# scoreboard_hazard_unit_flat

Figure 1. Met2 routing (scoreboard_hazard_unit_flat).
Drawn at 3 px/um. Cells faint in the background.
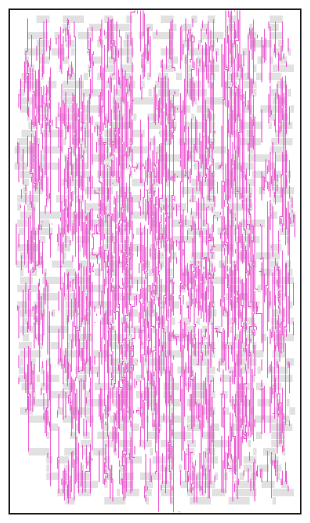
File: src/rtl/scoreboard_hazard_unit_if.sv
// ID-stage request / hazard response bundle for scoreboard_hazard_unit.
// HAZARD_STATS_EN adds the stall/flush counter outputs.
interface scoreboard_hazard_unit_if #(
  parameter int AW = 5,
  parameter int FW = 2
);
  logic          id_valid_i;
  logic [AW-1:0] id_rs_i;
  logic [AW-1:0] id_rt_i;
  logic          id_rs_use_i;
  logic          id_rt_use_i;
  logic          id_wr_i;
  logic [AW-1:0] id_rd_i;
  logic          id_load_i;
  logic          flush_i;
  logic          stall_o;
  logic          issue_o;
  logic [FW-1:0] fwd_rs_o;
  logic [FW-1:0] fwd_rt_o;
  logic          busy_o;
`ifdef HAZARD_STATS_EN
  logic [31:0]   stall_cnt_o;
  logic [31:0]   flush_cnt_o;

  modport slave (
    input  id_valid_i, id_rs_i, id_rt_i, id_rs_use_i, id_rt_use_i,
           id_wr_i, id_rd_i, id_load_i, flush_i,
    output stall_o, issue_o, fwd_rs_o, fwd_rt_o, busy_o, stall_cnt_o, flush_cnt_o
  );
  modport master (
    output id_valid_i, id_rs_i, id_rt_i, id_rs_use_i, id_rt_use_i,
           id_wr_i, id_rd_i, id_load_i, flush_i,
    input  stall_o, issue_o, fwd_rs_o, fwd_rt_o, busy_o, stall_cnt_o, flush_cnt_o
  );
`else
  modport slave (
    input  id_valid_i, id_rs_i, id_rt_i, id_rs_use_i, id_rt_use_i,
           id_wr_i, id_rd_i, id_load_i, flush_i,
    output stall_o, issue_o, fwd_rs_o, fwd_rt_o, busy_o
  );
  modport master (
    output id_valid_i, id_rs_i, id_rt_i, id_rs_use_i, id_rt_use_i,
           id_wr_i, id_rd_i, id_load_i, flush_i,
    input  stall_o, issue_o, fwd_rs_o, fwd_rt_o, busy_o
  );
`endif
endinterface

File: src/rtl/scoreboard_hazard_unit.sv
// Per-register writer-age scoreboard driving load-use stall, forward taps and issue.
// Optional stall/flush statistics counters are built when HAZARD_STATS_EN is defined.
module scoreboard_hazard_entry #(
  parameter int DEPTH = 3,
  parameter int FW    = 2
) (
  input  logic          clk,
  input  logic          rst,
  input  logic          set,
  input  logic          set_ld,
  output logic [FW-1:0] age,
  output logic          ld
);
  // A new writer restarts the entry; otherwise the age walks toward writeback.
  always_ff @(posedge clk) begin
    if (rst) begin
      age <= '0;
      ld  <= 1'b0;
    end else if (set) begin
      age <= FW'(1);
      ld  <= set_ld;
    end else if (age == FW'(DEPTH-1)) begin
      age <= '0;
      ld  <= 1'b0;
    end else if (age != '0) begin
      age <= age + FW'(1);
    end
  end
endmodule

module scoreboard_hazard_unit #(
  parameter int NREG     = 32,
  parameter int AW       = $clog2(NREG),
  parameter int DEPTH    = 3,
  parameter int LOAD_LAT = 2,
  parameter int FW       = $clog2(DEPTH)
) (
  input  logic                  clk_i,
  input  logic                  rst_i,
  scoreboard_hazard_unit_if.slave sb
);
  logic [NREG-1:0][FW-1:0] age;
  logic [NREG-1:0]         ld;
  logic [NREG-1:0]         set;

  logic          live, stall, issue;
  logic          use_rs, use_rt, haz_rs, haz_rt;
  logic [FW-1:0] age_rs, age_rt;

  assign age[0] = '0;
  assign ld[0]  = 1'b0;
  assign set[0] = 1'b0;

  genvar r;
  generate
    for (r = 1; r < NREG; r++) begin : g_ent
      assign set[r] = issue & sb.id_wr_i & (sb.id_rd_i == AW'(r));
      scoreboard_hazard_entry #(.DEPTH(DEPTH), .FW(FW)) u_ent (
        .clk    (clk_i),
        .rst    (rst_i),
        .set    (set[r]),
        .set_ld (sb.id_load_i),
        .age    (age[r]),
        .ld     (ld[r])
      );
    end
  endgenerate

  // Lookups use pre-update state, so rs == rd of the same instruction sees the old writer.
  assign age_rs = age[sb.id_rs_i];
  assign age_rt = age[sb.id_rt_i];
  assign use_rs = sb.id_rs_use_i & (sb.id_rs_i != '0);
  assign use_rt = sb.id_rt_use_i & (sb.id_rt_i != '0);
  assign haz_rs = use_rs & (age_rs != '0) & ld[sb.id_rs_i] & (age_rs < FW'(LOAD_LAT));
  assign haz_rt = use_rt & (age_rt != '0) & ld[sb.id_rt_i] & (age_rt < FW'(LOAD_LAT));

  assign live  = sb.id_valid_i & ~sb.flush_i;
  assign stall = live & (haz_rs | haz_rt);
  assign issue = live & ~stall;

  assign sb.stall_o  = stall;
  assign sb.issue_o  = issue;
  assign sb.fwd_rs_o = use_rs ? age_rs : '0;
  assign sb.fwd_rt_o = use_rt ? age_rt : '0;
  assign sb.busy_o   = |age;

`ifdef HAZARD_STATS_EN
  logic [31:0] stall_cnt, flush_cnt;

  always_ff @(posedge clk_i) begin
    if (rst_i) begin
      stall_cnt <= '0;
      flush_cnt <= '0;
    end else begin
      if (stall && stall_cnt != '1)
        stall_cnt <= stall_cnt + 32'd1;
      if (sb.id_valid_i && sb.flush_i && flush_cnt != '1)
        flush_cnt <= flush_cnt + 32'd1;
    end
  end

  assign sb.stall_cnt_o = stall_cnt;
  assign sb.flush_cnt_o = flush_cnt;
`endif
endmodule

File: src/flat_wrapper.sv
// flat-port wrapper written by rule: the top's interface ports become plain ports
module scoreboard_hazard_unit_flat 
#(
  parameter int NREG     = 32,
  parameter int AW       = $clog2(NREG),
  parameter int DEPTH    = 3,
  parameter int LOAD_LAT = 2,
  parameter int FW       = $clog2(DEPTH)
)
  (clk_i, rst_i, sb_id_valid_i, sb_id_rs_i, sb_id_rt_i, sb_id_rs_use_i, sb_id_rt_use_i, sb_id_wr_i, sb_id_rd_i, sb_id_load_i, sb_flush_i, sb_stall_o, sb_issue_o, sb_fwd_rs_o, sb_fwd_rt_o, sb_busy_o);
  scoreboard_hazard_unit_if #(.AW(AW), .FW(FW)) sb_i ();
  input  logic clk_i;
  input  logic rst_i;
  input wire logic [$bits(sb_i.id_valid_i)-1:0] sb_id_valid_i;
  input wire logic [$bits(sb_i.id_rs_i)-1:0] sb_id_rs_i;
  input wire logic [$bits(sb_i.id_rt_i)-1:0] sb_id_rt_i;
  input wire logic [$bits(sb_i.id_rs_use_i)-1:0] sb_id_rs_use_i;
  input wire logic [$bits(sb_i.id_rt_use_i)-1:0] sb_id_rt_use_i;
  input wire logic [$bits(sb_i.id_wr_i)-1:0] sb_id_wr_i;
  input wire logic [$bits(sb_i.id_rd_i)-1:0] sb_id_rd_i;
  input wire logic [$bits(sb_i.id_load_i)-1:0] sb_id_load_i;
  input wire logic [$bits(sb_i.flush_i)-1:0] sb_flush_i;
  output wire logic [$bits(sb_i.stall_o)-1:0] sb_stall_o;
  output wire logic [$bits(sb_i.issue_o)-1:0] sb_issue_o;
  output wire logic [$bits(sb_i.fwd_rs_o)-1:0] sb_fwd_rs_o;
  output wire logic [$bits(sb_i.fwd_rt_o)-1:0] sb_fwd_rt_o;
  output wire logic [$bits(sb_i.busy_o)-1:0] sb_busy_o;
  assign sb_i.id_valid_i = sb_id_valid_i;
  assign sb_i.id_rs_i = sb_id_rs_i;
  assign sb_i.id_rt_i = sb_id_rt_i;
  assign sb_i.id_rs_use_i = sb_id_rs_use_i;
  assign sb_i.id_rt_use_i = sb_id_rt_use_i;
  assign sb_i.id_wr_i = sb_id_wr_i;
  assign sb_i.id_rd_i = sb_id_rd_i;
  assign sb_i.id_load_i = sb_id_load_i;
  assign sb_i.flush_i = sb_flush_i;
  assign sb_stall_o = sb_i.stall_o;
  assign sb_issue_o = sb_i.issue_o;
  assign sb_fwd_rs_o = sb_i.fwd_rs_o;
  assign sb_fwd_rt_o = sb_i.fwd_rt_o;
  assign sb_busy_o = sb_i.busy_o;
  scoreboard_hazard_unit #(.NREG(NREG), .AW(AW), .DEPTH(DEPTH), .LOAD_LAT(LOAD_LAT), .FW(FW)) u_core (.clk_i(clk_i), .rst_i(rst_i), .sb(sb_i));
endmodule
File: config.mk
export PLATFORM = sky130hd
export DESIGN_NAME = scoreboard_hazard_unit_flat
export DESIGN_NICKNAME = d
export VERILOG_FILES = /design/src/rtl/scoreboard_hazard_unit_if.sv /design/src/rtl/scoreboard_hazard_unit.sv /design/src/flat_wrapper.sv
export SDC_FILE = /design/constraint.sdc
export NUM_CORES = 1
export LEC_CHECK = 0
export CELL_PAD_IN_SITES_DETAIL_PLACEMENT = 2
export CELL_PAD_IN_SITES_GLOBAL_PLACEMENT = 2
export CORE_ASPECT_RATIO = 1.75
export CORE_MARGIN = 1
export CORE_UTILIZATION = 47
export CTS_BUF_LIST = sky130_fd_sc_hd__clkbuf_8
export DETAILED_ROUTE_END_ITERATION = 7
export DONT_BUFFER_PORTS = 1
export GPL_TIMING_DRIVEN = 0
export HOLD_SLACK_MARGIN = 0.12
export PLACE_DENSITY_LB_ADDON = 0.12
export SYNTH_ARGS = -nofsm -noshare
export SYNTH_HDL_FRONTEND = slang
export SYNTH_HIERARCHICAL = 1
export SYNTH_SLANG_ARGS = --single-unit
File: constraint.sdc
create_clock -name clk_i -period 7.3 [get_ports clk_i]
set_input_delay 1.46 -clock clk_i [delete_from_list [all_inputs] [get_ports clk_i]]
set_output_delay 1.46 -clock clk_i [all_outputs]
set_load 0.02 [all_outputs]
==> out/results.ini <==
[sta]
hold_slack_ns=0.581
finalSetupTns_ns=0
rsz0062_at_grt=false

[outcome]
status=finished, final reports clean

[power]
p_sw_share_pct=41.8
p_leak_nw=3.01
pwr.group.clock_mw=0.346

[drt]
drt_iter0_markers=259

[clock_tree]
clock_latency_ns=0.39
clockRootBuffer=clkbuf_8

[cells_and_area]
drive_gt1_share_pct=10.5
utilization_pct=50.9

[critical_path]
crit_path_max_fanout=10
crit_type=primary input to output port
cp.required_ns=5.84

[placed_design]
io_buffers=0

[flow_run]
cap_violations=0

[floorplan]
io_pins=30

[worst_hold_path]
hold_class=flop to flop

Notes on Figure 1 above:
wire length on this layer: 13700 um
main direction: vertical
routed wire length: 25400 um
GR met2 Demand/Resource: 60.0%
Via Count: 6435

[synthesized netlist by cell type (6+ instances only)]
master,instances,area [sq um]
dfxtp_1,93,1860
ha_1,93,1160
nor4_1,70,438
inv_1,63,236
mux2i_1,46,460
nand2_1,38,143
mux4_2,37,833
nand2b_1,36,225
nor2_1,36,135
nor4b_1,34,298
a211oi_1,32,240
a21oi_1,31,155
or3b_1,31,272
clkbuf_1,10,37.5
nor2b_1,9,56.3
mux2_2,7,78.8
a22oi_1,6,45.0
mux4_1,6,158

# led_trail_pwm

Figure 2. Clock wiring as the flow saved it (led_trail_pwm).
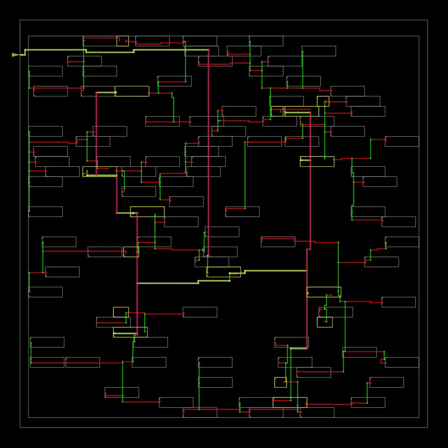
Figure 3. Port wiring (led_trail_pwm).
Drawn at 3 px/um.
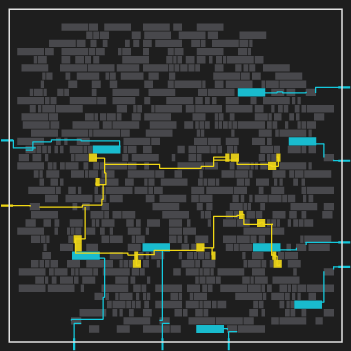
### config.mk
export PLATFORM = sky130hd
export DESIGN_NAME = led_trail_pwm
export DESIGN_NICKNAME = d
export VERILOG_FILES = /design/src/rtl/led_trail_pkg.sv /design/src/rtl/led_trail_channel.sv /design/src/rtl/led_trail_pwm.sv
export SDC_FILE = /design/constraint.sdc
export NUM_CORES = 1
export LEC_CHECK = 0
export CAP_MARGIN = 5
export CORE_MARGIN = 2
export CORE_UTILIZATION = 50
export CTS_CLUSTER_SIZE = 14
export DETAILED_ROUTE_END_ITERATION = 6
export PLACE_DENSITY_LB_ADDON = 0.08
export SLEW_MARGIN = 40
export SYNTH_ARGS = -nofsm -noshare
export SYNTH_HDL_FRONTEND = slang
export SYNTH_SLANG_ARGS = --single-unit
export TNS_END_PERCENT = 100
### constraint.sdc
create_clock -name clk -period 2.1 [get_ports clk]
set_input_delay 0.315 -clock clk [delete_from_list [all_inputs] [get_ports clk]]
set_output_delay 0.315 -clock clk [all_outputs]
set_load 0.02 [all_outputs]
### src/rtl/led_trail_pkg.sv
// ============================================================================
// Module   : led_trail_pkg
// Purpose  : Shared defaults and the brightness level type for led_trail_pwm.
// Revision : 1.0
// ============================================================================
`default_nettype none

package led_trail_pkg;

    localparam int unsigned   DEF_N_LEDS      = 8;
    localparam int unsigned   DEF_PWM_BITS    = 8;
    localparam logic [31:0]   DEF_DECAY_TICKS = 32'd500_000;
    localparam logic [7:0]    DEF_DECAY_STEP  = 8'd16;

    typedef logic [DEF_PWM_BITS-1:0] level_t;

endpackage : led_trail_pkg

`default_nettype wire

### src/rtl/led_trail_channel.sv
// ============================================================================
// Module   : led_trail_channel
// Purpose  : One LED channel: level register with saturating fade, optional
//            gamma stage (LED_TRAIL_GAMMA_EN) and registered PWM compare.
// Revision : 1.0
// ============================================================================
`default_nettype none

module led_trail_channel
    import led_trail_pkg::*;
#(
    parameter int unsigned           PWM_BITS   = DEF_PWM_BITS,
    parameter logic [PWM_BITS-1:0]   DECAY_STEP = PWM_BITS'(DEF_DECAY_STEP)
) (
    input  logic                clk,
    input  logic                rst_n,
    input  logic                load,
    input  logic                decay_tick,
    input  logic [PWM_BITS-1:0] pwm_cnt,
    input  logic                en,
    output logic                led,
    output logic                nonzero
);

    localparam logic [PWM_BITS-1:0] c_MAX = '1;

    logic [PWM_BITS-1:0] r_level;
    logic                r_led;
    logic                w_cmp_max;
    logic [PWM_BITS-1:0] w_cmp_lvl;

    // A fresh request wins over a decay step landing in the same cycle.
    always_ff @(posedge clk or negedge rst_n) begin
        if (!rst_n) begin
            r_level <= '0;
        end else if (load) begin
            r_level <= c_MAX;
        end else if (decay_tick) begin
            r_level <= (r_level > DECAY_STEP) ? (r_level - DECAY_STEP) : '0;
        end
    end

`ifdef LED_TRAIL_GAMMA_EN
    logic [2*PWM_BITS-1:0] w_lvl_ext;
    logic [2*PWM_BITS-1:0] w_sq;
    logic [PWM_BITS-1:0]   r_g;
    logic                  r_is_max;

    assign w_lvl_ext = {{PWM_BITS{1'b0}}, r_level};
    assign w_sq      = w_lvl_ext * w_lvl_ext;

    always_ff @(posedge clk or negedge rst_n) begin
        if (!rst_n) begin
            r_g      <= '0;
            r_is_max <= 1'b0;
        end else begin
            r_g      <= PWM_BITS'(w_sq >> PWM_BITS);
            r_is_max <= (r_level == c_MAX);
        end
    end

    assign w_cmp_max = r_is_max;
    assign w_cmp_lvl = r_g;
`else
    assign w_cmp_max = (r_level == c_MAX);
    assign w_cmp_lvl = r_level;
`endif

    always_ff @(posedge clk or negedge rst_n) begin
        if (!rst_n) begin
            r_led <= 1'b0;
        end else begin
            r_led <= en && (w_cmp_max || (pwm_cnt < w_cmp_lvl));
        end
    end

    assign led     = r_led;
    assign nonzero = |r_level;

endmodule : led_trail_channel

`default_nettype wire

### src/rtl/led_trail_pwm.sv
// ============================================================================
// Module   : led_trail_pwm
// Purpose  : Scanner afterglow PWM driver: decay prescaler, PWM counter and
//            N_LEDS fading channels. Optional gamma via LED_TRAIL_GAMMA_EN.
// Revision : 1.0
// ============================================================================
`default_nettype none

module led_trail_pwm
    import led_trail_pkg::*;
#(
    parameter int unsigned           N_LEDS      = DEF_N_LEDS,
    parameter int unsigned           PWM_BITS    = DEF_PWM_BITS,
    parameter logic [31:0]           DECAY_TICKS = DEF_DECAY_TICKS,
    parameter logic [PWM_BITS-1:0]   DECAY_STEP  = PWM_BITS'(DEF_DECAY_STEP)
) (
    input  logic              clk,
    input  logic              rst_n,
    input  logic              en,
    input  logic [N_LEDS-1:0] pattern,
    output logic [N_LEDS-1:0] led_out,
    output logic              active
);

    logic [31:0]         r_presc;
    logic                r_decay_tick;
    logic [PWM_BITS-1:0] r_pwm_cnt;
    logic                r_active;
    logic [N_LEDS-1:0]   w_nonzero;
    logic [N_LEDS-1:0]   w_led;

    always_ff @(posedge clk or negedge rst_n) begin
        if (!rst_n) begin
            r_presc      <= '0;
            r_decay_tick <= 1'b0;
        end else if (r_presc == (DECAY_TICKS - 32'd1)) begin
            r_presc      <= '0;
            r_decay_tick <= 1'b1;
        end else begin
            r_presc      <= r_presc + 32'd1;
            r_decay_tick <= 1'b0;
        end
    end

    always_ff @(posedge clk or negedge rst_n) begin
        if (!rst_n) begin
            r_pwm_cnt <= '0;
            r_active  <= 1'b0;
        end else begin
            r_pwm_cnt <= r_pwm_cnt + 1'b1;
            r_active  <= |w_nonzero;
        end
    end

    for (genvar gi = 0; gi < N_LEDS; gi++) begin : g_chan
        led_trail_channel #(
            .PWM_BITS   (PWM_BITS),
            .DECAY_STEP (DECAY_STEP)
        ) u_chan (
            .clk        (clk),
            .rst_n      (rst_n),
            .load       (pattern[gi]),
            .decay_tick (r_decay_tick),
            .pwm_cnt    (r_pwm_cnt),
            .en         (en),
            .led        (w_led[gi]),
            .nonzero    (w_nonzero[gi])
        );
    end

    assign led_out = w_led;
    assign active  = r_active;

endmodule : led_trail_pwm

`default_nettype wire

==> out/results.ini <==
[cells_and_area]
buffer_area_share_pct=4.40
comb_area_sq_um=3160
dominant_cells=combinational gates
regArea_sq_um=2250
utilization_pct=57.8
drive_gt1_share_pct=6.05

[sta]
hold_viol=0
tightest_slew_ns=0.605
hold_slack_ns=0.459

[critical_path]
cp.required_ns=2.31
cp-endpoint=g_chan[7].u_chan.led$_DFF_PN0_

[synthesis]
floorplan.nets=676
synthAdderAreaFrac_pct=18.1
syn_inst=583
synth-compound-area-share_pct=14.5
enable_flop_cells=0
top_area_share_pct=39.8
ys_cells=583

[power]
ir_worst_vdd_uv=589
power_density_nw_per_um2=550

[outcome]
status=finished, final reports clean

[floorplan]
die_h_um=110
chip_area_sq_um=12200

[placed_design]
post-place-cells=735

[clock_tree]
clkTransAtPathRegs_ns=0.07

[drt]
viasPerCell=5.79

About Figure 2:
Skew-Pair Late Insertion Delay: 0.35 ns
Clock Sinks: 90
Setup Skew: 0.00605 ns
clock network power: 1.61 mW

About Figure 3:
[led_out] cyan | bits: 8 | direction: output | edge: 4 east, 3 south, 1 west | end cells: 8 | buffers: 8 | wire: 198 um
[en] yellow | bits: 1 | direction: input | edge: west | end cells: 16 | buffers: 2 | wire: 253 um
Ports: 20
port bufs: 19

-- what timing repair did --
item	4_1_cts	5_1_grt
hold endpoints to repair	34	0
hold buffers	1	0
endpoints found under the setup margin	0	0
-- power by group --
group,switching (mW),leakage [nW],internal [mW]
combinational,0.0735,1.85,0.0457
clock,0.774,0.146,0.838
sequential,0.00304,0.985,1.74
total,0.850,2.98,2.62
-- critical path: stages (launching register included) --
cell and delay [ns]:
dfrtp_1 0.53, ha_1 0.34, a21boi_0 0.17, o21ai_0 0.09, a2111oi_0 0.43, o22ai_1 0.15

# vga_sync_gen

==> src/rtl/vga_sync_gen.sv <==
// rtl/vga_sync_gen.sv - raster timing generator with registered sync, active, coordinates and strobes
module vga_sync_gen #(
    parameter int H_ACTIVE = 640,
    parameter int H_FP     = 16,
    parameter int H_SYNC   = 96,
    parameter int H_BP     = 48,
    parameter int V_ACTIVE = 480,
    parameter int V_FP     = 10,
    parameter int V_SYNC   = 2,
    parameter int V_BP     = 33,
    parameter bit SYNC_NEG = 1'b1,
    parameter int CW       = 10
) (
    input  logic          clock,
    input  logic          reset,
    input  logic          enable,
    output logic          hsync,
    output logic          vsync,
    output logic          active,
    output logic [CW-1:0] x,
    output logic [CW-1:0] y,
    output logic          line_start,
    output logic          frame_start
);

    localparam int H_TOTAL = H_ACTIVE + H_FP + H_SYNC + H_BP;
    localparam int V_TOTAL = V_ACTIVE + V_FP + V_SYNC + V_BP;

    // Decode boundaries as CW-bit constants so every compare is same-width unsigned.
    localparam logic [CW-1:0] H_LAST     = CW'(H_TOTAL - 1);
    localparam logic [CW-1:0] V_LAST     = CW'(V_TOTAL - 1);
    localparam logic [CW-1:0] H_ACT_END  = CW'(H_ACTIVE);
    localparam logic [CW-1:0] V_ACT_END  = CW'(V_ACTIVE);
    localparam logic [CW-1:0] H_SYNC_BEG = CW'(H_ACTIVE + H_FP);
    localparam logic [CW-1:0] H_SYNC_END = CW'(H_ACTIVE + H_FP + H_SYNC);
    localparam logic [CW-1:0] V_SYNC_BEG = CW'(V_ACTIVE + V_FP);
    localparam logic [CW-1:0] V_SYNC_END = CW'(V_ACTIVE + V_FP + V_SYNC);

    logic [CW-1:0] hc_q, hc_d;
    logic [CW-1:0] vc_q, vc_d;
    logic [CW-1:0] x_q, x_d;
    logic [CW-1:0] y_q, y_d;
    logic          hsync_q, hsync_d;
    logic          vsync_q, vsync_d;
    logic          active_q, active_d;
    logic          line_start_q, line_start_d;
    logic          frame_start_q, frame_start_d;

    // Counter advance and output decode from the current (hc,vc); everything holds while stalled.
    always_comb begin
        hc_d          = hc_q;
        vc_d          = vc_q;
        x_d           = x_q;
        y_d           = y_q;
        hsync_d       = hsync_q;
        vsync_d       = vsync_q;
        active_d      = active_q;
        line_start_d  = 1'b0;
        frame_start_d = 1'b0;
        if (enable) begin
            x_d           = hc_q;
            y_d           = vc_q;
            active_d      = (hc_q < H_ACT_END) && (vc_q < V_ACT_END);
            // XOR with SYNC_NEG maps "in pulse" to the configured asserted level.
            hsync_d       = ((hc_q >= H_SYNC_BEG) && (hc_q < H_SYNC_END)) ^ SYNC_NEG;
            vsync_d       = ((vc_q >= V_SYNC_BEG) && (vc_q < V_SYNC_END)) ^ SYNC_NEG;
            line_start_d  = (hc_q == '0);
            frame_start_d = (hc_q == '0) && (vc_q == '0);
            if (hc_q == H_LAST) begin
                hc_d = '0;
                vc_d = (vc_q == V_LAST) ? '0 : vc_q + 1'b1;
            end else begin
                hc_d = hc_q + 1'b1;
            end
        end
    end

    // State and output registers; reset parks syncs at their deasserted level.
    always_ff @(posedge clock or posedge reset) begin
        if (reset) begin
            hc_q          <= '0;
            vc_q          <= '0;
            x_q           <= '0;
            y_q           <= '0;
            hsync_q       <= SYNC_NEG;
            vsync_q       <= SYNC_NEG;
            active_q      <= 1'b0;
            line_start_q  <= 1'b0;
            frame_start_q <= 1'b0;
        end else begin
            hc_q          <= hc_d;
            vc_q          <= vc_d;
            x_q           <= x_d;
            y_q           <= y_d;
            hsync_q       <= hsync_d;
            vsync_q       <= vsync_d;
            active_q      <= active_d;
            line_start_q  <= line_start_d;
            frame_start_q <= frame_start_d;
        end
    end

    assign hsync       = hsync_q;
    assign vsync       = vsync_q;
    assign active      = active_q;
    assign x           = x_q;
    assign y           = y_q;
    assign line_start  = line_start_q;
    assign frame_start = frame_start_q;

endmodule

==> config.mk <==
export PLATFORM = sky130hd
export DESIGN_NAME = vga_sync_gen
export DESIGN_NICKNAME = d
export VERILOG_FILES = /design/src/rtl/vga_sync_gen.sv
export SDC_FILE = /design/constraint.sdc
export NUM_CORES = 1
export LEC_CHECK = 0
export ABC_AREA = 1
export CAP_MARGIN = 20
export CORE_ASPECT_RATIO = 0.9
export CORE_MARGIN = 5
export CORE_UTILIZATION = 54
export CTS_CLUSTER_DIAMETER = 100
export CTS_CLUSTER_SIZE = 20
export DETAILED_ROUTE_END_ITERATION = 10
export PLACE_DENSITY = 0.78
export REMOVE_ABC_BUFFERS = 1
export SYNTH_ARGS = -nofsm -noshare
export SYNTH_HDL_FRONTEND = slang
export SYNTH_SLANG_ARGS = --single-unit
==> constraint.sdc <==
create_clock -name clock -period 1.5 [get_ports clock]
set_input_delay 0.3 -clock clock [delete_from_list [all_inputs] [get_ports clock]]
set_output_delay 0.3 -clock clock [all_outputs]
set_load 0.02 [all_outputs]
==> out/results.ini <==
[cells_and_area]
syn2layout_area_growth_pct=23.5
final_common_cell=nand2_1
nNetsFinal=313
lay_top_cells=nand2_1, dfrtp_1, inv_1, nor2_1, dlygate4sd2_1

[sta]
finalSetupTns_ns=0
finalWorstSetupSlack_ns=0.0564
rsz0062_at_grt=true
min_period_ns=1.44
tightest_slew_ns=0.279

[placed_design]
hpwlAfterDp_um=3140
place_congestion=0.901

[clock_tree]
clockRootBuffer=clkbuf_8
clockBufferDepth=2
clkTransAtPathRegs_ns=0.08

[critical_path]
cp.required_ns=1.20
path_cells=dlygate4sd2_1
arrival_ns=1.14

[floorplan]
core_sq_um=3990
die_w_um=77.0

[outcome]
status=finished, final reports clean

[synthesis]
ys_cells=263
synthDistinctLibCells=27

[drt]
dr.pass1.iters=4

[grt]
grt_pass1_wl_um=7690
use_met3_pct=3.87

[power]
p_leak_nw=1.42
powerComb_mw=1.12
pwr.group.clock_mw=0.765

area by class of cell:
class,count,area [sq um]
timing repair buffer,44,388
sequential,45,1130
clock buffer,8,90.1
inverter,31,116
tap,48,60.1
fill,366,1290
multi-input combinational,179,915
worst paths after layout:
check | end | cells past startpoint
max in group asynchronous | hsync$_DFFE_PP1P_ | 3
setup / recovery | hsync | 1
min in group clock | x[3]$_DFFE_PP0P_ | 2
hold reg to reg | x[3]$_DFFE_PP0P_ | 2
setup reg to reg | vc_q[1]$_DFFE_PP0P_ | 6
hold / removal | y[5]$_DFFE_PP0P_ | 3
Figure 4. Layout detail (vga_sync_gen).
Region (48, 43) to (68, 63) um. Cells in gray, sequential cells in the stronger gray; small squares are vias.
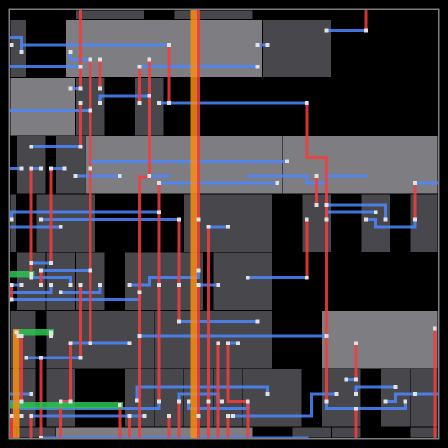
[M1] blue
[M2] red
[M4] orange
[M3] green
most frequent: nand2_1 (12), inv_1 (4), dfrtp_1 (4)
netlist names of flops here include: x (3), hc_q (1)
cells with their middle in the window: 31
sequential cells in the window: 4


# wide_adder_seq_flat

Figure 5. Layout detail (wide_adder_seq_flat).
Region (155, 155) to (175, 175) um. Cells in gray, sequential cells in the stronger gray; small squares are vias.
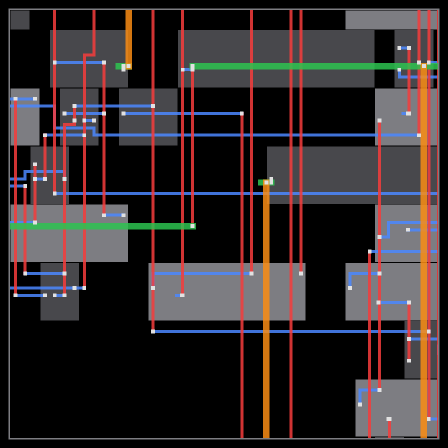
Figure 6. Clock wiring as the flow saved it (wide_adder_seq_flat).
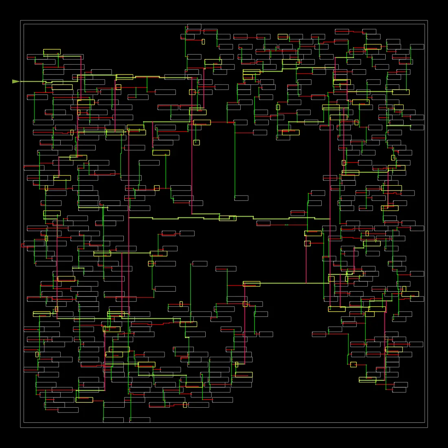
Figure 7. Met2 routing (wide_adder_seq_flat).
Drawn at 1.5 px/um. Cells faint in the background.
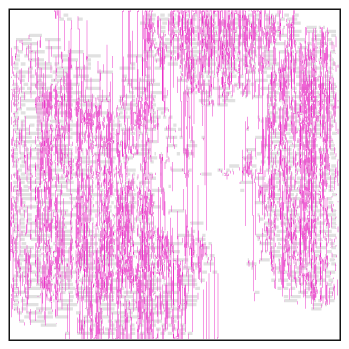
==> src/rtl/wide_adder_seq_if.sv <==
// Operand/result handshake bundle for wide_adder_seq.
// The master side produces operands and consumes results; the slave side is the adder.
interface wide_adder_seq_if #(
    parameter int WIDTH = 100
);
    logic             in_valid;
    logic             in_ready;
    logic [WIDTH-1:0] a;
    logic [WIDTH-1:0] b;
    logic             cin;
    logic             out_valid;
    logic             out_ready;
    logic [WIDTH-1:0] sum;
    logic [WIDTH-1:0] cout;
    logic             busy;

    modport master (
        output in_valid, a, b, cin, out_ready,
        input  in_ready, out_valid, sum, cout, busy
    );

    modport slave (
        input  in_valid, a, b, cin, out_ready,
        output in_ready, out_valid, sum, cout, busy
    );
endinterface

==> src/rtl/wide_adder_seq.sv <==
// Time-shared ripple-carry adder: a + b + cin over WIDTH bits, CHUNK bits per clock,
// with a registered carry between chunks and per-bit sum/carry-out result registers.
module wide_adder_seq #(
    parameter int WIDTH = 100,
    parameter int CHUNK = 10
) (
    input  logic           clk,
    input  logic           reset,
    wide_adder_seq_if.slave bus
);
    localparam int NUM_CHUNKS = (WIDTH + CHUNK - 1) / CHUNK;
    localparam int IDXW       = (NUM_CHUNKS > 1) ? $clog2(NUM_CHUNKS) : 1;

    typedef enum logic [1:0] {
        S_IDLE,
        S_RUN,
        S_DONE
    } state_t;

    state_t           r_state;
    logic             r_in_ready;
    logic             r_out_valid;
    logic             r_busy;
    logic [IDXW-1:0]  r_idx;
    logic             r_carry;
    logic [WIDTH-1:0] r_a;
    logic [WIDTH-1:0] r_b;
    logic [WIDTH-1:0] r_sum;
    logic [WIDTH-1:0] r_cout;

    logic [CHUNK-1:0] w_a_chunk;
    logic [CHUNK-1:0] w_b_chunk;
    logic [CHUNK-1:0] w_s;
    logic [CHUNK-1:0] w_co;
    logic [WIDTH-1:0] w_sum_next;
    logic [WIDTH-1:0] w_cout_next;
    logic             w_carry_next;
    logic             w_accept;

    assign w_accept = bus.in_valid && r_in_ready;

    // Lanes beyond WIDTH in the final chunk read as zero and are never written back,
    // so they cannot disturb the result or the final carry.
    always_comb begin : chunk_slice
        logic w_c;
        w_a_chunk    = '0;
        w_b_chunk    = '0;
        w_sum_next   = r_sum;
        w_cout_next  = r_cout;
        w_carry_next = r_carry;
        for (int j = 0; j < WIDTH; j++) begin
            if (r_idx == IDXW'(j / CHUNK)) begin
                w_a_chunk[j % CHUNK] = r_a[j];
                w_b_chunk[j % CHUNK] = r_b[j];
            end
        end
        w_c = r_carry;
        for (int i = 0; i < CHUNK; i++) begin
            w_s[i]  = w_a_chunk[i] ^ w_b_chunk[i] ^ w_c;
            w_co[i] = (w_a_chunk[i] & w_b_chunk[i]) | (w_a_chunk[i] & w_c) | (w_b_chunk[i] & w_c);
            w_c     = w_co[i];
        end
        for (int j = 0; j < WIDTH; j++) begin
            if (r_idx == IDXW'(j / CHUNK)) begin
                w_sum_next[j]  = w_s[j % CHUNK];
                w_cout_next[j] = w_co[j % CHUNK];
                if ((j % CHUNK == CHUNK - 1) || (j == WIDTH - 1)) begin
                    w_carry_next = w_co[j % CHUNK];
                end
            end
        end
    end

    // Operand capture carries no reset: these registers are only read after a capture.
    always_ff @(posedge clk) begin
        if (w_accept) begin
            r_a <= bus.a;
            r_b <= bus.b;
        end
    end

    always_ff @(posedge clk) begin
        if (reset) begin
            r_state     <= S_IDLE;
            r_in_ready  <= 1'b1;
            r_out_valid <= 1'b0;
            r_busy      <= 1'b0;
            r_idx       <= '0;
            r_carry     <= 1'b0;
            r_sum       <= '0;
            r_cout      <= '0;
        end else begin
            case (r_state)
                S_IDLE: begin
                    if (w_accept) begin
                        r_idx      <= '0;
                        r_carry    <= bus.cin;
                        r_in_ready <= 1'b0;
                        r_busy     <= 1'b1;
                        r_state    <= S_RUN;
                    end
                end
                S_RUN: begin
                    r_sum   <= w_sum_next;
                    r_cout  <= w_cout_next;
                    r_carry <= w_carry_next;
                    r_idx   <= r_idx + 1'b1;
                    if (r_idx == IDXW'(NUM_CHUNKS - 1)) begin
                        r_out_valid <= 1'b1;
                        r_state     <= S_DONE;
                    end
                end
                S_DONE: begin
                    // in_ready stays low this cycle, leaving one bubble before the next capture.
                    if (bus.out_ready) begin
                        r_out_valid <= 1'b0;
                        r_in_ready  <= 1'b1;
                        r_busy      <= 1'b0;
                        r_state     <= S_IDLE;
                    end
                end
                default: begin
                    r_out_valid <= 1'b0;
                    r_in_ready  <= 1'b1;
                    r_busy      <= 1'b0;
                    r_state     <= S_IDLE;
                end
            endcase
        end
    end

    assign bus.in_ready  = r_in_ready;
    assign bus.out_valid = r_out_valid;
    assign bus.busy      = r_busy;
    assign bus.sum       = r_sum;
    assign bus.cout      = r_cout;
endmodule

==> src/flat_wrapper.sv <==
// flat-port wrapper written by rule: the top's interface ports become plain ports
module wide_adder_seq_flat 
#(
    parameter int WIDTH = 100,
    parameter int CHUNK = 10
)
  (clk, reset, bus_in_valid, bus_a, bus_b, bus_cin, bus_out_ready, bus_in_ready, bus_out_valid, bus_sum, bus_cout, bus_busy);
  wide_adder_seq_if #(.WIDTH(WIDTH)) bus_i ();
  input  logic clk;
  input  logic reset;
  input wire logic [$bits(bus_i.in_valid)-1:0] bus_in_valid;
  input wire logic [$bits(bus_i.a)-1:0] bus_a;
  input wire logic [$bits(bus_i.b)-1:0] bus_b;
  input wire logic [$bits(bus_i.cin)-1:0] bus_cin;
  input wire logic [$bits(bus_i.out_ready)-1:0] bus_out_ready;
  output wire logic [$bits(bus_i.in_ready)-1:0] bus_in_ready;
  output wire logic [$bits(bus_i.out_valid)-1:0] bus_out_valid;
  output wire logic [$bits(bus_i.sum)-1:0] bus_sum;
  output wire logic [$bits(bus_i.cout)-1:0] bus_cout;
  output wire logic [$bits(bus_i.busy)-1:0] bus_busy;
  assign bus_i.in_valid = bus_in_valid;
  assign bus_i.a = bus_a;
  assign bus_i.b = bus_b;
  assign bus_i.cin = bus_cin;
  assign bus_i.out_ready = bus_out_ready;
  assign bus_in_ready = bus_i.in_ready;
  assign bus_out_valid = bus_i.out_valid;
  assign bus_sum = bus_i.sum;
  assign bus_cout = bus_i.cout;
  assign bus_busy = bus_i.busy;
  wide_adder_seq #(.WIDTH(WIDTH), .CHUNK(CHUNK)) u_core (.clk(clk), .reset(reset), .bus(bus_i));
endmodule
==> config.mk <==
export PLATFORM = sky130hd
export DESIGN_NAME = wide_adder_seq_flat
export DESIGN_NICKNAME = d
export VERILOG_FILES = /design/src/rtl/wide_adder_seq_if.sv /design/src/rtl/wide_adder_seq.sv /design/src/flat_wrapper.sv
export SDC_FILE = /design/constraint.sdc
export NUM_CORES = 1
export LEC_CHECK = 0
export ABC_AREA = 1
export CAP_MARGIN = 25
export CELL_PAD_IN_SITES_DETAIL_PLACEMENT = 1
export CELL_PAD_IN_SITES_GLOBAL_PLACEMENT = 1
export CORE_MARGIN = 1.5
export CORE_UTILIZATION = 33
export CTS_CLUSTER_DIAMETER = 120
export DETAILED_ROUTE_END_ITERATION = 8
export PLACE_DENSITY = 0.87
export SLEW_MARGIN = 30
export SYNTH_ARGS = -nofsm -noshare
export SYNTH_HDL_FRONTEND = slang
export SYNTH_SLANG_ARGS = --single-unit
==> constraint.sdc <==
create_clock -name clk -period 6.6 [get_ports clk]
set_clock_uncertainty 0.1 [all_clocks]
set_input_delay 1.98 -clock clk [delete_from_list [all_inputs] [get_ports clk]]
set_output_delay 1.98 -clock clk [all_outputs]
set_load 0.01 [all_outputs]
==> out/results.ini <==
[outcome]
status=finished, final reports clean

[sta]
hold_viol=0
finalSetupTns_ns=0

[worst_hold_path]
hp-start=u_core.bus.in_ready$_SDFFE_PP1P_

[power]
ir_worst_vdd_uv=226

[clock_tree]
clockBufferDepth=3
cts.repair.resized=9
cts_setup_buffers=0

[drt]
post-route-drc-count=0

[critical_path]
crit_family=adder cells
slowest_delay_ns=0.49

[flow_run]
warnings=31

[synthesis]
ys_ff=410
avgSynthCellArea_sq_um=10.2

[floorplan]
core_sq_um=46500

[cells_and_area]
regArea_sq_um=10200

## Picture notes: Figure 5
[M4] orange
[M2] red
[M3] green
[M1] blue
sequential cells in the window: 4
netlist names of flops here include: u_core.bus.cout (3), u_core.bus.sum (1)
most frequent: dfxtp_1 (4), a21oi_1 (3)
cells with their middle in the window: 13

## Picture notes: Figure 6
Skew-Pair Late Insertion Delay: 0.59 ns
Clock Sinks: 410

## Picture notes: Figure 7
share of all routed wire: 50%
nets with wire on the layer: 1947
GR met2 Demand/Resource: 42.6%
routed wire length: 59500 um
Via Count: 13.3k

-- cell families after synthesis --
| kind of cell | share of synthesized area, % |
|---|---|
| adders and majority gates | 1.62 |
| AOI/OAI and AO/OA | 14.5 |
| DFF | 65.9 |
| buffers and inverters | 4.91 |
| and+or+nand+nor | 13.0 |
-- routing by layer --
layer	up-vias	share of wire [%]
li1	6010	-
met1	6554	39
met2	597	50
met3	150	6.7
met4	6	4.3
met5	-	0.057

# sum_frame_accumulator

Figure 8. Met2 routing (sum_frame_accumulator).
Drawn at 4 px/um. Cells faint in the background.
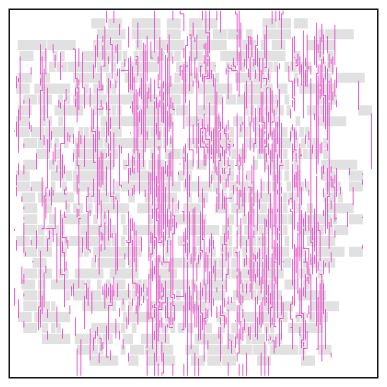
**src/rtl/acc_pkg.sv**
```systemverilog
// Shared definitions for the frame accumulator.
//   state_t    : controller states (IDLE, ADD_LO, ADD_HI, DONE)
//   half_width : derives the per-cycle adder width from the datapath width
package acc_pkg;

  typedef enum logic [1:0] {
    IDLE   = 2'd0,
    ADD_LO = 2'd1,
    ADD_HI = 2'd2,
    DONE   = 2'd3
  } state_t;

  // The datapath is processed as two equal halves, so the width must be even.
  function automatic int half_width(input int data_w);
    return data_w / 2;
  endfunction

endpackage

```
**src/rtl/add_half.sv**
```systemverilog
// Combinational half-width adder with carry in/out. The accumulator reuses a
// single instance for both the low and the high half of every sample.
//   a, b  in  W  operands
//   cin   in  1  carry in
//   sum   out W  a + b + cin, modulo 2^W
//   cout  out 1  carry out of the MSB
module add_half #(
  parameter int W = 16
) (
  input  logic [W-1:0] a,
  input  logic [W-1:0] b,
  input  logic         cin,
  output logic [W-1:0] sum,
  output logic         cout
);

  logic [W:0] full_s;

  assign full_s = {1'b0, a} + {1'b0, b} + {{W{1'b0}}, cin};
  assign sum    = full_s[W-1:0];
  assign cout   = full_s[W];

endmodule

```
**src/rtl/sum_frame_accumulator.sv**
```systemverilog
// Accumulates COUNT samples of DATA_W bits into one frame total, adding one
// half per cycle through a shared half-width adder (low half, then high half
// with the stored carry). The total and a sticky overflow flag are offered on
// a valid/ready output.
//   clk, reset          clock; synchronous active-high reset
//   in_valid/in_ready   sample handshake (ready only in IDLE)
//   in_data             sample
//   out_valid/out_ready frame handshake (valid only in DONE)
//   out_sum             frame total modulo 2^DATA_W
//   out_ovf             a carry left the MSB at some point in the frame
module sum_frame_accumulator
  import acc_pkg::*;
#(
  parameter int DATA_W = 32,
  parameter int COUNT  = 4
) (
  input  logic              clk,
  input  logic              reset,
  input  logic              in_valid,
  output logic              in_ready,
  input  logic [DATA_W-1:0] in_data,
  output logic              out_valid,
  input  logic              out_ready,
  output logic [DATA_W-1:0] out_sum,
  output logic              out_ovf
);

  localparam int HALF_W = half_width(DATA_W);
  localparam int CNT_W  = $clog2(COUNT + 1);

  state_t              state_r;
  state_t              state_s;
  logic [DATA_W-1:0]   acc_r;
  logic [DATA_W-1:0]   op_r;
  logic [CNT_W-1:0]    cnt_r;
  logic [CNT_W-1:0]    cnt_inc_s;
  logic                ovf_r;
  logic                carry_r;
  logic                in_ready_r;
  logic                out_valid_r;

  logic [HALF_W-1:0]   add_a_s;
  logic [HALF_W-1:0]   add_b_s;
  logic                add_cin_s;
  logic [HALF_W-1:0]   add_sum_s;
  logic                add_cout_s;

  assign cnt_inc_s = cnt_r + CNT_W'(1'b1);

  // Select which half feeds the shared adder; the carry is only used on the
  // high half and only comes from the low half of the same sample.
  always_comb begin
    add_a_s   = acc_r[HALF_W-1:0];
    add_b_s   = op_r[HALF_W-1:0];
    add_cin_s = 1'b0;
    if (state_r == ADD_HI) begin
      add_a_s   = acc_r[DATA_W-1:HALF_W];
      add_b_s   = op_r[DATA_W-1:HALF_W];
      add_cin_s = carry_r;
    end else begin
      add_a_s   = acc_r[HALF_W-1:0];
      add_b_s   = op_r[HALF_W-1:0];
      add_cin_s = 1'b0;
    end
  end

  add_half #(
    .W (HALF_W)
  ) u_add_half (
    .a    (add_a_s),
    .b    (add_b_s),
    .cin  (add_cin_s),
    .sum  (add_sum_s),
    .cout (add_cout_s)
  );

  // Next-state logic for the accept / add-low / add-high / present sequence.
  always_comb begin
    state_s = state_r;
    case (state_r)
      IDLE: begin
        if (in_valid) begin
          state_s = ADD_LO;
        end else begin
          state_s = IDLE;
        end
      end
      ADD_LO: begin
        state_s = ADD_HI;
      end
      ADD_HI: begin
        if (cnt_inc_s == CNT_W'(COUNT)) begin
          state_s = DONE;
        end else begin
          state_s = IDLE;
        end
      end
      DONE: begin
        if (out_ready) begin
          state_s = IDLE;
        end else begin
          state_s = DONE;
        end
      end
      default: begin
        state_s = IDLE;
      end
    endcase
  end

  // State register plus handshake flags registered from the next state, so
  // they line up exactly with the state they describe.
  always_ff @(posedge clk) begin
    if (reset) begin
      state_r     <= IDLE;
      in_ready_r  <= 1'b1;
      out_valid_r <= 1'b0;
    end else begin
      state_r     <= state_s;
      in_ready_r  <= (state_s == IDLE);
      out_valid_r <= (state_s == DONE);
    end
  end

  // Datapath: operand capture, half-wise accumulation, sample count and the
  // sticky overflow; everything is cleared when a finished frame is taken.
  always_ff @(posedge clk) begin
    if (reset) begin
      acc_r   <= {DATA_W{1'b0}};
      op_r    <= {DATA_W{1'b0}};
      cnt_r   <= {CNT_W{1'b0}};
      ovf_r   <= 1'b0;
      carry_r <= 1'b0;
    end else begin
      case (state_r)
        IDLE: begin
          if (in_valid) begin
            op_r <= in_data;
          end
        end
        ADD_LO: begin
          acc_r[HALF_W-1:0] <= add_sum_s;
          carry_r           <= add_cout_s;
        end
        ADD_HI: begin
          acc_r[DATA_W-1:HALF_W] <= add_sum_s;
          ovf_r                  <= ovf_r | add_cout_s;
          cnt_r                  <= cnt_inc_s;
        end
        DONE: begin
          if (out_ready) begin
            acc_r   <= {DATA_W{1'b0}};
            cnt_r   <= {CNT_W{1'b0}};
            ovf_r   <= 1'b0;
            carry_r <= 1'b0;
          end
        end
        default: begin
          acc_r <= acc_r;
        end
      endcase
    end
  end

  assign in_ready  = in_ready_r;
  assign out_valid = out_valid_r;
  assign out_sum   = acc_r;
  assign out_ovf   = ovf_r;

endmodule
```
**config.mk**
```make
export PLATFORM = sky130hd
export DESIGN_NAME = sum_frame_accumulator
export DESIGN_NICKNAME = d
export VERILOG_FILES = /design/src/rtl/acc_pkg.sv /design/src/rtl/add_half.sv /design/src/rtl/sum_frame_accumulator.sv
export SDC_FILE = /design/constraint.sdc
export NUM_CORES = 1
export LEC_CHECK = 0
export ABC_AREA = 1
export CORE_MARGIN = 1
export CORE_UTILIZATION = 50
export CTS_BUF_LIST = sky130_fd_sc_hd__clkbuf_4
export DETAILED_ROUTE_END_ITERATION = 6
export HOLD_SLACK_MARGIN = 0.06
export PLACE_DENSITY = 0.76
export RECOVER_POWER = 25
export SYNTH_ARGS = -nofsm -noshare
export SYNTH_HDL_FRONTEND = slang
export SYNTH_HIERARCHICAL = 1
export SYNTH_SLANG_ARGS = --single-unit
```
**constraint.sdc**
```tcl
create_clock -name clk -period 2.6 [get_ports clk]
set_input_delay 0.52 -clock clk [delete_from_list [all_inputs] [get_ports clk]]
set_output_delay 0.52 -clock clk [all_outputs]
set_load 0.005 [all_outputs]
```
==> out/results.ini <==
[outcome]
violations=max-capacitance violations, max-slew violations
status=complete, but fails checks

[clock_tree]
clock_sinks=73
cts_tree=done

[synthesis]
synth-compound-area-share_pct=9.88
yosys-top-cells-area=dfxtp_1, nand2_1, nor2_1
enable_flop_cells=0

[flow_run]
warnings=26
cap_violations=1

[sta]
drv_slew=38
tightest_slew_ns=1.63

[cells_and_area]
syn2layout_area_growth_pct=23.5
comb_area_sq_um=2220
drive_gt1_share_pct=7.29

[grt]
grt_antenna_before_repair=0
use_met3_pct=3.81
grt_max_degree=38

[critical_path]
slowest_stage=clkbuf_1
r2r_end=out_sum[13]$_SDFFE_PP0P_

[floorplan]
die_h_um=91.7
chip_area_sq_um=8420

[drt]
wl_met2_um=4830
wl_met3_um=497

[worst_hold_path]
hp-start=out_ovf$_SDFFE_PP0P_

Notes on Figure 8 above:
longest straight run: 41.0 um
nets with wire on the layer: 547
main direction: vertical
share of all routed wire: 49%
wire length on this layer: 4830 um
Via Count: 3966
GR met2 Demand/Resource: 42.2%
routed wire length: 9880 um

[worst min-delay path, cell delays in order (launching register included)]
cell and delay (ns):
dfxtp_1 0.34, inv_1 0.05, a21oi_1 0.05
[what timing repair did]
action                     CTS  global route
resized                      0             7
hold buffers                 0             0
setup endpoints to repair    0            18
setup buffers                0             1
[sequential cells by signal (all words and copies together) (netlist names)]
signal and flops:
state_r 2, carry_r 1, out_valid 1, in_ready 1, out_ovf 1, cnt_r 3
out_sum 32, op_r 32
[report_power, final]
group,internal [mW],total (mW),switching [mW]
clock,0.486,0.904,0.417
combinational,0.200,0.465,0.265
sequential,1.18,1.23,0.0427

# serial_complementer

### src/rtl/serial_comp_pkg.sv
// Shared types and constants for the bit-serial complement engine.
// Pure declarations; no logic, no latency, no flow control.
package serial_comp_pkg;

  typedef enum logic {
    S_PASS = 1'b0,
    S_INV  = 1'b1
  } state_t;

  localparam logic MODE_ONES = 1'b0;
  localparam logic MODE_TWOS = 1'b1;

  // Two's complement copies bits up to and including the first 1, so it starts in PASS.
  function automatic state_t first_state(input logic m);
    return (m == MODE_TWOS) ? S_PASS : S_INV;
  endfunction

endpackage

### src/rtl/serial_comp_deser.sv
// Collects result bits into a word and publishes it with a one-cycle strobe.
// Latency 1 cycle from the last bit; no backpressure, every accepted bit is stored.
module serial_comp_deser #(
  parameter int WIDTH = 8,
  parameter int IW    = (WIDTH > 2) ? $clog2(WIDTH) : 1
) (
  input  logic             clk,
  input  logic             rst,
  input  logic             bit_vld,
  input  logic [IW-1:0]    bit_idx,
  input  logic             bit_dat,
  input  logic             bit_last,
  output logic [WIDTH-1:0] word_out,
  output logic             word_valid
);

  logic [WIDTH-1:0] shadow;
  logic [WIDTH-1:0] merged;

  // The last bit never lands in the shadow; it is merged straight into word_out.
  always_comb begin
    merged          = shadow;
    merged[bit_idx] = bit_dat;
  end

  always_ff @(posedge clk) begin
    if (rst) begin
      shadow     <= '0;
      word_out   <= '0;
      word_valid <= 1'b0;
    end else begin
      word_valid <= 1'b0;
      if (bit_vld) begin
        if (bit_last) begin
          word_out   <= merged;
          word_valid <= 1'b1;
          shadow     <= '0;
        end else begin
          shadow <= merged;
        end
      end
    end
  end

endmodule

### src/rtl/serial_complementer.sv
// Word-framed bit-serial one's/two's complementer with parallel result and overflow flag.
// Latency 1 cycle per bit; no backpressure, source may insert idle gaps at will.
module serial_complementer
  import serial_comp_pkg::*;
#(
  parameter int WIDTH = 8
) (
  input  logic             clk,
  input  logic             rst,
  input  logic             in_valid,
  input  logic             in_data,
  input  logic             mode,
  output logic             out_valid,
  output logic             out_data,
  output logic [WIDTH-1:0] word_out,
  output logic             word_valid,
  output logic             ovf,
  output logic             busy
);

  localparam int CW = (WIDTH > 2) ? $clog2(WIDTH) : 1;

  logic [CW-1:0] bit_cnt;
  state_t        state;
  logic          mode_q;

  logic          first_bit;
  logic          last_bit;
  logic          mode_eff;
  state_t        state_eff;
  logic          res_bit;

  // Bit 0 re-derives everything from the live mode input; later bits use the latched copy.
  always_comb begin
    first_bit = (bit_cnt == '0);
    last_bit  = (bit_cnt == CW'(WIDTH - 1));
    mode_eff  = first_bit ? mode : mode_q;
    state_eff = first_bit ? first_state(mode) : state;
    res_bit   = (state_eff == S_PASS) ? in_data : ~in_data;
  end

  always_ff @(posedge clk) begin
    if (rst) begin
      bit_cnt   <= '0;
      state     <= S_PASS;
      mode_q    <= MODE_ONES;
      out_valid <= 1'b0;
      out_data  <= 1'b0;
      ovf       <= 1'b0;
    end else begin
      out_valid <= in_valid;
      ovf       <= 1'b0;
      if (in_valid) begin
        out_data <= res_bit;
        bit_cnt  <= last_bit ? '0 : bit_cnt + CW'(1);
        mode_q   <= mode_eff;
        state    <= (state_eff == S_PASS && in_data) ? S_INV : state_eff;
        // MSB still copied through means every lower bit was 0: the most-negative value.
        ovf      <= last_bit & (mode_eff == MODE_TWOS) & in_data & (state_eff == S_PASS);
      end
    end
  end

  assign busy = (bit_cnt != '0);

  serial_comp_deser #(
    .WIDTH (WIDTH),
    .IW    (CW)
  ) u_deser (
    .clk        (clk),
    .rst        (rst),
    .bit_vld    (in_valid),
    .bit_idx    (bit_cnt),
    .bit_dat    (res_bit),
    .bit_last   (last_bit),
    .word_out   (word_out),
    .word_valid (word_valid)
  );

endmodule

### config.mk
export PLATFORM = sky130hd
export DESIGN_NAME = serial_complementer
export DESIGN_NICKNAME = d
export VERILOG_FILES = /design/src/rtl/serial_comp_pkg.sv /design/src/rtl/serial_comp_deser.sv /design/src/rtl/serial_complementer.sv
export SDC_FILE = /design/constraint.sdc
export NUM_CORES = 1
export LEC_CHECK = 0
export ABC_AREA = 1
export CAP_MARGIN = 20
export CELL_PAD_IN_SITES_DETAIL_PLACEMENT = 1
export CELL_PAD_IN_SITES_GLOBAL_PLACEMENT = 1
export CORE_MARGIN = 5
export CORE_UTILIZATION = 34
export CTS_CLUSTER_SIZE = 20
export DETAILED_ROUTE_END_ITERATION = 8
export PLACE_DENSITY = 0.82
export RECOVER_POWER = 25
export SYNTH_ARGS = -nofsm -noshare
export SYNTH_HDL_FRONTEND = slang
export SYNTH_SLANG_ARGS = --single-unit
### constraint.sdc
create_clock -name clk -period 1.9 [get_ports clk]
set_input_delay 0.19 -clock clk [delete_from_list [all_inputs] [get_ports clk]]
set_output_delay 0.19 -clock clk [all_outputs]
set_load 0.005 [all_outputs]
Figure 9. Port wiring (serial_complementer).
Drawn at 6 px/um.
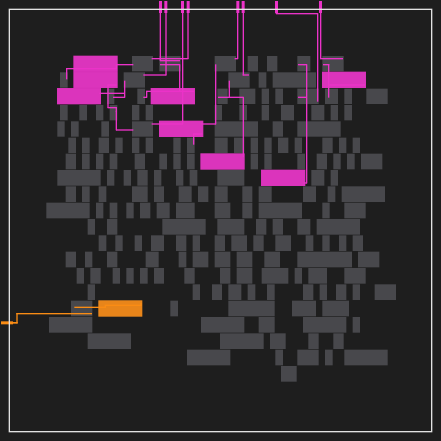
[word_out] magenta | bits: 8 | direction: output | edge: north | end cells: 8 | buffers: 8 | wire: 234 um
[out_valid] orange | bits: 1 | direction: output | edge: west | end cells: 1 | buffers: 1 | wire: 26.4 um
Ports: 18
port bufs: 17

Figure 10. Met2 routing (serial_complementer).
Drawn at 6 px/um. Cells faint in the background.
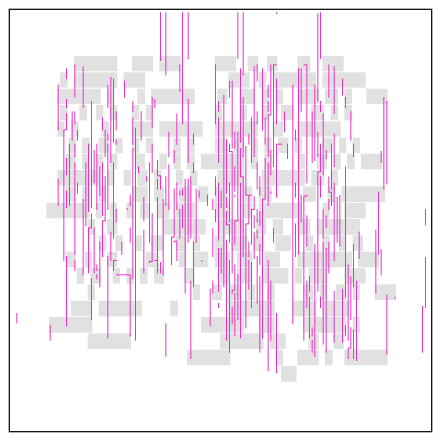
wire length on this layer: 1860 um
nets with wire on the layer: 177
share of all routed wire: 53%
Via Count: 1187
routed wire length: 3490 um
GR met2 Demand/Resource: 26.9%

==> out/results.ini <==
[outcome]
status=finished, final reports clean

[sta]
tightest_slew_ns=0.654
slew_headroom_pct=56.4

[synthesis]
synthFlopType=dfxtp_1
syn_inst=174
enable_flop_cells=0
async_flop_share_pct=0
mux_share_pct=0
synth-compound-area-share_pct=9.77
synthAdderAreaFrac_pct=4.07

[cells_and_area]
lay_top_cells=nand2_1, inv_1, dfxtp_1, nand3_1, nor2_1
regArea_sq_um=502
sh_seq_area_pct=32.9
nNetsFinal=206

[critical_path]
slowest_delay_ns=0.35

[clock_tree]
htreeDepth=1
clock_latency_ns=0.33
clockRootBuffer=clkbuf_4

[placed_design]
place_congestion=0.800

[floorplan]
die_w_um=70.1
die_h_um=70.1

[drt]
wl_met1_um=1490

[flow_run]
cap_violations=0
warnings=27

[power]
p_leak_nw=0.688

-- cells by family (layout without fill, tap and decap cells) --
kind of cell | Yosys count | after routing
AND/OR/NAND/NOR | 87 | 87
buffers and inverters | 35 | 57
flip-flops | 25 | 25
AND-OR/OR-AND | 23 | 23
adder cells (fa/ha/maj) | 4 | 4
-- state kept, by name (all words and copies together) (netlist names) --
signal and flops:
ovf 1, mode_q 1, bit_cnt 3, out_data 1, state 1, u_deser.shadow 8
u_deser.word_valid 1, out_valid 1, u_deser.word_out 8

# sub4bits_serial

[config.mk]
export PLATFORM = sky130hd
export DESIGN_NAME = sub4bits_serial
export DESIGN_NICKNAME = d
export VERILOG_FILES = /design/src/rtl/sub4bits_serial.sv
export SDC_FILE = /design/constraint.sdc
export NUM_CORES = 1
export LEC_CHECK = 0
export CAP_MARGIN = 5
export CELL_PAD_IN_SITES_DETAIL_PLACEMENT = 1
export CELL_PAD_IN_SITES_GLOBAL_PLACEMENT = 2
export CORE_MARGIN = 2
export CORE_UTILIZATION = 30
export CTS_BUF_LIST = sky130_fd_sc_hd__clkbuf_16
export CTS_CLUSTER_DIAMETER = 80
export CTS_CLUSTER_SIZE = 16
export DETAILED_ROUTE_END_ITERATION = 8
export PLACE_DENSITY = 0.87
export SYNTH_ARGS = -nofsm -noshare
export SYNTH_HDL_FRONTEND = slang
export SYNTH_SLANG_ARGS = --single-unit
[constraint.sdc]
create_clock -name clk -period 1.5 [get_ports clk]
set_input_delay 0.3 -clock clk [delete_from_list [all_inputs] [get_ports clk]]
set_output_delay 0.3 -clock clk [all_outputs]
set_load 0.01 [all_outputs]
[src/rtl/sub4bits_serial.sv]
// sub4bits_serial: bit-serial subtractor, d = a - b, LSB first, one bit per clock.
// The result is {borrow_out, diff}, WIDTH+1 bits, held until the next done pulse.
// Optional build macro SUB4_ADD_MODE_EN adds an op input (0 = add, 1 = subtract).
module sub4bits_serial #(
    parameter int unsigned WIDTH = 4
) (
    input  logic             clk,
    input  logic             rst_n,
    input  logic             start,
`ifdef SUB4_ADD_MODE_EN
    input  logic             op,
`endif
    input  logic [WIDTH-1:0] a,
    input  logic [WIDTH-1:0] b,
    output logic             busy,
    output logic             done,
    output logic [WIDTH:0]   d
);

    localparam int unsigned CNT_W = (WIDTH > 1) ? $clog2(WIDTH) : 1;

    typedef enum logic {
        IDLE  = 1'b0,
        SHIFT = 1'b1
    } state_t;

    state_t             state_q, state_n;
    logic [WIDTH-1:0]   a_sr_q, a_sr_n;
    logic [WIDTH-1:0]   b_sr_q, b_sr_n;
    logic [WIDTH-1:0]   res_q, res_n;
    logic               br_q, br_n;
    logic [CNT_W-1:0]   cnt_q, cnt_n;
    logic               busy_n;
    logic               done_n;
    logic [WIDTH:0]     d_n;
`ifdef SUB4_ADD_MODE_EN
    logic               op_q, op_n;
`endif

    logic               ai, bi, dbit, br_next;

    // Per-bit datapath: difference/sum bit and next borrow/carry from operand LSBs
    always_comb begin
        ai      = a_sr_q[0];
        bi      = b_sr_q[0];
        dbit    = ai ^ bi ^ br_q;
        br_next = (~ai & bi) | (~(ai ^ bi) & br_q);
`ifdef SUB4_ADD_MODE_EN
        if (!op_q) begin
            br_next = (ai & bi) | (ai & br_q) | (bi & br_q);
        end
`endif
    end

    // Next-state and next-output logic
    always_comb begin
        state_n = state_q;
        a_sr_n  = a_sr_q;
        b_sr_n  = b_sr_q;
        res_n   = res_q;
        br_n    = br_q;
        cnt_n   = cnt_q;
        busy_n  = busy;
        done_n  = 1'b0;
        d_n     = d;
`ifdef SUB4_ADD_MODE_EN
        op_n    = op_q;
`endif
        unique case (state_q)
            IDLE: begin
                busy_n = 1'b0;
                if (start) begin
                    a_sr_n  = a;
                    b_sr_n  = b;
                    br_n    = 1'b0;
                    cnt_n   = '0;
                    busy_n  = 1'b1;
                    state_n = SHIFT;
`ifdef SUB4_ADD_MODE_EN
                    op_n    = op;
`endif
                end
            end
            SHIFT: begin
                busy_n = 1'b1;
                a_sr_n = a_sr_q >> 1;
                b_sr_n = b_sr_q >> 1;
                res_n  = {dbit, res_q[WIDTH-1:1]};
                br_n   = br_next;
                cnt_n  = cnt_q + CNT_W'(1);
                if (cnt_q == CNT_W'(WIDTH - 1)) begin
                    d_n     = {br_next, dbit, res_q[WIDTH-1:1]};
                    done_n  = 1'b1;
                    busy_n  = 1'b0;
                    state_n = IDLE;
                end
            end
            default: begin
                state_n = IDLE;
                busy_n  = 1'b0;
            end
        endcase
    end

    // State, datapath and output registers with synchronous active-low reset
    always_ff @(posedge clk) begin
        if (!rst_n) begin
            state_q <= IDLE;
            a_sr_q  <= '0;
            b_sr_q  <= '0;
            res_q   <= '0;
            br_q    <= 1'b0;
            cnt_q   <= '0;
            busy    <= 1'b0;
            done    <= 1'b0;
            d       <= '0;
`ifdef SUB4_ADD_MODE_EN
            op_q    <= 1'b1;
`endif
        end else begin
            state_q <= state_n;
            a_sr_q  <= a_sr_n;
            b_sr_q  <= b_sr_n;
            res_q   <= res_n;
            br_q    <= br_n;
            cnt_q   <= cnt_n;
            busy    <= busy_n;
            done    <= done_n;
            d       <= d_n;
`ifdef SUB4_ADD_MODE_EN
            op_q    <= op_n;
`endif
        end
    end

endmodule

==> out/results.ini <==
[critical_path]
arrival_ns=1.16
start_kind=flop

[drt]
ant_nets=0
post-route-drc-count=1
viasPerCell=4.96
wl_met2_um=1080
drt_iter0_markers=3

[sta]
rsz0062_at_grt=false
min_period_ns=1.46

[clock_tree]
cts_hold_buf=0
cts_tree=done

[grt]
use_met2_pct=23.0
grt_util_met1_pct=16.4
first_global_vias=751

[outcome]
violations=design-rule violations
status=complete, but fails checks

[power]
pwr.group.clock_mw=0.558

[worst_hold_path]
hold_class=flop to flop

[synthesis]
synthesis.area_sq_um=895
synth-simple-area-share_pct=14.7

## through the flow
stage                     total power, mW  setup slack [ns]  std cells
after floorplan                     0.699             0.392         88
after global placement              0.748            0.0392        133
after detailed placement            0.752           -0.0291        133
after CTS                            1.32            0.0306        137
after global routing                 1.36           0.00524        137
final                                1.30            0.0442        137
## state kept, by name (all words and copies together) (netlist names)
name / count
b_sr_q: 4
br_q: 1
a_sr_q: 4
d: 5
done: 1
res_q: 3
state_q: 1
cnt_q: 2
Figure 11. Port wiring (sub4bits_serial).
Drawn at 6 px/um.
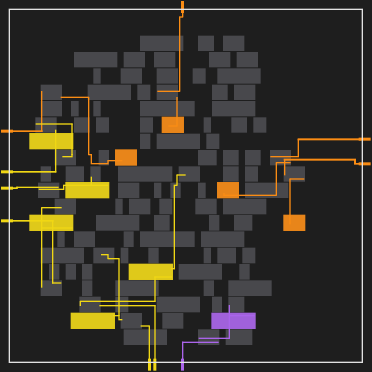
[d] yellow | bits: 5 | direction: output | edge: 3 west, 2 south | end cells: 5 | buffers: 5 | wire: 167 um
[a] orange | bits: 4 | direction: input | edge: 2 east, 1 north, 1 west | end cells: 4 | buffers: 4 | wire: 117 um
[busy] purple | bits: 1 | direction: output | edge: south | end cells: 1 | buffers: 1 | wire: 23.5 um
port bufs: 17
Ports: 18

Figure 12. Metal layers overlaid (sub4bits_serial).
Drawn at 10 px/um. Only two layers are drawn.
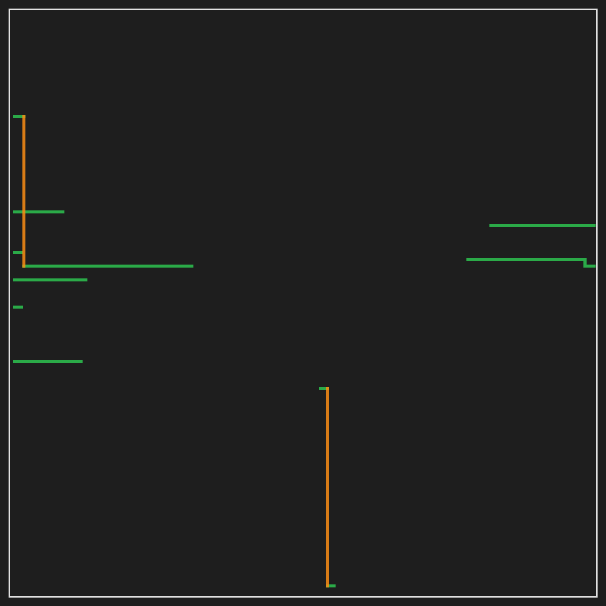
[M4] orange | wire length: 34.7 um
[M3] green | wire length: 62.8 um
Via Count: 680
routed wire length: 2110 um
Global Route Usage Sum: 13.6%
drt wl/cell: 15.4 um

Figure 13. Layout detail (sub4bits_serial).
Region (34, 34) to (54, 54) um. Cells in gray, sequential cells in the stronger gray; small squares are vias.
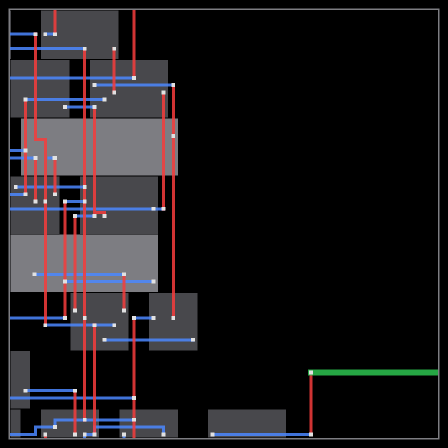
[M3] green
[M2] red
[M1] blue
most frequent: a211oi_1 (4), clkdlybuf4s50_1 (3)
sequential cells in the window: 2
cells with their middle in the window: 12
netlist names of flops here include: b_sr_q (2)


# requantize_multi_flat

--- config.mk ---
export PLATFORM = sky130hd
export DESIGN_NAME = requantize_multi_flat
export DESIGN_NICKNAME = d
export VERILOG_FILES = /design/src/rtl/requantize_multi_if.sv /design/src/rtl/requantize_multi.sv /design/src/flat_wrapper.sv
export SDC_FILE = /design/constraint.sdc
export NUM_CORES = 1
export LEC_CHECK = 0
export ABC_AREA = 1
export CAP_MARGIN = 20
export CORE_MARGIN = 3
export CORE_UTILIZATION = 35
export DETAILED_ROUTE_END_ITERATION = 16
export DONT_BUFFER_PORTS = 1
export PLACE_DENSITY_LB_ADDON = 0.1
export SYNTH_ARGS = -nofsm -noshare
export SYNTH_HDL_FRONTEND = slang
export SYNTH_SLANG_ARGS = --single-unit
--- constraint.sdc ---
create_clock -name clock -period 11.9 [get_ports clock]
set_clock_uncertainty 0.2 [all_clocks]
set_input_delay 2.38 -clock clock [delete_from_list [all_inputs] [get_ports clock]]
set_output_delay 2.38 -clock clock [all_outputs]
set_load 0.005 [all_outputs]
--- src/rtl/requantize_multi_if.sv ---
// Stream, configuration and status signals of the multi-channel requantizer.
// The master side feeds samples and configuration; the slave side is the requantizer.
interface requantize_multi_if #(
   parameter int WIDTH = 18,
   parameter int CHW   = 2,
   parameter int QW    = 5,
   parameter int CNTW  = 16
);
   logic             cfg_we;
   logic [CHW-1:0]   cfg_chan;
   logic [QW-1:0]    cfg_nquant;
   logic [1:0]       cfg_mode;

   logic             in_valid;
   logic             in_ready;
   logic [CHW-1:0]   in_chan;
   logic [WIDTH-1:0] datain;

   logic             out_valid;
   logic             out_ready;
   logic [CHW-1:0]   out_chan;
   logic [WIDTH-1:0] dataout;
   logic             out_sat;

   logic             sat_clr;
   logic [CNTW-1:0]  sat_count;

   modport master (
      output cfg_we, cfg_chan, cfg_nquant, cfg_mode,
      output in_valid, in_chan, datain,
      output out_ready, sat_clr,
      input  in_ready, out_valid, out_chan, dataout, out_sat, sat_count
   );

   modport slave (
      input  cfg_we, cfg_chan, cfg_nquant, cfg_mode,
      input  in_valid, in_chan, datain,
      input  out_ready, sat_clr,
      output in_ready, out_valid, out_chan, dataout, out_sat, sat_count
   );
endinterface

--- src/rtl/requantize_multi.sv ---
// Multi-channel requantizer: per-channel output width and rounding mode,
// saturation on positive overflow, a saturation event counter and a
// 2-stage stallable valid/ready pipeline.
module requantize_multi #(
   parameter int WIDTH = 18,
   parameter int NCH   = 4,
   parameter int CHW   = 2,
   parameter int QW    = 5,
   parameter int CNTW  = 16
) (
   input logic              clock,
   input logic              reset,
   requantize_multi_if.slave bus
);
   localparam int XW = WIDTH + 1;

   logic [QW-1:0]    q_cfg    [NCH];
   logic [1:0]       mode_cfg [NCH];

   logic             s1_valid;
   logic [CHW-1:0]   s1_chan;
   logic [QW-1:0]    s1_q;
   logic [1:0]       s1_mode;
   logic [WIDTH-1:0] s1_fl;
   logic             s1_gt;
   logic             s1_eq;

   logic             s1_load;
   logic             s2_load;
   logic [QW-1:0]    q_wr;
   logic [CHW-1:0]   rd_idx;
   logic [QW-1:0]    q_rd;
   logic [1:0]       mode_rd;
   int               sh;
   logic [WIDTH-1:0] fl_c;
   logic [WIDTH-1:0] mask_c;
   logic [WIDTH-1:0] frac_c;
   logic [WIDTH-1:0] half_c;
   logic             gt_c;
   logic             eq_c;

   logic             inc;
   logic [XW-1:0]    r_ext;
   logic [XW-1:0]    max_ext;
   logic             sat_c;
   logic [WIDTH-1:0] res_c;

   // Pipeline advance: a stage loads when it is empty or its successor is loading.
   always_comb begin
      s2_load      = !bus.out_valid || bus.out_ready;
      s1_load      = !s1_valid || s2_load;
      bus.in_ready = s1_load;
   end

   // Written Q is clamped to 2..WIDTH so the datapath never sees a degenerate width.
   always_comb begin
      if (int'(bus.cfg_nquant) < 2) begin
         q_wr = QW'(2);
      end else if (int'(bus.cfg_nquant) > WIDTH) begin
         q_wr = QW'(WIDTH);
      end else begin
         q_wr = bus.cfg_nquant;
      end
   end

   // Per-channel configuration; writes to nonexistent channels are dropped.
   always_ff @(posedge clock) begin
      if (reset) begin
         for (int i = 0; i < NCH; i++) begin
            q_cfg[i]    <= QW'(WIDTH);
            mode_cfg[i] <= 2'd0;
         end
      end else if (bus.cfg_we && (int'(bus.cfg_chan) < NCH)) begin
         q_cfg[bus.cfg_chan]    <= q_wr;
         mode_cfg[bus.cfg_chan] <= bus.cfg_mode;
      end
   end

   // Stage 1 arithmetic: floor shift plus comparison of the dropped bits against one half.
   always_comb begin
      rd_idx  = (int'(bus.in_chan) < NCH) ? bus.in_chan : '0;
      q_rd    = q_cfg[rd_idx];
      mode_rd = mode_cfg[rd_idx];
      sh      = WIDTH - int'(q_rd);
      fl_c    = WIDTH'($signed(bus.datain) >>> sh);
      mask_c  = (WIDTH'(1) << sh) - WIDTH'(1);
      frac_c  = bus.datain & mask_c;
      half_c  = '0;
      if (sh > 0) begin
         half_c = WIDTH'(1) << (sh - 1);
      end
      gt_c = (sh > 0) && (frac_c > half_c);
      eq_c = (sh > 0) && (frac_c == half_c);
   end

   // Stage 1 register captures the sample together with the config in force at acceptance.
   always_ff @(posedge clock) begin
      if (reset) begin
         s1_valid <= 1'b0;
         s1_chan  <= '0;
         s1_q     <= QW'(WIDTH);
         s1_mode  <= 2'd0;
         s1_fl    <= '0;
         s1_gt    <= 1'b0;
         s1_eq    <= 1'b0;
      end else if (s1_load) begin
         s1_valid <= bus.in_valid;
         if (bus.in_valid) begin
            s1_chan <= bus.in_chan;
            s1_q    <= q_rd;
            s1_mode <= mode_rd;
            s1_fl   <= fl_c;
            s1_gt   <= gt_c;
            s1_eq   <= eq_c;
         end
      end
   end

   // Stage 2 arithmetic: rounding increment with one guard bit, then clip at the positive limit.
   always_comb begin
      case (s1_mode)
         2'd1:    inc = s1_gt | s1_eq;
         2'd2:    inc = s1_gt | (s1_eq & s1_fl[0]);
         default: inc = 1'b0;
      endcase
      r_ext   = {s1_fl[WIDTH-1], s1_fl} + {{WIDTH{1'b0}}, inc};
      max_ext = (XW'(1) << (s1_q - QW'(1))) - XW'(1);
      sat_c   = $signed(r_ext) > $signed(max_ext);
      res_c   = sat_c ? max_ext[WIDTH-1:0] : r_ext[WIDTH-1:0];
   end

   // Output register holds steady while the consumer stalls.
   always_ff @(posedge clock) begin
      if (reset) begin
         bus.out_valid <= 1'b0;
         bus.out_chan  <= '0;
         bus.dataout   <= '0;
         bus.out_sat   <= 1'b0;
      end else if (s2_load) begin
         bus.out_valid <= s1_valid;
         if (s1_valid) begin
            bus.out_chan <= s1_chan;
            bus.dataout  <= res_c;
            bus.out_sat  <= sat_c;
         end
      end
   end

   // Saturation event counter sticks at all-ones; clear wins over a coincident increment.
   always_ff @(posedge clock) begin
      if (reset || bus.sat_clr) begin
         bus.sat_count <= '0;
      end else if (bus.out_valid && bus.out_ready && bus.out_sat && (bus.sat_count != '1)) begin
         bus.sat_count <= bus.sat_count + CNTW'(1);
      end
   end
endmodule
--- src/flat_wrapper.sv ---
// flat-port wrapper written by rule: the top's interface ports become plain ports
module requantize_multi_flat 
#(
   parameter int WIDTH = 18,
   parameter int NCH   = 4,
   parameter int CHW   = 2,
   parameter int QW    = 5,
   parameter int CNTW  = 16
)
  (clock, reset, bus_cfg_we, bus_cfg_chan, bus_cfg_nquant, bus_cfg_mode, bus_in_valid, bus_in_chan, bus_datain, bus_out_ready, bus_sat_clr, bus_in_ready, bus_out_valid, bus_out_chan, bus_dataout, bus_out_sat, bus_sat_count);
  requantize_multi_if #(.WIDTH(WIDTH), .CHW(CHW), .QW(QW), .CNTW(CNTW)) bus_i ();
  input logic clock;
  input logic reset;
  input wire logic [$bits(bus_i.cfg_we)-1:0] bus_cfg_we;
  input wire logic [$bits(bus_i.cfg_chan)-1:0] bus_cfg_chan;
  input wire logic [$bits(bus_i.cfg_nquant)-1:0] bus_cfg_nquant;
  input wire logic [$bits(bus_i.cfg_mode)-1:0] bus_cfg_mode;
  input wire logic [$bits(bus_i.in_valid)-1:0] bus_in_valid;
  input wire logic [$bits(bus_i.in_chan)-1:0] bus_in_chan;
  input wire logic [$bits(bus_i.datain)-1:0] bus_datain;
  input wire logic [$bits(bus_i.out_ready)-1:0] bus_out_ready;
  input wire logic [$bits(bus_i.sat_clr)-1:0] bus_sat_clr;
  output wire logic [$bits(bus_i.in_ready)-1:0] bus_in_ready;
  output wire logic [$bits(bus_i.out_valid)-1:0] bus_out_valid;
  output wire logic [$bits(bus_i.out_chan)-1:0] bus_out_chan;
  output wire logic [$bits(bus_i.dataout)-1:0] bus_dataout;
  output wire logic [$bits(bus_i.out_sat)-1:0] bus_out_sat;
  output wire logic [$bits(bus_i.sat_count)-1:0] bus_sat_count;
  assign bus_i.cfg_we = bus_cfg_we;
  assign bus_i.cfg_chan = bus_cfg_chan;
  assign bus_i.cfg_nquant = bus_cfg_nquant;
  assign bus_i.cfg_mode = bus_cfg_mode;
  assign bus_i.in_valid = bus_in_valid;
  assign bus_i.in_chan = bus_in_chan;
  assign bus_i.datain = bus_datain;
  assign bus_i.out_ready = bus_out_ready;
  assign bus_i.sat_clr = bus_sat_clr;
  assign bus_in_ready = bus_i.in_ready;
  assign bus_out_valid = bus_i.out_valid;
  assign bus_out_chan = bus_i.out_chan;
  assign bus_dataout = bus_i.dataout;
  assign bus_out_sat = bus_i.out_sat;
  assign bus_sat_count = bus_i.sat_count;
  requantize_multi #(.WIDTH(WIDTH), .NCH(NCH), .CHW(CHW), .QW(QW), .CNTW(CNTW)) u_core (.clock(clock), .reset(reset), .bus(bus_i));
endmodule
Figure 14. Metal layers overlaid (requantize_multi_flat).
Drawn at 4 px/um. Only two layers are drawn.
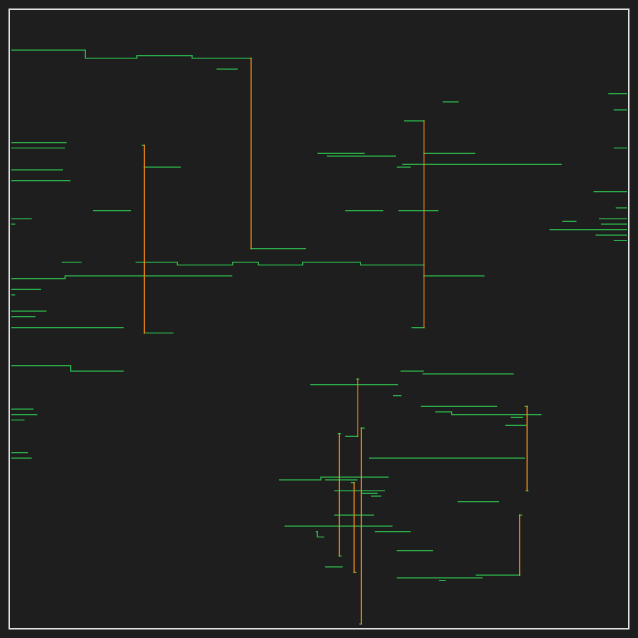
[M3] green | wire length: 909 um
[M4] orange | wire length: 299 um
Global Route Usage Sum: 19.0%
drt wl/cell: 15.7 um
routed wire length: 22500 um
Via Count: 7282

==> out/results.ini <==
[outcome]
status=finished, final reports clean

[synthesis]
ys_cells=1176
yosys.area.top_type=dfxtp_1
common_cells=nand2_1, nand3_1, nor2_1
synth-warning-count=0

[critical_path]
crit_path_max_fanout=22
start_kind=primary input
crit_start=bus_in_chan[0]
cp.required_ns=11.99
cp-endpoint=u_core.s1_eq$_SDFFE_PP0P_

[power]
total_power_mw=1.05

[cells_and_area]
clkCellAreaFrac_pct=3.50
nNetsFinal=1239
flop-count=96
comb_area_sq_um=4770
sh_seq_area_pct=26.9

[placed_design]
place_congestion=0.921
hpwlAfterDp_um=17900

[drt]
dr.max_layer_used=met4
ant_nets=0
dr.pass1.iters=5

[sta]
finalWorstSetupSlack_ns=3.66
finalCritPeriodShare_pct=69.3
hold_viol=0

[worst_hold_path]
whs_endpoint=u_core.s1_fl[16]$_SDFFE_PP0P_
hold_class=flop to flop

[grt]
grt_antenna_before_repair=0

[clock_tree]
cts_hold_buf=0
clockBufferDepth=2

[floorplan]
n_tap_cell=275

Figure 15. Port wiring (requantize_multi_flat).
Drawn at 2 px/um.
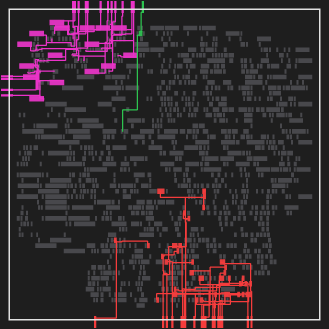
[bus_sat_count] magenta | bits: 16 | direction: output | edge: 12 north, 4 west | end cells: 16 | buffers: 0 | wire: 630 um
[bus_datain] red | bits: 18 | direction: input | edge: south | end cells: 39 | buffers: 0 | wire: 837 um
[bus_in_ready] green | bits: 1 | direction: output | edge: north | end cells: 1 | buffers: 0 | wire: 69.0 um
Ports: 74
port bufs: 0

## power breakdown
group	leakage, nW	internal [mW]	switching, mW
Sequential	0.831	0.363	0.0212
Combinational	2.74	0.119	0.254
Clock	0.142	0.147	0.142
## cell families after synthesis
| group | count (synthesis) | share of synthesized area (%) |
|---|---|---|
| AND/OR/NAND/NOR | 664 | 39.2 |
| buffers and inverters | 186 | 9.74 |
| AND-OR/OR-AND | 151 | 11.0 |
| flip-flops | 96 | 28.5 |
| adder cells (fa/ha/maj) | 51 | 8.26 |
| XOR/XNOR | 28 | 3.27 |

# id_ds_buffer

Figure 16. Clock wiring as the flow saved it (id_ds_buffer).
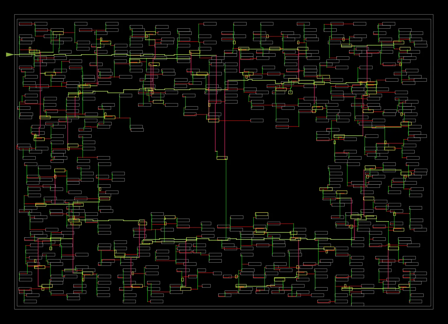
Figure 17. Layout detail (id_ds_buffer).
Region (264, 183) to (284, 203) um. Cells in gray, sequential cells in the stronger gray; small squares are vias.
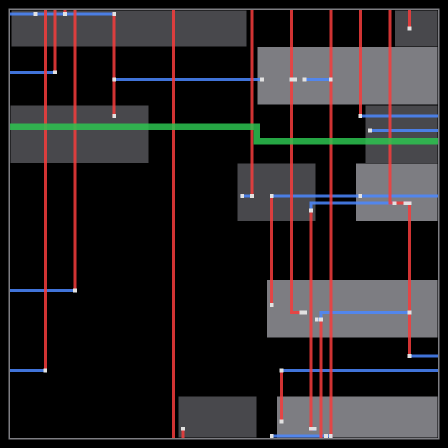
<file path="config.mk">
export PLATFORM = sky130hd
export DESIGN_NAME = id_ds_buffer
export DESIGN_NICKNAME = d
export VERILOG_FILES = /design/src/rtl/id_ds_buffer_pkg.sv /design/src/rtl/id_ds_buffer_fifo2_bundle.sv /design/src/rtl/id_ds_buffer.sv
export SDC_FILE = /design/constraint.sdc
export NUM_CORES = 1
export LEC_CHECK = 0
export CAP_MARGIN = 20
export CELL_PAD_IN_SITES_DETAIL_PLACEMENT = 1
export CELL_PAD_IN_SITES_GLOBAL_PLACEMENT = 1
export CORE_ASPECT_RATIO = 0.7
export CORE_MARGIN = 2
export CORE_UTILIZATION = 23
export CTS_CLUSTER_SIZE = 14
export DETAILED_ROUTE_END_ITERATION = 10
export GPL_TIMING_DRIVEN = 1
export HOLD_SLACK_MARGIN = 0.03
export PLACE_DENSITY_LB_ADDON = 0.1
export SLEW_MARGIN = 10
export SYNTH_ARGS = -nofsm -noshare
export SYNTH_HDL_FRONTEND = slang
export SYNTH_SLANG_ARGS = --single-unit
</file>
<file path="constraint.sdc">
create_clock -name clk -period 22.9 [get_ports clk]
set_input_delay 4.58 -clock clk [delete_from_list [all_inputs] [get_ports clk]]
set_output_delay 4.58 -clock clk [all_outputs]
set_load 0.005 [all_outputs]
</file>
<file path="src/rtl/id_ds_buffer_pkg.sv">
// Shared payload types for the decode -> data-select buffer.
// Consumed by id_ds_buffer and fifo2_bundle.
package basicparams;

    typedef logic [31:0] UIntX;
    typedef logic [31:0] InstPc;
    typedef logic [31:0] Inst;
    typedef logic [15:0] IId;
    typedef logic [15:0] Ctrl;

    localparam int ID_DS_DEPTH = 2;

    typedef struct packed {
        InstPc pc;
        Inst   inst;
        IId    instId;
        Ctrl   ctrl;
        UIntX  immI;
        UIntX  immS;
        UIntX  immB;
        UIntX  immJ;
        UIntX  immU;
        UIntX  immZ;
    } IdDsBundle;

endpackage

</file>
<file path="src/rtl/id_ds_buffer_fifo2_bundle.sv">
// Two-entry pointer/count FIFO of IdDsBundle with flush.
// o_ready is registered and depends only on occupancy.
module fifo2_bundle
    import basicparams::*;
(
    input  logic      i_clk,
    input  logic      i_rst_n,
    input  logic      i_push,
    input  logic      i_pop,
    input  logic      i_flush,
    input  IdDsBundle i_wdata,
    output IdDsBundle o_rdata,
    output logic [1:0] o_count,
    output logic      o_ready
);

    logic       r_rdPtr;
    logic       r_wrPtr;
    logic [1:0] r_count;
    logic       r_ready;
    IdDsBundle  r_mem [0:ID_DS_DEPTH-1];

    logic       w_doPush;
    logic       w_doPop;
    logic [1:0] w_countNext;

    assign w_doPush = i_push && (r_count != 2'd2);
    assign w_doPop  = i_pop && (r_count != 2'd0);

    always_comb begin
        w_countNext = r_count;
        if (w_doPush && !w_doPop) begin
            w_countNext = r_count + 2'd1;
        end else if (w_doPop && !w_doPush) begin
            w_countNext = r_count - 2'd1;
        end
    end

    // Reset outranks flush; both empty the buffer, only reset drops ready.
    always_ff @(posedge i_clk) begin
        if (!i_rst_n) begin
            r_rdPtr <= 1'b0;
            r_wrPtr <= 1'b0;
            r_count <= 2'd0;
            r_ready <= 1'b0;
        end else if (i_flush) begin
            r_rdPtr <= 1'b0;
            r_wrPtr <= 1'b0;
            r_count <= 2'd0;
            r_ready <= 1'b1;
        end else begin
            if (w_doPush) begin
                r_wrPtr <= ~r_wrPtr;
            end
            if (w_doPop) begin
                r_rdPtr <= ~r_rdPtr;
            end
            r_count <= w_countNext;
            r_ready <= (w_countNext != 2'd2);
        end
    end

    always_ff @(posedge i_clk) begin
        if (i_rst_n && !i_flush && w_doPush) begin
            r_mem[r_wrPtr] <= i_wdata;
        end
    end

    assign o_rdata = r_mem[r_rdPtr];
    assign o_count = r_count;
    assign o_ready = r_ready;

endmodule

</file>
<file path="src/rtl/id_ds_buffer.sv">
// Decode -> data-select elastic buffer (depth 2, strict FIFO, flushable).
// Define ID_DS_BYPASS_EN to pass id_* straight to ds_* when the buffer is empty.
module id_ds_buffer
    import basicparams::*;
(
    input  logic  clk,
    input  logic  rst_n,
    input  logic  id_valid,
    output logic  id_ready,
    input  InstPc id_pc,
    input  Inst   id_inst,
    input  IId    id_inst_id,
    input  Ctrl   id_ctrl,
    input  UIntX  id_imm_i,
    input  UIntX  id_imm_s,
    input  UIntX  id_imm_b,
    input  UIntX  id_imm_j,
    input  UIntX  id_imm_u,
    input  UIntX  id_imm_z,
    output logic  ds_valid,
    output InstPc ds_pc,
    output Inst   ds_inst,
    output IId    ds_inst_id,
    output Ctrl   ds_ctrl,
    output UIntX  ds_imm_i,
    output UIntX  ds_imm_s,
    output UIntX  ds_imm_b,
    output UIntX  ds_imm_j,
    output UIntX  ds_imm_u,
    output UIntX  ds_imm_z,
    input  logic  dh_stall_flg,
    input  logic  flush
);

`ifdef ID_DS_BYPASS_EN
    localparam logic BYPASS_EN = 1'b1;
`else
    localparam logic BYPASS_EN = 1'b0;
`endif

    IdDsBundle  w_inBundle;
    IdDsBundle  w_headBundle;
    IdDsBundle  w_present;
    logic [1:0] w_count;
    logic       w_ready;
    logic       w_bypass;
    logic       w_dsValid;
    logic       w_push;
    logic       w_pop;
    logic       w_fifoPush;
    logic       w_fifoPop;

    always_comb begin
        w_inBundle.pc     = id_pc;
        w_inBundle.inst   = id_inst;
        w_inBundle.instId = id_inst_id;
        w_inBundle.ctrl   = id_ctrl;
        w_inBundle.immI   = id_imm_i;
        w_inBundle.immS   = id_imm_s;
        w_inBundle.immB   = id_imm_b;
        w_inBundle.immJ   = id_imm_j;
        w_inBundle.immU   = id_imm_u;
        w_inBundle.immZ   = id_imm_z;
    end

    // The bypass beat also needs id_ready so decode and data-select agree it was handed over.
    assign w_bypass  = BYPASS_EN && (w_count == 2'd0);
    assign w_dsValid = rst_n && !flush &&
                       ((w_count != 2'd0) || (w_bypass && id_valid && w_ready));
    assign w_present = w_bypass ? w_inBundle : w_headBundle;

    assign w_push     = id_valid && w_ready && !flush;
    assign w_pop      = w_dsValid && !dh_stall_flg;
    assign w_fifoPush = w_push && !(w_bypass && w_pop);
    assign w_fifoPop  = w_pop && !w_bypass;

    fifo2_bundle u_fifo (
        .i_clk   (clk),
        .i_rst_n (rst_n),
        .i_push  (w_fifoPush),
        .i_pop   (w_fifoPop),
        .i_flush (flush),
        .i_wdata (w_inBundle),
        .o_rdata (w_headBundle),
        .o_count (w_count),
        .o_ready (w_ready)
    );

    assign id_ready   = w_ready;
    assign ds_valid   = w_dsValid;
    assign ds_pc      = w_present.pc;
    assign ds_inst    = w_present.inst;
    assign ds_inst_id = w_present.instId;
    assign ds_ctrl    = w_present.ctrl;
    assign ds_imm_i   = w_present.immI;
    assign ds_imm_s   = w_present.immS;
    assign ds_imm_b   = w_present.immB;
    assign ds_imm_j   = w_present.immJ;
    assign ds_imm_u   = w_present.immU;
    assign ds_imm_z   = w_present.immZ;

endmodule
</file>
==> out/results.ini <==
[sta]
finalWorstSetupSlack_ns=12.34
tightest_slew_ns=1.07

[critical_path]
slowest_delay_ns=0.51
crit_start=flush
reg2regPathDepth=7

[power]
power_leader=registers

[cells_and_area]
top_register=u_fifo.r_mem
nNetsFinal=1855
comb_area_sq_um=3450
clkCellAreaFrac_pct=6.74
nMultiInputCombCells=314
sh_seq_area_pct=57.3

[outcome]
status=finished, final reports clean

[grt]
grt_pass1_wl_um=82700

[drt]
route.vias.total=11000
wl_met3_um=5810
dr.pass1.iters=4

[synthesis]
synth-warning-count=0
synthFlopType=edfxtp_1

## Picture notes: Figure 16
Skew-Pair Late Insertion Delay: 0.63 ns
flop count: 582
Setup Skew: 0.0204 ns
Clock Sinks: 582
clock network power: 1.01 mW

## Picture notes: Figure 17
[M2] red
[M3] green
[M1] blue
cells with their middle in the window: 8
sequential cells in the window: 3
most frequent: clkdlybuf4s50_1 (3), edfxtp_1 (3)
netlist names of flops here include: u_fifo.r_mem (3)

kinds of logic (layout without fill, tap and decap cells):
kind of cell | after synthesis | count (layout) | synth area share (%)
flops | 582 | 582 | 82.8
mux | 289 | 289 | 15.5
buf+inv | 36 | 712 | 0.833
simple gates | 15 | 15 | 0.464
compound gates | 4 | 4 | 0.149
xor+xnor | 4 | 4 | 0.167
fa+ha+maj | 2 | 2 | 0.119
other cells | 0 | 4 | 0
critical path: cells and delay by family:
family | cells | cell delay [ns]
buffers and inverters | 3 | 1.12
and+or+nand+nor | 2 | 0.28

# hazard_fwd_unit

Figure 18. Layout detail (hazard_fwd_unit).
Region (71, 71) to (91, 91) um. Cells in gray, sequential cells in the stronger gray; small squares are vias.
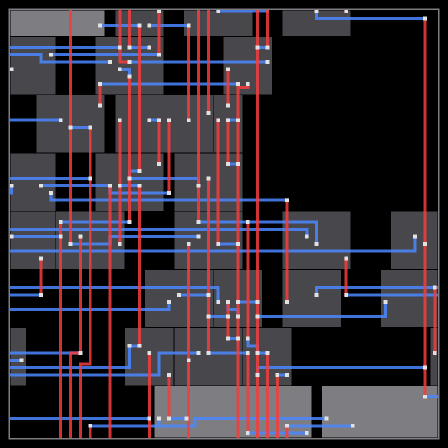
Figure 19. Metal layers overlaid (hazard_fwd_unit).
Drawn at 6 px/um. Only two layers are drawn.
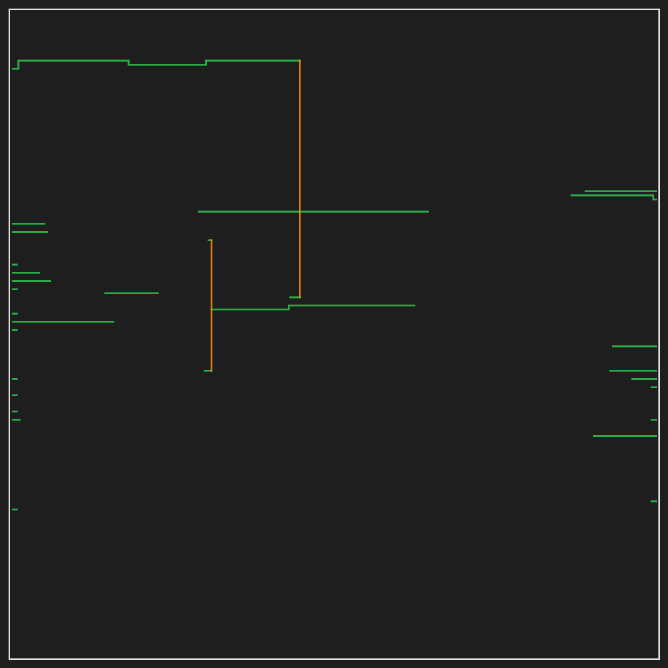
Figure 20. Clock wiring as the flow saved it (hazard_fwd_unit).
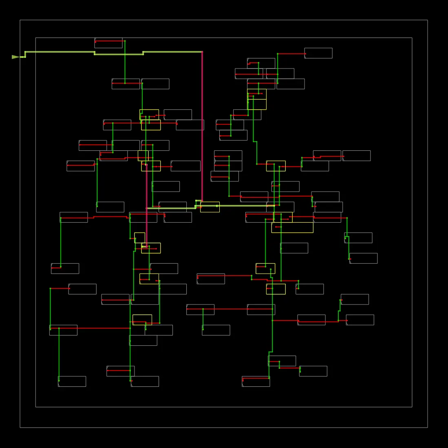
**src/rtl/pipe_pkg.sv**
```systemverilog
// pipe_pkg: shared scoreboard entry type, forward-select constants and helpers
package pipe_pkg;
  localparam int RA_MAX = 8;
  localparam int FWD_REG = 0;
  typedef struct packed {
    logic              v;
    logic [RA_MAX-1:0] rd;
    logic              we;
    logic              ld;
    logic [RA_MAX-1:0] rs1;
    logic [RA_MAX-1:0] rs2;
    logic              u1;
    logic              u2;
  } sb_entry_t;
  function automatic int clog2(input int n);
    int r;
    r = 0;
    while ((1 << r) < n) r++;
    return r;
  endfunction
  function automatic logic hits(input sb_entry_t e, input logic [RA_MAX-1:0] s, input logic used);
    return e.v && e.we && (e.rd != '0) && (e.rd == s) && used;
  endfunction
endpackage

```
**src/rtl/fwd_pick.sv**
```systemverilog
// fwd_pick: priority encoder from stage-match vector to forward select, youngest stage wins
module fwd_pick
  import pipe_pkg::*;
#(
  parameter int DEPTH = 3,
  parameter int SEL_W = clog2(DEPTH)
) (
  input  logic [DEPTH-1:1] hit,
  output logic [SEL_W-1:0] sel
);
  always_comb begin
    sel = SEL_W'(FWD_REG);
    for (int i = DEPTH - 1; i >= 1; i--) sel = hit[i] ? SEL_W'(i) : sel;
  end
endmodule

```
**src/rtl/hazard_fwd_unit.sv**
```systemverilog
// hazard_fwd_unit: scoreboard-based EX operand forwarding, load-use stall and branch flush
module hazard_fwd_unit
  import pipe_pkg::*;
#(
  parameter int DEPTH      = 3,
  parameter int LOAD_STAGE = 3,
  parameter int RA_W       = 5,
  parameter int CNT_W      = 32,
  localparam int SEL_W     = clog2(DEPTH)
) (
  input  logic             clk,
  input  logic             rst,
  input  logic             id_valid,
  input  logic [RA_W-1:0]  id_rs1,
  input  logic [RA_W-1:0]  id_rs2,
  input  logic             id_rs1_used,
  input  logic             id_rs2_used,
  input  logic [RA_W-1:0]  id_rd,
  input  logic             id_rd_we,
  input  logic             id_is_load,
  input  logic             ex_br_taken,
  output logic             stall,
  output logic             flush,
  output logic [SEL_W-1:0] fwd_a,
  output logic [SEL_W-1:0] fwd_b,
  output logic [CNT_W-1:0] stall_cnt
);
  sb_entry_t [DEPTH:1] sb_q, sb_d;
  sb_entry_t           id_e;
  logic [CNT_W-1:0]    stall_cnt_q, stall_cnt_d;
  logic [RA_MAX-1:0]   rs1_x, rs2_x;
  logic [DEPTH-1:1]    hit_a, hit_b;
  logic                lu;
  assign rs1_x = RA_MAX'(id_rs1);
  assign rs2_x = RA_MAX'(id_rs2);
  always_comb begin
    lu = 1'b0;
    for (int j = 1; j <= LOAD_STAGE - 2; j++)
      lu = lu | (sb_q[j].ld && (hits(sb_q[j], rs1_x, id_rs1_used) || hits(sb_q[j], rs2_x, id_rs2_used)));
    flush = ex_br_taken;
    stall = !rst && id_valid && !ex_br_taken && lu;
    hit_a = '0;
    hit_b = '0;
    for (int k = 1; k < DEPTH; k++) begin
      hit_a[k] = !rst && sb_q[1].v && hits(sb_q[k+1], sb_q[1].rs1, sb_q[1].u1);
      hit_b[k] = !rst && sb_q[1].v && hits(sb_q[k+1], sb_q[1].rs2, sb_q[1].u2);
    end
    id_e = '{v: 1'b1, rd: RA_MAX'(id_rd), we: id_rd_we, ld: id_is_load,
             rs1: rs1_x, rs2: rs2_x, u1: id_rs1_used, u2: id_rs2_used};
    sb_d = '0;
    sb_d[1] = (id_valid && !stall && !flush) ? id_e : '0;
    for (int k = 2; k <= DEPTH; k++) sb_d[k] = sb_q[k-1];
    stall_cnt_d = (stall && !(&stall_cnt_q)) ? stall_cnt_q + CNT_W'(1) : stall_cnt_q;
  end
  always_ff @(posedge clk) begin
    if (rst) begin
      sb_q        <= '0;
      stall_cnt_q <= '0;
    end else begin
      sb_q        <= sb_d;
      stall_cnt_q <= stall_cnt_d;
    end
  end
  assign stall_cnt = stall_cnt_q;
  fwd_pick #(.DEPTH(DEPTH)) u_pick_a (.hit(hit_a), .sel(fwd_a));
  fwd_pick #(.DEPTH(DEPTH)) u_pick_b (.hit(hit_b), .sel(fwd_b));
endmodule

```
**config.mk**
```make
export PLATFORM = sky130hd
export DESIGN_NAME = hazard_fwd_unit
export DESIGN_NICKNAME = d
export VERILOG_FILES = /design/src/rtl/pipe_pkg.sv /design/src/rtl/fwd_pick.sv /design/src/rtl/hazard_fwd_unit.sv
export SDC_FILE = /design/constraint.sdc
export NUM_CORES = 1
export LEC_CHECK = 0
export CORE_MARGIN = 4
export CORE_UTILIZATION = 30
export DETAILED_ROUTE_END_ITERATION = 6
export GPL_TIMING_DRIVEN = 1
export PLACE_DENSITY_LB_ADDON = 0.12
export SLEW_MARGIN = 30
export SYNTH_ARGS = -nofsm -noshare
export SYNTH_HDL_FRONTEND = slang
export SYNTH_SLANG_ARGS = --single-unit
```
**constraint.sdc**
```tcl
create_clock -name clk -period 2.8 [get_ports clk]
set_input_delay 0.7 -clock clk [delete_from_list [all_inputs] [get_ports clk]]
set_output_delay 0.7 -clock clk [all_outputs]
set_load 0.01 [all_outputs]
```
==> out/results.ini <==
[grt]
overflow=0
use_met3_pct=2.75
grt_pass1_wl_um=12400

[cells_and_area]
drive_gt1_share_pct=15.6
regArea_sq_um=1320
utilization_pct=42.6
syn2layout_area_growth_pct=38.7
nMultiInputCombCells=248

[placed_design]
hpwlAfterDp_um=5600
io_buffers=60

[synthesis]
synthAdderAreaFrac_pct=0.416
synth-warning-count=0
yosys_area_sq_um=3000
top_area_share_pct=44.0

[clock_tree]
clock_sinks=66
cts_tree=done
cts_hold_buf=0

[drt]
wl_met2_um=3590

[critical_path]
cp-endpoint=stall
start_kind=primary input
path_cells=clkdlybuf4s50_1 -> xnor2_1 -> nand4_1 -> o22ai_2 -> nand2_2 -> inv_1 -> clkdlybuf4s15_2
cp.depth=7

[worst_hold_path]
hold_class=flop to flop

[outcome]
status=finished, final reports clean

[sta]
drv_slew=0

Notes on Figure 18 above:
[M2] red
[M1] blue
netlist names of flops here include: sb_q (2)
sequential cells in the window: 2
cells with their middle in the window: 21
most frequent: xor2_1 (6), xnor2_1 (6)

Notes on Figure 19 above:
[M4] orange | wire length: 61.2 um
[M3] green | wire length: 238 um
drt wl/cell: 13.7 um
Via Count: 2575
routed wire length: 7570 um
Global Route Usage Sum: 13.3%

Notes on Figure 20 above:
clock network power: 0.876 mW
number of clock buffers in the layout: 13
CTS Buf Count: 9
Skew-Pair Late Insertion Delay: 0.33 ns

-- registers in the layout (all words and copies together), names as in the netlist --
signal     count
stall_cnt     32
sb_q           7
sb_d          27
-- power breakdown --
part | internal, mW | total (mW) | leakage [nW] | switching (mW)
clock network | 0.509 | 0.876 | 0.108 | 0.367
registers | 0.949 | 0.958 | 0.534 | 0.00934
logic | 0.0552 | 0.0961 | 0.916 | 0.0410
total | 1.51 | 1.93 | 1.56 | 0.418

# quad_seven_seg_flat

[src/rtl/quad_seven_seg_pkg.sv]
// quad_seven_seg_pkg: shared constants for the quad seven-segment driver
//   SEG_LUT          : active-low {g,f,e,d,c,b,a} patterns for hex 0..F
//   REFRESH_BITS_DEF : default refresh counter width
//   AN_OFF / AN_DIG  : anode patterns (all off / digit k selected)
package quad_seven_seg_pkg;
  localparam int REFRESH_BITS_DEF = 18;
  localparam logic [6:0] SEG_LUT [16] = '{
    7'h40, 7'h79, 7'h24, 7'h30, 7'h19, 7'h12, 7'h02, 7'h78,
    7'h00, 7'h10, 7'h08, 7'h03, 7'h46, 7'h21, 7'h06, 7'h0E
  };
  localparam logic [3:0] AN_OFF = 4'b1111;
  localparam logic [3:0] AN_DIG [4] = '{4'b1110, 4'b1101, 4'b1011, 4'b0111};
endpackage

[src/rtl/quad_seven_seg_if.sv]
// quad_seven_seg_if: user-side values/dots in, display pins and latched nibbles out
//   master : drives val0..3/dot0..3, observes anx/val/seg0..3
//   slave  : the driver itself
interface quad_seven_seg_if;
  logic [3:0] val0, val1, val2, val3;
  logic       dot0, dot1, dot2, dot3;
  logic [3:0] anx;
  logic [7:0] val;
  logic [3:0] seg0, seg1, seg2, seg3;
  modport master (
    output val0, val1, val2, val3, dot0, dot1, dot2, dot3,
    input  anx, val, seg0, seg1, seg2, seg3
  );
  modport slave (
    input  val0, val1, val2, val3, dot0, dot1, dot2, dot3,
    output anx, val, seg0, seg1, seg2, seg3
  );
endinterface

[src/rtl/quad_seven_seg_hex_to_seg7.sv]
// hex_to_seg7: combinational hex nibble to active-low {g..a} segment decoder
//   i_nib : 4-bit hex value
//   o_seg : 7-bit active-low segment pattern {g,f,e,d,c,b,a}
module hex_to_seg7
  import quad_seven_seg_pkg::*;
(
  input  logic [3:0] i_nib,
  output logic [6:0] o_seg
);
  assign o_seg = SEG_LUT[i_nib];
endmodule

[src/rtl/quad_seven_seg.sv]
// quad_seven_seg: 4-digit multiplexed common-anode seven-segment driver
//   clk   : system clock (100 MHz)
//   rst_n : asynchronous active-low reset
//   bus   : slave side of quad_seven_seg_if (values/dots in, anx/val/seg0..3 out)
module quad_seven_seg
  import quad_seven_seg_pkg::*;
#(
  parameter int REFRESH_BITS = REFRESH_BITS_DEF
) (
  input  logic             clk,
  input  logic             rst_n,
  quad_seven_seg_if.slave  bus
);
  logic [REFRESH_BITS-1:0] r_cnt;
  logic [3:0][3:0]         r_nib;
  logic [3:0]              r_dot;
  logic [3:0]              r_anx;
  logic [7:0]              r_val;
  logic [1:0]              w_sel;
  logic [6:0]              w_seg;
  assign w_sel = r_cnt[REFRESH_BITS-1 -: 2];
  hex_to_seg7 u_dec (.i_nib(r_nib[w_sel]), .o_seg(w_seg));
  // cnt is 0 on the first clock after reset, so the live inputs are captured
  // immediately as well as at every frame wrap.
  always_ff @(posedge clk or negedge rst_n) begin
    if (!rst_n) begin
      r_cnt <= '0;
      r_nib <= '0;
      r_dot <= '0;
      r_anx <= AN_OFF;
      r_val <= 8'hFF;
    end else begin
      r_cnt <= r_cnt + 1'b1;
      if (r_cnt == '0) begin
        r_nib <= {bus.val3, bus.val2, bus.val1, bus.val0};
        r_dot <= {bus.dot3, bus.dot2, bus.dot1, bus.dot0};
      end
      r_anx <= AN_DIG[w_sel];
      r_val <= {~r_dot[w_sel], w_seg};
    end
  end
  assign bus.anx  = r_anx;
  assign bus.val  = r_val;
  assign bus.seg0 = r_nib[0];
  assign bus.seg1 = r_nib[1];
  assign bus.seg2 = r_nib[2];
  assign bus.seg3 = r_nib[3];
endmodule

[src/flat_wrapper.sv]
// flat-port wrapper written by rule: the top's interface ports become plain ports
module quad_seven_seg_flat import quad_seven_seg_pkg::*;
#(
  parameter int REFRESH_BITS = REFRESH_BITS_DEF
)
  (clk, rst_n, bus_val0, bus_val1, bus_val2, bus_val3, bus_dot0, bus_dot1, bus_dot2, bus_dot3, bus_anx, bus_val, bus_seg0, bus_seg1, bus_seg2, bus_seg3);
  quad_seven_seg_if bus_i ();
  input  logic clk;
  input  logic rst_n;
  input wire logic [$bits(bus_i.val0)-1:0] bus_val0;
  input wire logic [$bits(bus_i.val1)-1:0] bus_val1;
  input wire logic [$bits(bus_i.val2)-1:0] bus_val2;
  input wire logic [$bits(bus_i.val3)-1:0] bus_val3;
  input wire logic [$bits(bus_i.dot0)-1:0] bus_dot0;
  input wire logic [$bits(bus_i.dot1)-1:0] bus_dot1;
  input wire logic [$bits(bus_i.dot2)-1:0] bus_dot2;
  input wire logic [$bits(bus_i.dot3)-1:0] bus_dot3;
  output wire logic [$bits(bus_i.anx)-1:0] bus_anx;
  output wire logic [$bits(bus_i.val)-1:0] bus_val;
  output wire logic [$bits(bus_i.seg0)-1:0] bus_seg0;
  output wire logic [$bits(bus_i.seg1)-1:0] bus_seg1;
  output wire logic [$bits(bus_i.seg2)-1:0] bus_seg2;
  output wire logic [$bits(bus_i.seg3)-1:0] bus_seg3;
  assign bus_i.val0 = bus_val0;
  assign bus_i.val1 = bus_val1;
  assign bus_i.val2 = bus_val2;
  assign bus_i.val3 = bus_val3;
  assign bus_i.dot0 = bus_dot0;
  assign bus_i.dot1 = bus_dot1;
  assign bus_i.dot2 = bus_dot2;
  assign bus_i.dot3 = bus_dot3;
  assign bus_anx = bus_i.anx;
  assign bus_val = bus_i.val;
  assign bus_seg0 = bus_i.seg0;
  assign bus_seg1 = bus_i.seg1;
  assign bus_seg2 = bus_i.seg2;
  assign bus_seg3 = bus_i.seg3;
  quad_seven_seg #(.REFRESH_BITS(REFRESH_BITS)) u_core (.clk(clk), .rst_n(rst_n), .bus(bus_i));
endmodule
[config.mk]
export PLATFORM = sky130hd
export DESIGN_NAME = quad_seven_seg_flat
export DESIGN_NICKNAME = d
export VERILOG_FILES = /design/src/rtl/quad_seven_seg_pkg.sv /design/src/rtl/quad_seven_seg_if.sv /design/src/rtl/quad_seven_seg_hex_to_seg7.sv /design/src/rtl/quad_seven_seg.sv /design/src/flat_wrapper.sv
export SDC_FILE = /design/constraint.sdc
export NUM_CORES = 1
export LEC_CHECK = 0
export ABC_AREA = 0
export CAP_MARGIN = 20
export CORE_MARGIN = 3
export CORE_UTILIZATION = 25
export CTS_CLUSTER_DIAMETER = 50
export DETAILED_ROUTE_END_ITERATION = 10
export SYNTH_ARGS = -nofsm -noshare
export SYNTH_HDL_FRONTEND = slang
export SYNTH_SLANG_ARGS = --single-unit
[constraint.sdc]
create_clock -name clk -period 6.15 [get_ports clk]
set_input_delay 0.9225 -clock clk [delete_from_list [all_inputs] [get_ports clk]]
set_output_delay 0.9225 -clock clk [all_outputs]
set_load 0.02 [all_outputs]
Figure 21. Clock wiring as the flow saved it (quad_seven_seg_flat).
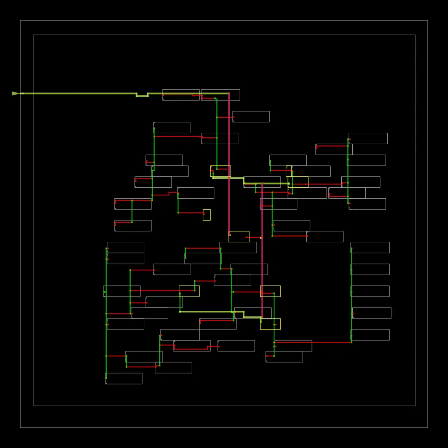
Skew-Pair Late Insertion Delay: 0.30 ns
flop count: 50
clock network power: 0.195 mW
Setup Skew: 0.00619 ns
Clock Sinks: 50

==> out/results.ini <==
[drt]
wl_per_cell_um=13.7
dr.pass1.iters=5
route.vias.total=1430

[clock_tree]
cts_tree=done

[power]
power_density_nw_per_um2=210

[floorplan]
chip_area_sq_um=10300

[synthesis]
enable_flop_cells=0
avgSynthCellArea_sq_um=13.8
synthesis.area_sq_um=2280
synthDistinctLibCells=31

[sta]
drv_slew=0

[cells_and_area]
buffer_area_share_pct=17.0
final_area_sq_um=2950
drive_gt1_share_pct=22.8
inv_count=8

[grt]
grt_antenna_before_repair=0
grt_util_met1_pct=12.8

[placed_design]
hpwlAfterDp_um=3260
post-place-cells=319

[critical_path]
start_kind=flop
slowest_delay_ns=0.61
crit_family=buffers and inverters

[flow_run]
cap_violations=0

[outcome]
status=finished, final reports clean

final timing paths:
kind,endpoint,slack [ns]
setup / recovery,bus_val[7],3.79
setup reg to reg,u_core.bus.val[3]$_DFF_PN1_,3.82
hold reg to reg,u_core.r_cnt[15]$_DFF_PN0_,0.50
max in group asynchronous,u_core.bus.seg1[3]$_DFFE_PN0N_,5.02
min in group asynchronous,u_core.bus.seg3[2]$_DFFE_PN0N_,0.72
hold / removal,u_core.r_cnt[15]$_DFF_PN0_,0.50
power breakdown:
group,switching (mW),internal (mW)
sequential,0.00592,0.343
clock,0.105,0.0909
combinational,0.0355,0.0414
total,0.146,0.475

# ldmx_dma_ob_cmd

**config.mk**
```make
export PLATFORM = sky130hd
export DESIGN_NAME = ldmx_dma_ob_cmd
export DESIGN_NICKNAME = d
export VERILOG_FILES = /design/src/rtl/ldmx_dma_ob_cmd.sv
export SDC_FILE = /design/constraint.sdc
export NUM_CORES = 1
export LEC_CHECK = 0
export CORE_MARGIN = 10
export CORE_UTILIZATION = 40
export DETAILED_ROUTE_END_ITERATION = 10
export PLACE_DENSITY_LB_ADDON = 0.25
export SYNTH_ARGS = -nofsm -noshare
export SYNTH_HDL_FRONTEND = slang
export SYNTH_SLANG_ARGS = --single-unit
export TNS_END_PERCENT = 10
```
**constraint.sdc**
```tcl
create_clock -name axilClk -period 3.59 [get_ports axilClk]
set_clock_uncertainty 0.2 [all_clocks]
set_input_delay 0.5385 -clock axilClk [delete_from_list [all_inputs] [get_ports axilClk]]
set_output_delay 0.5385 -clock axilClk [all_outputs]
set_load 0.05 [all_outputs]
```
**src/rtl/ldmx_dma_ob_cmd.sv**
```systemverilog
// Outbound DMA command engine: turns 64-bit stream beats into strobe/ack
// register writes and reads, and keeps read-back and frame/command/error status.
module ldmx_dma_ob_cmd #(
    parameter int unsigned ADDR_W      = 18,
    parameter int unsigned ACK_TIMEOUT = 255,
    parameter int unsigned CNT_W       = 16
) (
    input  logic              axilClk,
    input  logic              axilRst,
    input  logic              dmaObMaster_tValid,
    input  logic [63:0]       dmaObMaster_tData,
    input  logic [7:0]        dmaObMaster_tKeep,
    input  logic              dmaObMaster_tLast,
    output logic              dmaObSlave_tReady,
    output logic [ADDR_W-1:0] cmd_addr,
    output logic [31:0]       cmd_wdata,
    output logic              cmd_wstr,
    input  logic              cmd_wack,
    output logic              cmd_rstr,
    input  logic              cmd_rack,
    input  logic [31:0]       cmd_rdata,
    output logic [31:0]       rd_data,
    output logic              rd_valid,
    output logic [CNT_W-1:0]  frame_count,
    output logic [CNT_W-1:0]  cmd_count,
    output logic [CNT_W-1:0]  err_count,
    output logic              busy
);

    localparam int unsigned TMO_W = 16;
    localparam logic [3:0]  OP_WR = 4'h1;
    localparam logic [3:0]  OP_RD = 4'h2;

    typedef enum logic [1:0] {
        IDLE,
        WRITE,
        READ,
        DRAIN
    } state_t;

    state_t             state;
    logic [TMO_W-1:0]   tmo_cnt;
    logic               beat_last;

    logic               accept;
    logic [3:0]         opcode;
    logic               keep_ok;
    logic               tmo_hit;
    logic               ack;
    logic               unused_bits;

    // Saturating increment shared by all status counters.
    function automatic logic [CNT_W-1:0] sat_inc(input logic [CNT_W-1:0] v);
        return (&v) ? v : v + CNT_W'(1);
    endfunction

    assign accept      = dmaObMaster_tValid && dmaObSlave_tReady;
    assign opcode      = dmaObMaster_tData[63:60];
    assign keep_ok     = (dmaObMaster_tKeep == 8'hFF);
    assign tmo_hit     = (tmo_cnt == TMO_W'(ACK_TIMEOUT - 1));
    assign ack         = (state == WRITE) ? cmd_wack : cmd_rack;
    assign unused_bits = ^dmaObMaster_tData[59:50];

    // Command FSM with registered strobes, handshake and status counters.
    always_ff @(posedge axilClk) begin
        if (axilRst) begin
            state             <= IDLE;
            tmo_cnt           <= '0;
            beat_last         <= 1'b0;
            dmaObSlave_tReady <= 1'b0;
            cmd_addr          <= '0;
            cmd_wdata         <= '0;
            cmd_wstr          <= 1'b0;
            cmd_rstr          <= 1'b0;
            rd_data           <= '0;
            rd_valid          <= 1'b0;
            frame_count       <= '0;
            cmd_count         <= '0;
            err_count         <= '0;
            busy              <= 1'b0;
        end else begin
            rd_valid <= 1'b0;
            case (state)
                IDLE: begin
                    dmaObSlave_tReady <= 1'b1;
                    if (accept) begin
                        cmd_addr  <= ADDR_W'(dmaObMaster_tData[49:32]);
                        cmd_wdata <= dmaObMaster_tData[31:0];
                        beat_last <= dmaObMaster_tLast;
                        tmo_cnt   <= '0;
                        if (keep_ok && opcode == OP_WR) begin
                            state             <= WRITE;
                            cmd_wstr          <= 1'b1;
                            dmaObSlave_tReady <= 1'b0;
                            busy              <= 1'b1;
                        end else if (keep_ok && opcode == OP_RD) begin
                            state             <= READ;
                            cmd_rstr          <= 1'b1;
                            dmaObSlave_tReady <= 1'b0;
                            busy              <= 1'b1;
                        end else begin
                            err_count <= sat_inc(err_count);
                            if (dmaObMaster_tLast) begin
                                frame_count <= sat_inc(frame_count);
                            end else begin
                                state <= DRAIN;
                                busy  <= 1'b1;
                            end
                        end
                    end
                end
                WRITE, READ: begin
                    if (ack) begin
                        // Ack wins even on the expiry cycle.
                        cmd_wstr          <= 1'b0;
                        cmd_rstr          <= 1'b0;
                        cmd_count         <= sat_inc(cmd_count);
                        state             <= IDLE;
                        dmaObSlave_tReady <= 1'b1;
                        busy              <= 1'b0;
                        if (state == READ) begin
                            rd_data  <= cmd_rdata;
                            rd_valid <= 1'b1;
                        end
                        if (beat_last) begin
                            frame_count <= sat_inc(frame_count);
                        end
                    end else if (tmo_hit) begin
                        cmd_wstr          <= 1'b0;
                        cmd_rstr          <= 1'b0;
                        err_count         <= sat_inc(err_count);
                        dmaObSlave_tReady <= 1'b1;
                        if (beat_last) begin
                            frame_count <= sat_inc(frame_count);
                            state       <= IDLE;
                            busy        <= 1'b0;
                        end else begin
                            state <= DRAIN;
                        end
                    end else begin
                        tmo_cnt <= tmo_cnt + TMO_W'(1);
                    end
                end
                DRAIN: begin
                    dmaObSlave_tReady <= 1'b1;
                    if (accept && dmaObMaster_tLast) begin
                        frame_count <= sat_inc(frame_count);
                        state       <= IDLE;
                        busy        <= 1'b0;
                    end
                end
                default: begin
                    state             <= IDLE;
                    dmaObSlave_tReady <= 1'b1;
                    cmd_wstr          <= 1'b0;
                    cmd_rstr          <= 1'b0;
                    busy              <= 1'b0;
                end
            endcase
        end
    end

endmodule

```
Figure 22. Port wiring (ldmx_dma_ob_cmd).
Drawn at 2 px/um.
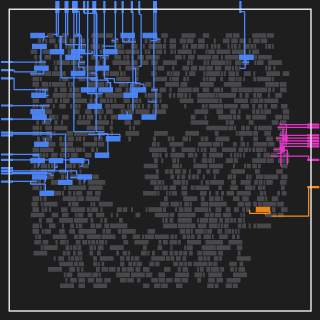
[dmaObMaster_tKeep] magenta | bits: 8 | direction: input | edge: east | end cells: 2 | buffers: 8 | wire: 188 um
[cmd_wdata] blue | bits: 32 | direction: output | edge: 19 north, 13 west | end cells: 32 | buffers: 32 | wire: 1310 um
[cmd_wstr] orange | bits: 1 | direction: output | edge: east | end cells: 1 | buffers: 1 | wire: 46.6 um
Ports: 245
port bufs: 234

==> flip-flops by register name, summed over array words and instances, names as in the netlist <==
register and count:
frame_count 16, cmd_count 16, cmd_wdata 32, beat_last 1, rd_valid 1, busy 1, cmd_wstr 1, state 2
dmaObSlave_tReady 1, cmd_addr 18, err_count 16, rd_data 32, cmd_rstr 1, tmo_cnt 16
==> out/results.ini <==
[critical_path]
crit_family=AND-OR/OR-AND gates
end_kind=flop
crit_start=state[0]$_SDFFE_PP0P_
arrival_ns=3.10
path_cells=inv_1 -> ha_1 -> inv_2 -> o22ai_2 -> a221o_2 -> nor4_1 -> mux2_2

[outcome]
status=finished, final reports clean

[power]
p_seq_mw=1.92
seq_power_share_pct=36.8

[sta]
drv_slew=0

[placed_design]
place_congestion=0.806

[synthesis]
ys_ff=154
ys_sh_xor_pct=2.20

[worst_hold_path]
hp-start=rd_data[18]$_SDFFE_PP0P_

[cells_and_area]
flop-count=154
clkCellAreaFrac_pct=6.02

[grt]
grt_pass1_wl_um=33500
grt_antenna_before_repair=0
use_met2_pct=30.5

[clock_tree]
cts_made_buffers=17


# fft_sample_feeder

Figure 23. Clock wiring as the flow saved it (fft_sample_feeder).
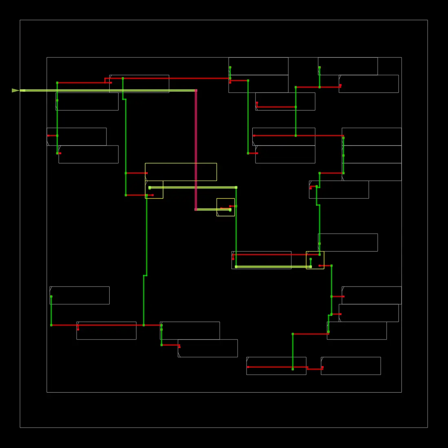
Figure 24. Layout detail (fft_sample_feeder).
Region (37, 37) to (57, 57) um. Cells in gray, sequential cells in the stronger gray; small squares are vias.
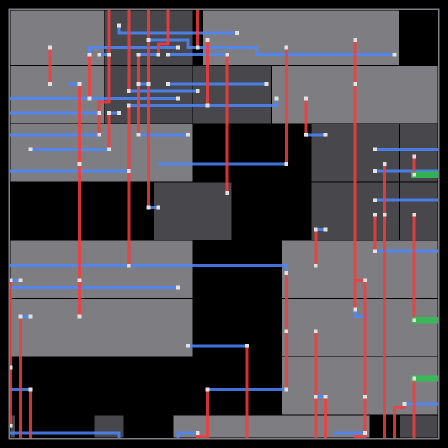
==> src/rtl/fft_pkg.sv <==
`default_nettype none
// ============================================================================
//  Module      : fft_pkg
//  Description : Shared types and default sizing for the FFT sample feeder.
//  Revision    : 1.0 - initial release
// ============================================================================
package fft_pkg;

    typedef enum logic [1:0] {
        IDLE = 2'd0,
        ARM  = 2'd1,
        RUN  = 2'd2
    } fft_state_t;

    localparam int FFT_DW       = 8;
    localparam int FFT_N_POINTS = 1024;
    localparam int FFT_IDX_W    = 10;

endpackage
`default_nettype wire

==> src/rtl/sample_tick_gen.sv <==
`default_nettype none
// ============================================================================
//  Module      : sample_tick_gen
//  Description : Rising-edge detector for the divided sample clock. Emits a
//                one-cycle tick in the clk domain per sample_clk rising edge.
//  Revision    : 1.0 - initial release
// ============================================================================
module sample_tick_gen (
    input  logic clk,
    input  logic rst_n,
    input  logic sample_clk,
    output logic tick
);

    logic sclk_d;

    // Previous-cycle copy of sample_clk for edge detection.
    always_ff @(posedge clk or negedge rst_n) begin
        if (!rst_n) begin
            sclk_d <= 1'b0;
        end else begin
            sclk_d <= sample_clk;
        end
    end

    // Only the low-to-high transition produces a tick.
    assign tick = sample_clk & ~sclk_d;

endmodule
`default_nettype wire

==> src/rtl/fft_sample_feeder.sv <==
`default_nettype none
// ============================================================================
//  Module      : fft_sample_feeder
//  Description : Captures one ADC word per sample_clk rising edge and streams
//                frames of N_POINTS samples into the FFT sink with
//                valid/ready/sop/eop. Single-shot or continuous framing.
//                Optional macro FFT_FEEDER_SIGNED_EN converts offset-binary
//                ADC words to two's complement (MSB inversion).
//  Revision    : 1.0 - initial release
// ============================================================================
module fft_sample_feeder
    import fft_pkg::*;
#(
    parameter int DW       = FFT_DW,
    parameter int N_POINTS = FFT_N_POINTS,
    parameter int IDX_W    = FFT_IDX_W
) (
    input  logic          clk,
    input  logic          rst_n,
    input  logic          sample_clk,
    input  logic [DW-1:0] adc_data,
    input  logic          start,
    input  logic          cont_mode,
    input  logic          fft_ready,
    output logic          fft_valid,
    output logic          fft_sop,
    output logic          fft_eop,
    output logic [DW-1:0] fft_data,
    output logic          busy,
    output logic          overrun,
    output logic          frame_done
);

    localparam logic [IDX_W-1:0] LAST_IDX = IDX_W'(N_POINTS - 1);

    fft_state_t       state;
    fft_state_t       state_nxt;
    logic [IDX_W-1:0] idx;
    logic [IDX_W-1:0] idx_nxt;
    logic [DW-1:0]    conv_data;
    logic             tick;
    logic             active;
    logic             accept;
    logic             last_accept;
    logic             stop;
    logic             capture;
    logic             drop;
    logic             start_ok;

    sample_tick_gen u_tick_gen (
        .clk        (clk),
        .rst_n      (rst_n),
        .sample_clk (sample_clk),
        .tick       (tick)
    );

`ifdef FFT_FEEDER_SIGNED_EN
    assign conv_data = {~adc_data[DW-1], adc_data[DW-2:0]};
`else
    assign conv_data = adc_data;
`endif

    // idx is the frame position of the next sample to be delivered; an
    // accepted beat in this cycle means a same-cycle capture is one further on.
    assign active      = (state != IDLE);
    assign accept      = fft_valid & fft_ready;
    assign last_accept = accept & fft_eop;
    assign stop        = last_accept & ~cont_mode;
    assign idx_nxt     = accept ? idx + 1'b1 : idx;
    assign start_ok    = (state == IDLE) & start;
    // A single-shot frame ends on its eop beat, so no new sample is taken then.
    assign capture     = active & tick & (~fft_valid | accept) & ~stop;
    assign drop        = active & tick & fft_valid & ~accept;
    assign busy        = active;

    // State register.
    always_ff @(posedge clk or negedge rst_n) begin
        if (!rst_n) begin
            state <= IDLE;
        end else begin
            state <= state_nxt;
        end
    end

    // Next-state logic.
    always_comb begin
        state_nxt = state;
        case (state)
            IDLE:    if (start) state_nxt = ARM;
            ARM:     if (tick)  state_nxt = RUN;
            RUN:     if (stop)  state_nxt = IDLE;
            default:            state_nxt = IDLE;
        endcase
    end

    // Output register, frame index, sticky overrun and frame_done pulse.
    always_ff @(posedge clk or negedge rst_n) begin
        if (!rst_n) begin
            fft_valid  <= 1'b0;
            fft_sop    <= 1'b0;
            fft_eop    <= 1'b0;
            fft_data   <= '0;
            idx        <= '0;
            overrun    <= 1'b0;
            frame_done <= 1'b0;
        end else begin
            if (capture) begin
                fft_valid <= 1'b1;
                fft_data  <= conv_data;
                fft_sop   <= (idx_nxt == '0);
                fft_eop   <= (idx_nxt == LAST_IDX);
            end else if (accept) begin
                fft_valid <= 1'b0;
            end
            idx        <= idx_nxt;
            frame_done <= last_accept;
            if (start_ok) begin
                overrun <= 1'b0;
            end else if (drop) begin
                overrun <= 1'b1;
            end
        end
    end

endmodule
`default_nettype wire

==> config.mk <==
export PLATFORM = sky130hd
export DESIGN_NAME = fft_sample_feeder
export DESIGN_NICKNAME = d
export VERILOG_FILES = /design/src/rtl/fft_pkg.sv /design/src/rtl/sample_tick_gen.sv /design/src/rtl/fft_sample_feeder.sv
export SDC_FILE = /design/constraint.sdc
export NUM_CORES = 1
export LEC_CHECK = 0
export CORE_MARGIN = 4
export CORE_UTILIZATION = 47
export CTS_CLUSTER_SIZE = 25
export DETAILED_ROUTE_END_ITERATION = 7
export DONT_BUFFER_PORTS = 1
export HOLD_SLACK_MARGIN = 0.03
export MAX_ROUTING_LAYER = met4
export REMOVE_ABC_BUFFERS = 1
export SYNTH_ARGS = -nofsm -noshare
export SYNTH_HDL_FRONTEND = slang
export SYNTH_HIERARCHICAL = 1
export SYNTH_SLANG_ARGS = --single-unit
==> constraint.sdc <==
create_clock -name clk -period 1.7 [get_ports clk]
set_input_delay 0.17 -clock clk [delete_from_list [all_inputs] [get_ports clk]]
set_output_delay 0.17 -clock clk [all_outputs]
set_load 0.03 [all_outputs]
==> out/results.ini <==
[synthesis]
ys_seq_share_pct=45.9
async_flop_share_pct=100
synth-warning-count=6
logic_family=simple AND/OR/NAND/NOR gates
yosys.area.top_type=dfrtp_1

[floorplan]
chip_area_sq_um=3960

[cells_and_area]
nNetsFinal=175
final_common_cell=dfrtp_1

[grt]
use_met2_pct=26.0

[sta]
min_period_ns=1.65
finalSetupViolations=0

[outcome]
status=finished, final reports clean

[critical_path]
critPathBufInv=0
slowest_delay_ns=0.52
path_cells=ha_4 -> or4b_4 -> a211oi_2 -> o21ai_1 -> o22ai_2

[power]
power.internal_mw=1.54
powerComb_mw=0.995

[worst_hold_path]
hold_class=primary input to flop

[drt]
wl_met1_um=1380
wl_met2_um=1490

## Picture notes: Figure 23
Setup Skew: 0.0104 ns
clock network power: 0.438 mW
number of clock buffers in the layout: 3

## Picture notes: Figure 24
[M3] green
[M1] blue
[M2] red
sequential cells in the window: 8
netlist names of flops here include: fft_data (5)
cells with their middle in the window: 14
most frequent: dfrtp_1 (7), mux2_2 (4), dlygate4sd3_1 (2)

[area by class of cell]
class | count | share of cell area, %
Sequential cell | 26 | 37.4
Timing Repair Buffer | 26 | 13.5
Clock buffer | 3 | 1.29
Clock inverter | 1 | 1.72
Tap cell | 31 | 2.22
Multi-Input combinational cell | 97 | 42.5
Inverter | 6 | 1.29
[flip-flops by register name, summed over array words and instances (netlist names)]
signal and flops:
idx 10, fft_data 8, state 2, fft_eop 1
fft_sop 1, fft_valid 1, frame_done 1, overrun 1
u_tick_gen/sclk_d 1


==> notes/layouts.md <==
Pictures saved along the way, in no particular order.

Clock wiring as the flow saved it.
picture 1
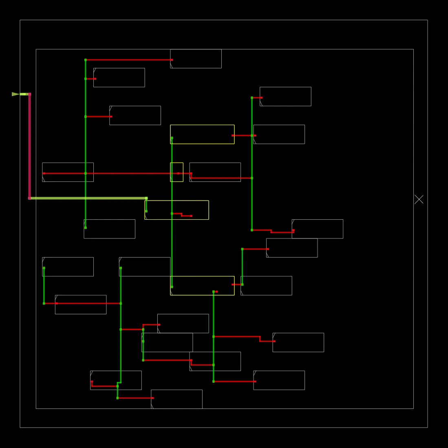
picture 2
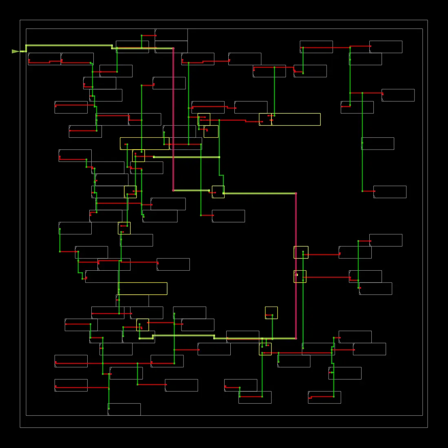
picture 3
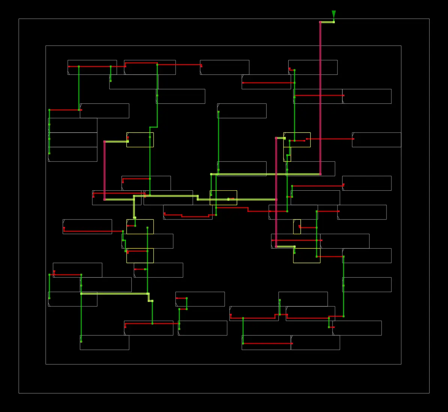
picture 4
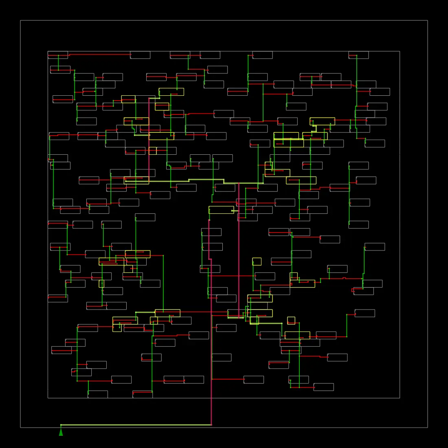
picture 5
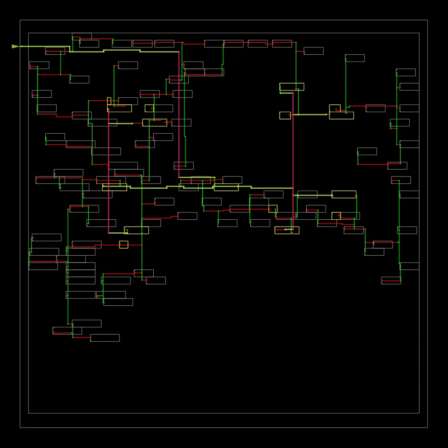
picture 6
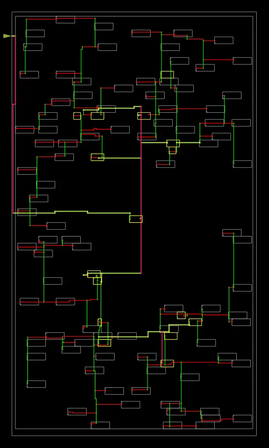
sub4bits_serial is picture 1.
vga_sync_gen is picture 3.
scoreboard_hazard_unit_flat is picture 6.
ldmx_dma_ob_cmd is picture 4.
requantize_multi_flat is picture 5.
sum_frame_accumulator is picture 2.


## Gallery

Layout detail.
panel A
Region (73, 73) to (93, 93) um. Cells in gray, sequential cells in the stronger gray; small squares are vias.
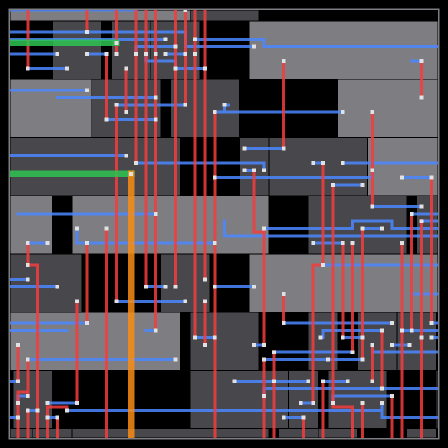
panel B
Region (43, 43) to (63, 63) um. Cells in gray, sequential cells in the stronger gray; small squares are vias.
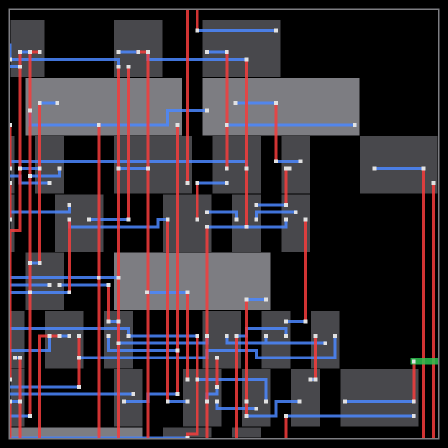
panel C
Region (106, 106) to (126, 126) um. Cells in gray, sequential cells in the stronger gray; small squares are vias.
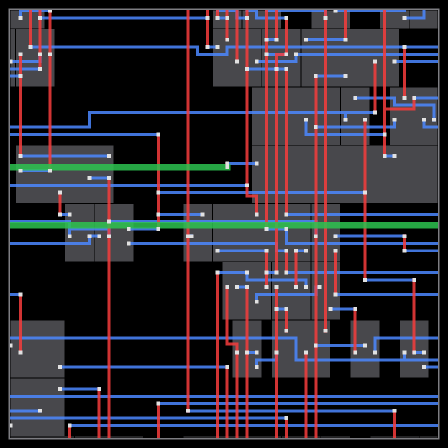
panel D
Region (103, 103) to (123, 123) um. Cells in gray, sequential cells in the stronger gray; small squares are vias.
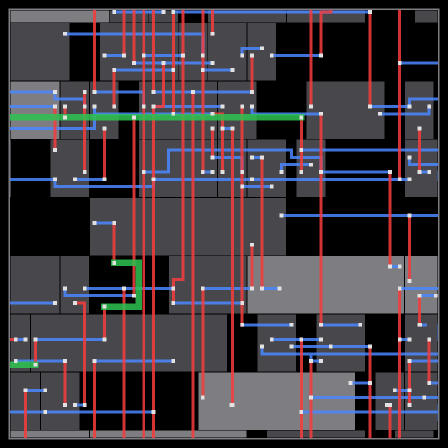
panel E
Region (62, 116) to (82, 136) um. Cells in gray, sequential cells in the stronger gray; small squares are vias.
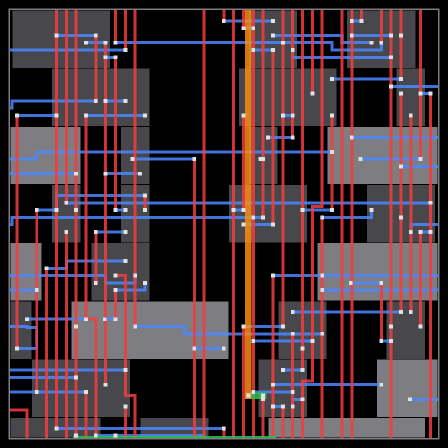
panel F
Region (59, 59) to (79, 79) um. Cells in gray, sequential cells in the stronger gray; small squares are vias.
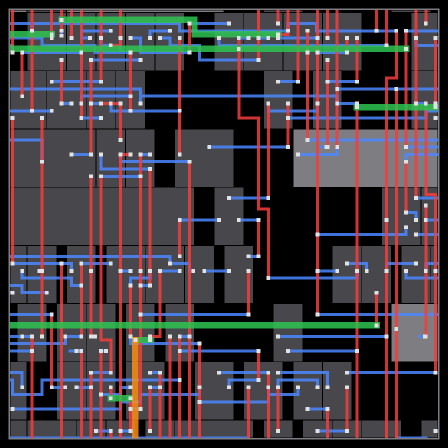
| from | picture |
|---|---|
| sum_frame_accumulator | panel F |
| led_trail_pwm | panel A |
| serial_complementer | panel B |
| ldmx_dma_ob_cmd | panel D |
| scoreboard_hazard_unit_flat | panel E |
| requantize_multi_flat | panel C |

Key to panel A:
[M1] blue
[M3] green
[M4] orange
[M2] red
most frequent: dfrtp_1 (5), ha_1 (4)
netlist names of flops here include: g_chan.u_chan.r_level (3)
cells with their middle in the window: 24
sequential cells in the window: 5

Power is estimated from default activity; no workload was simulated.
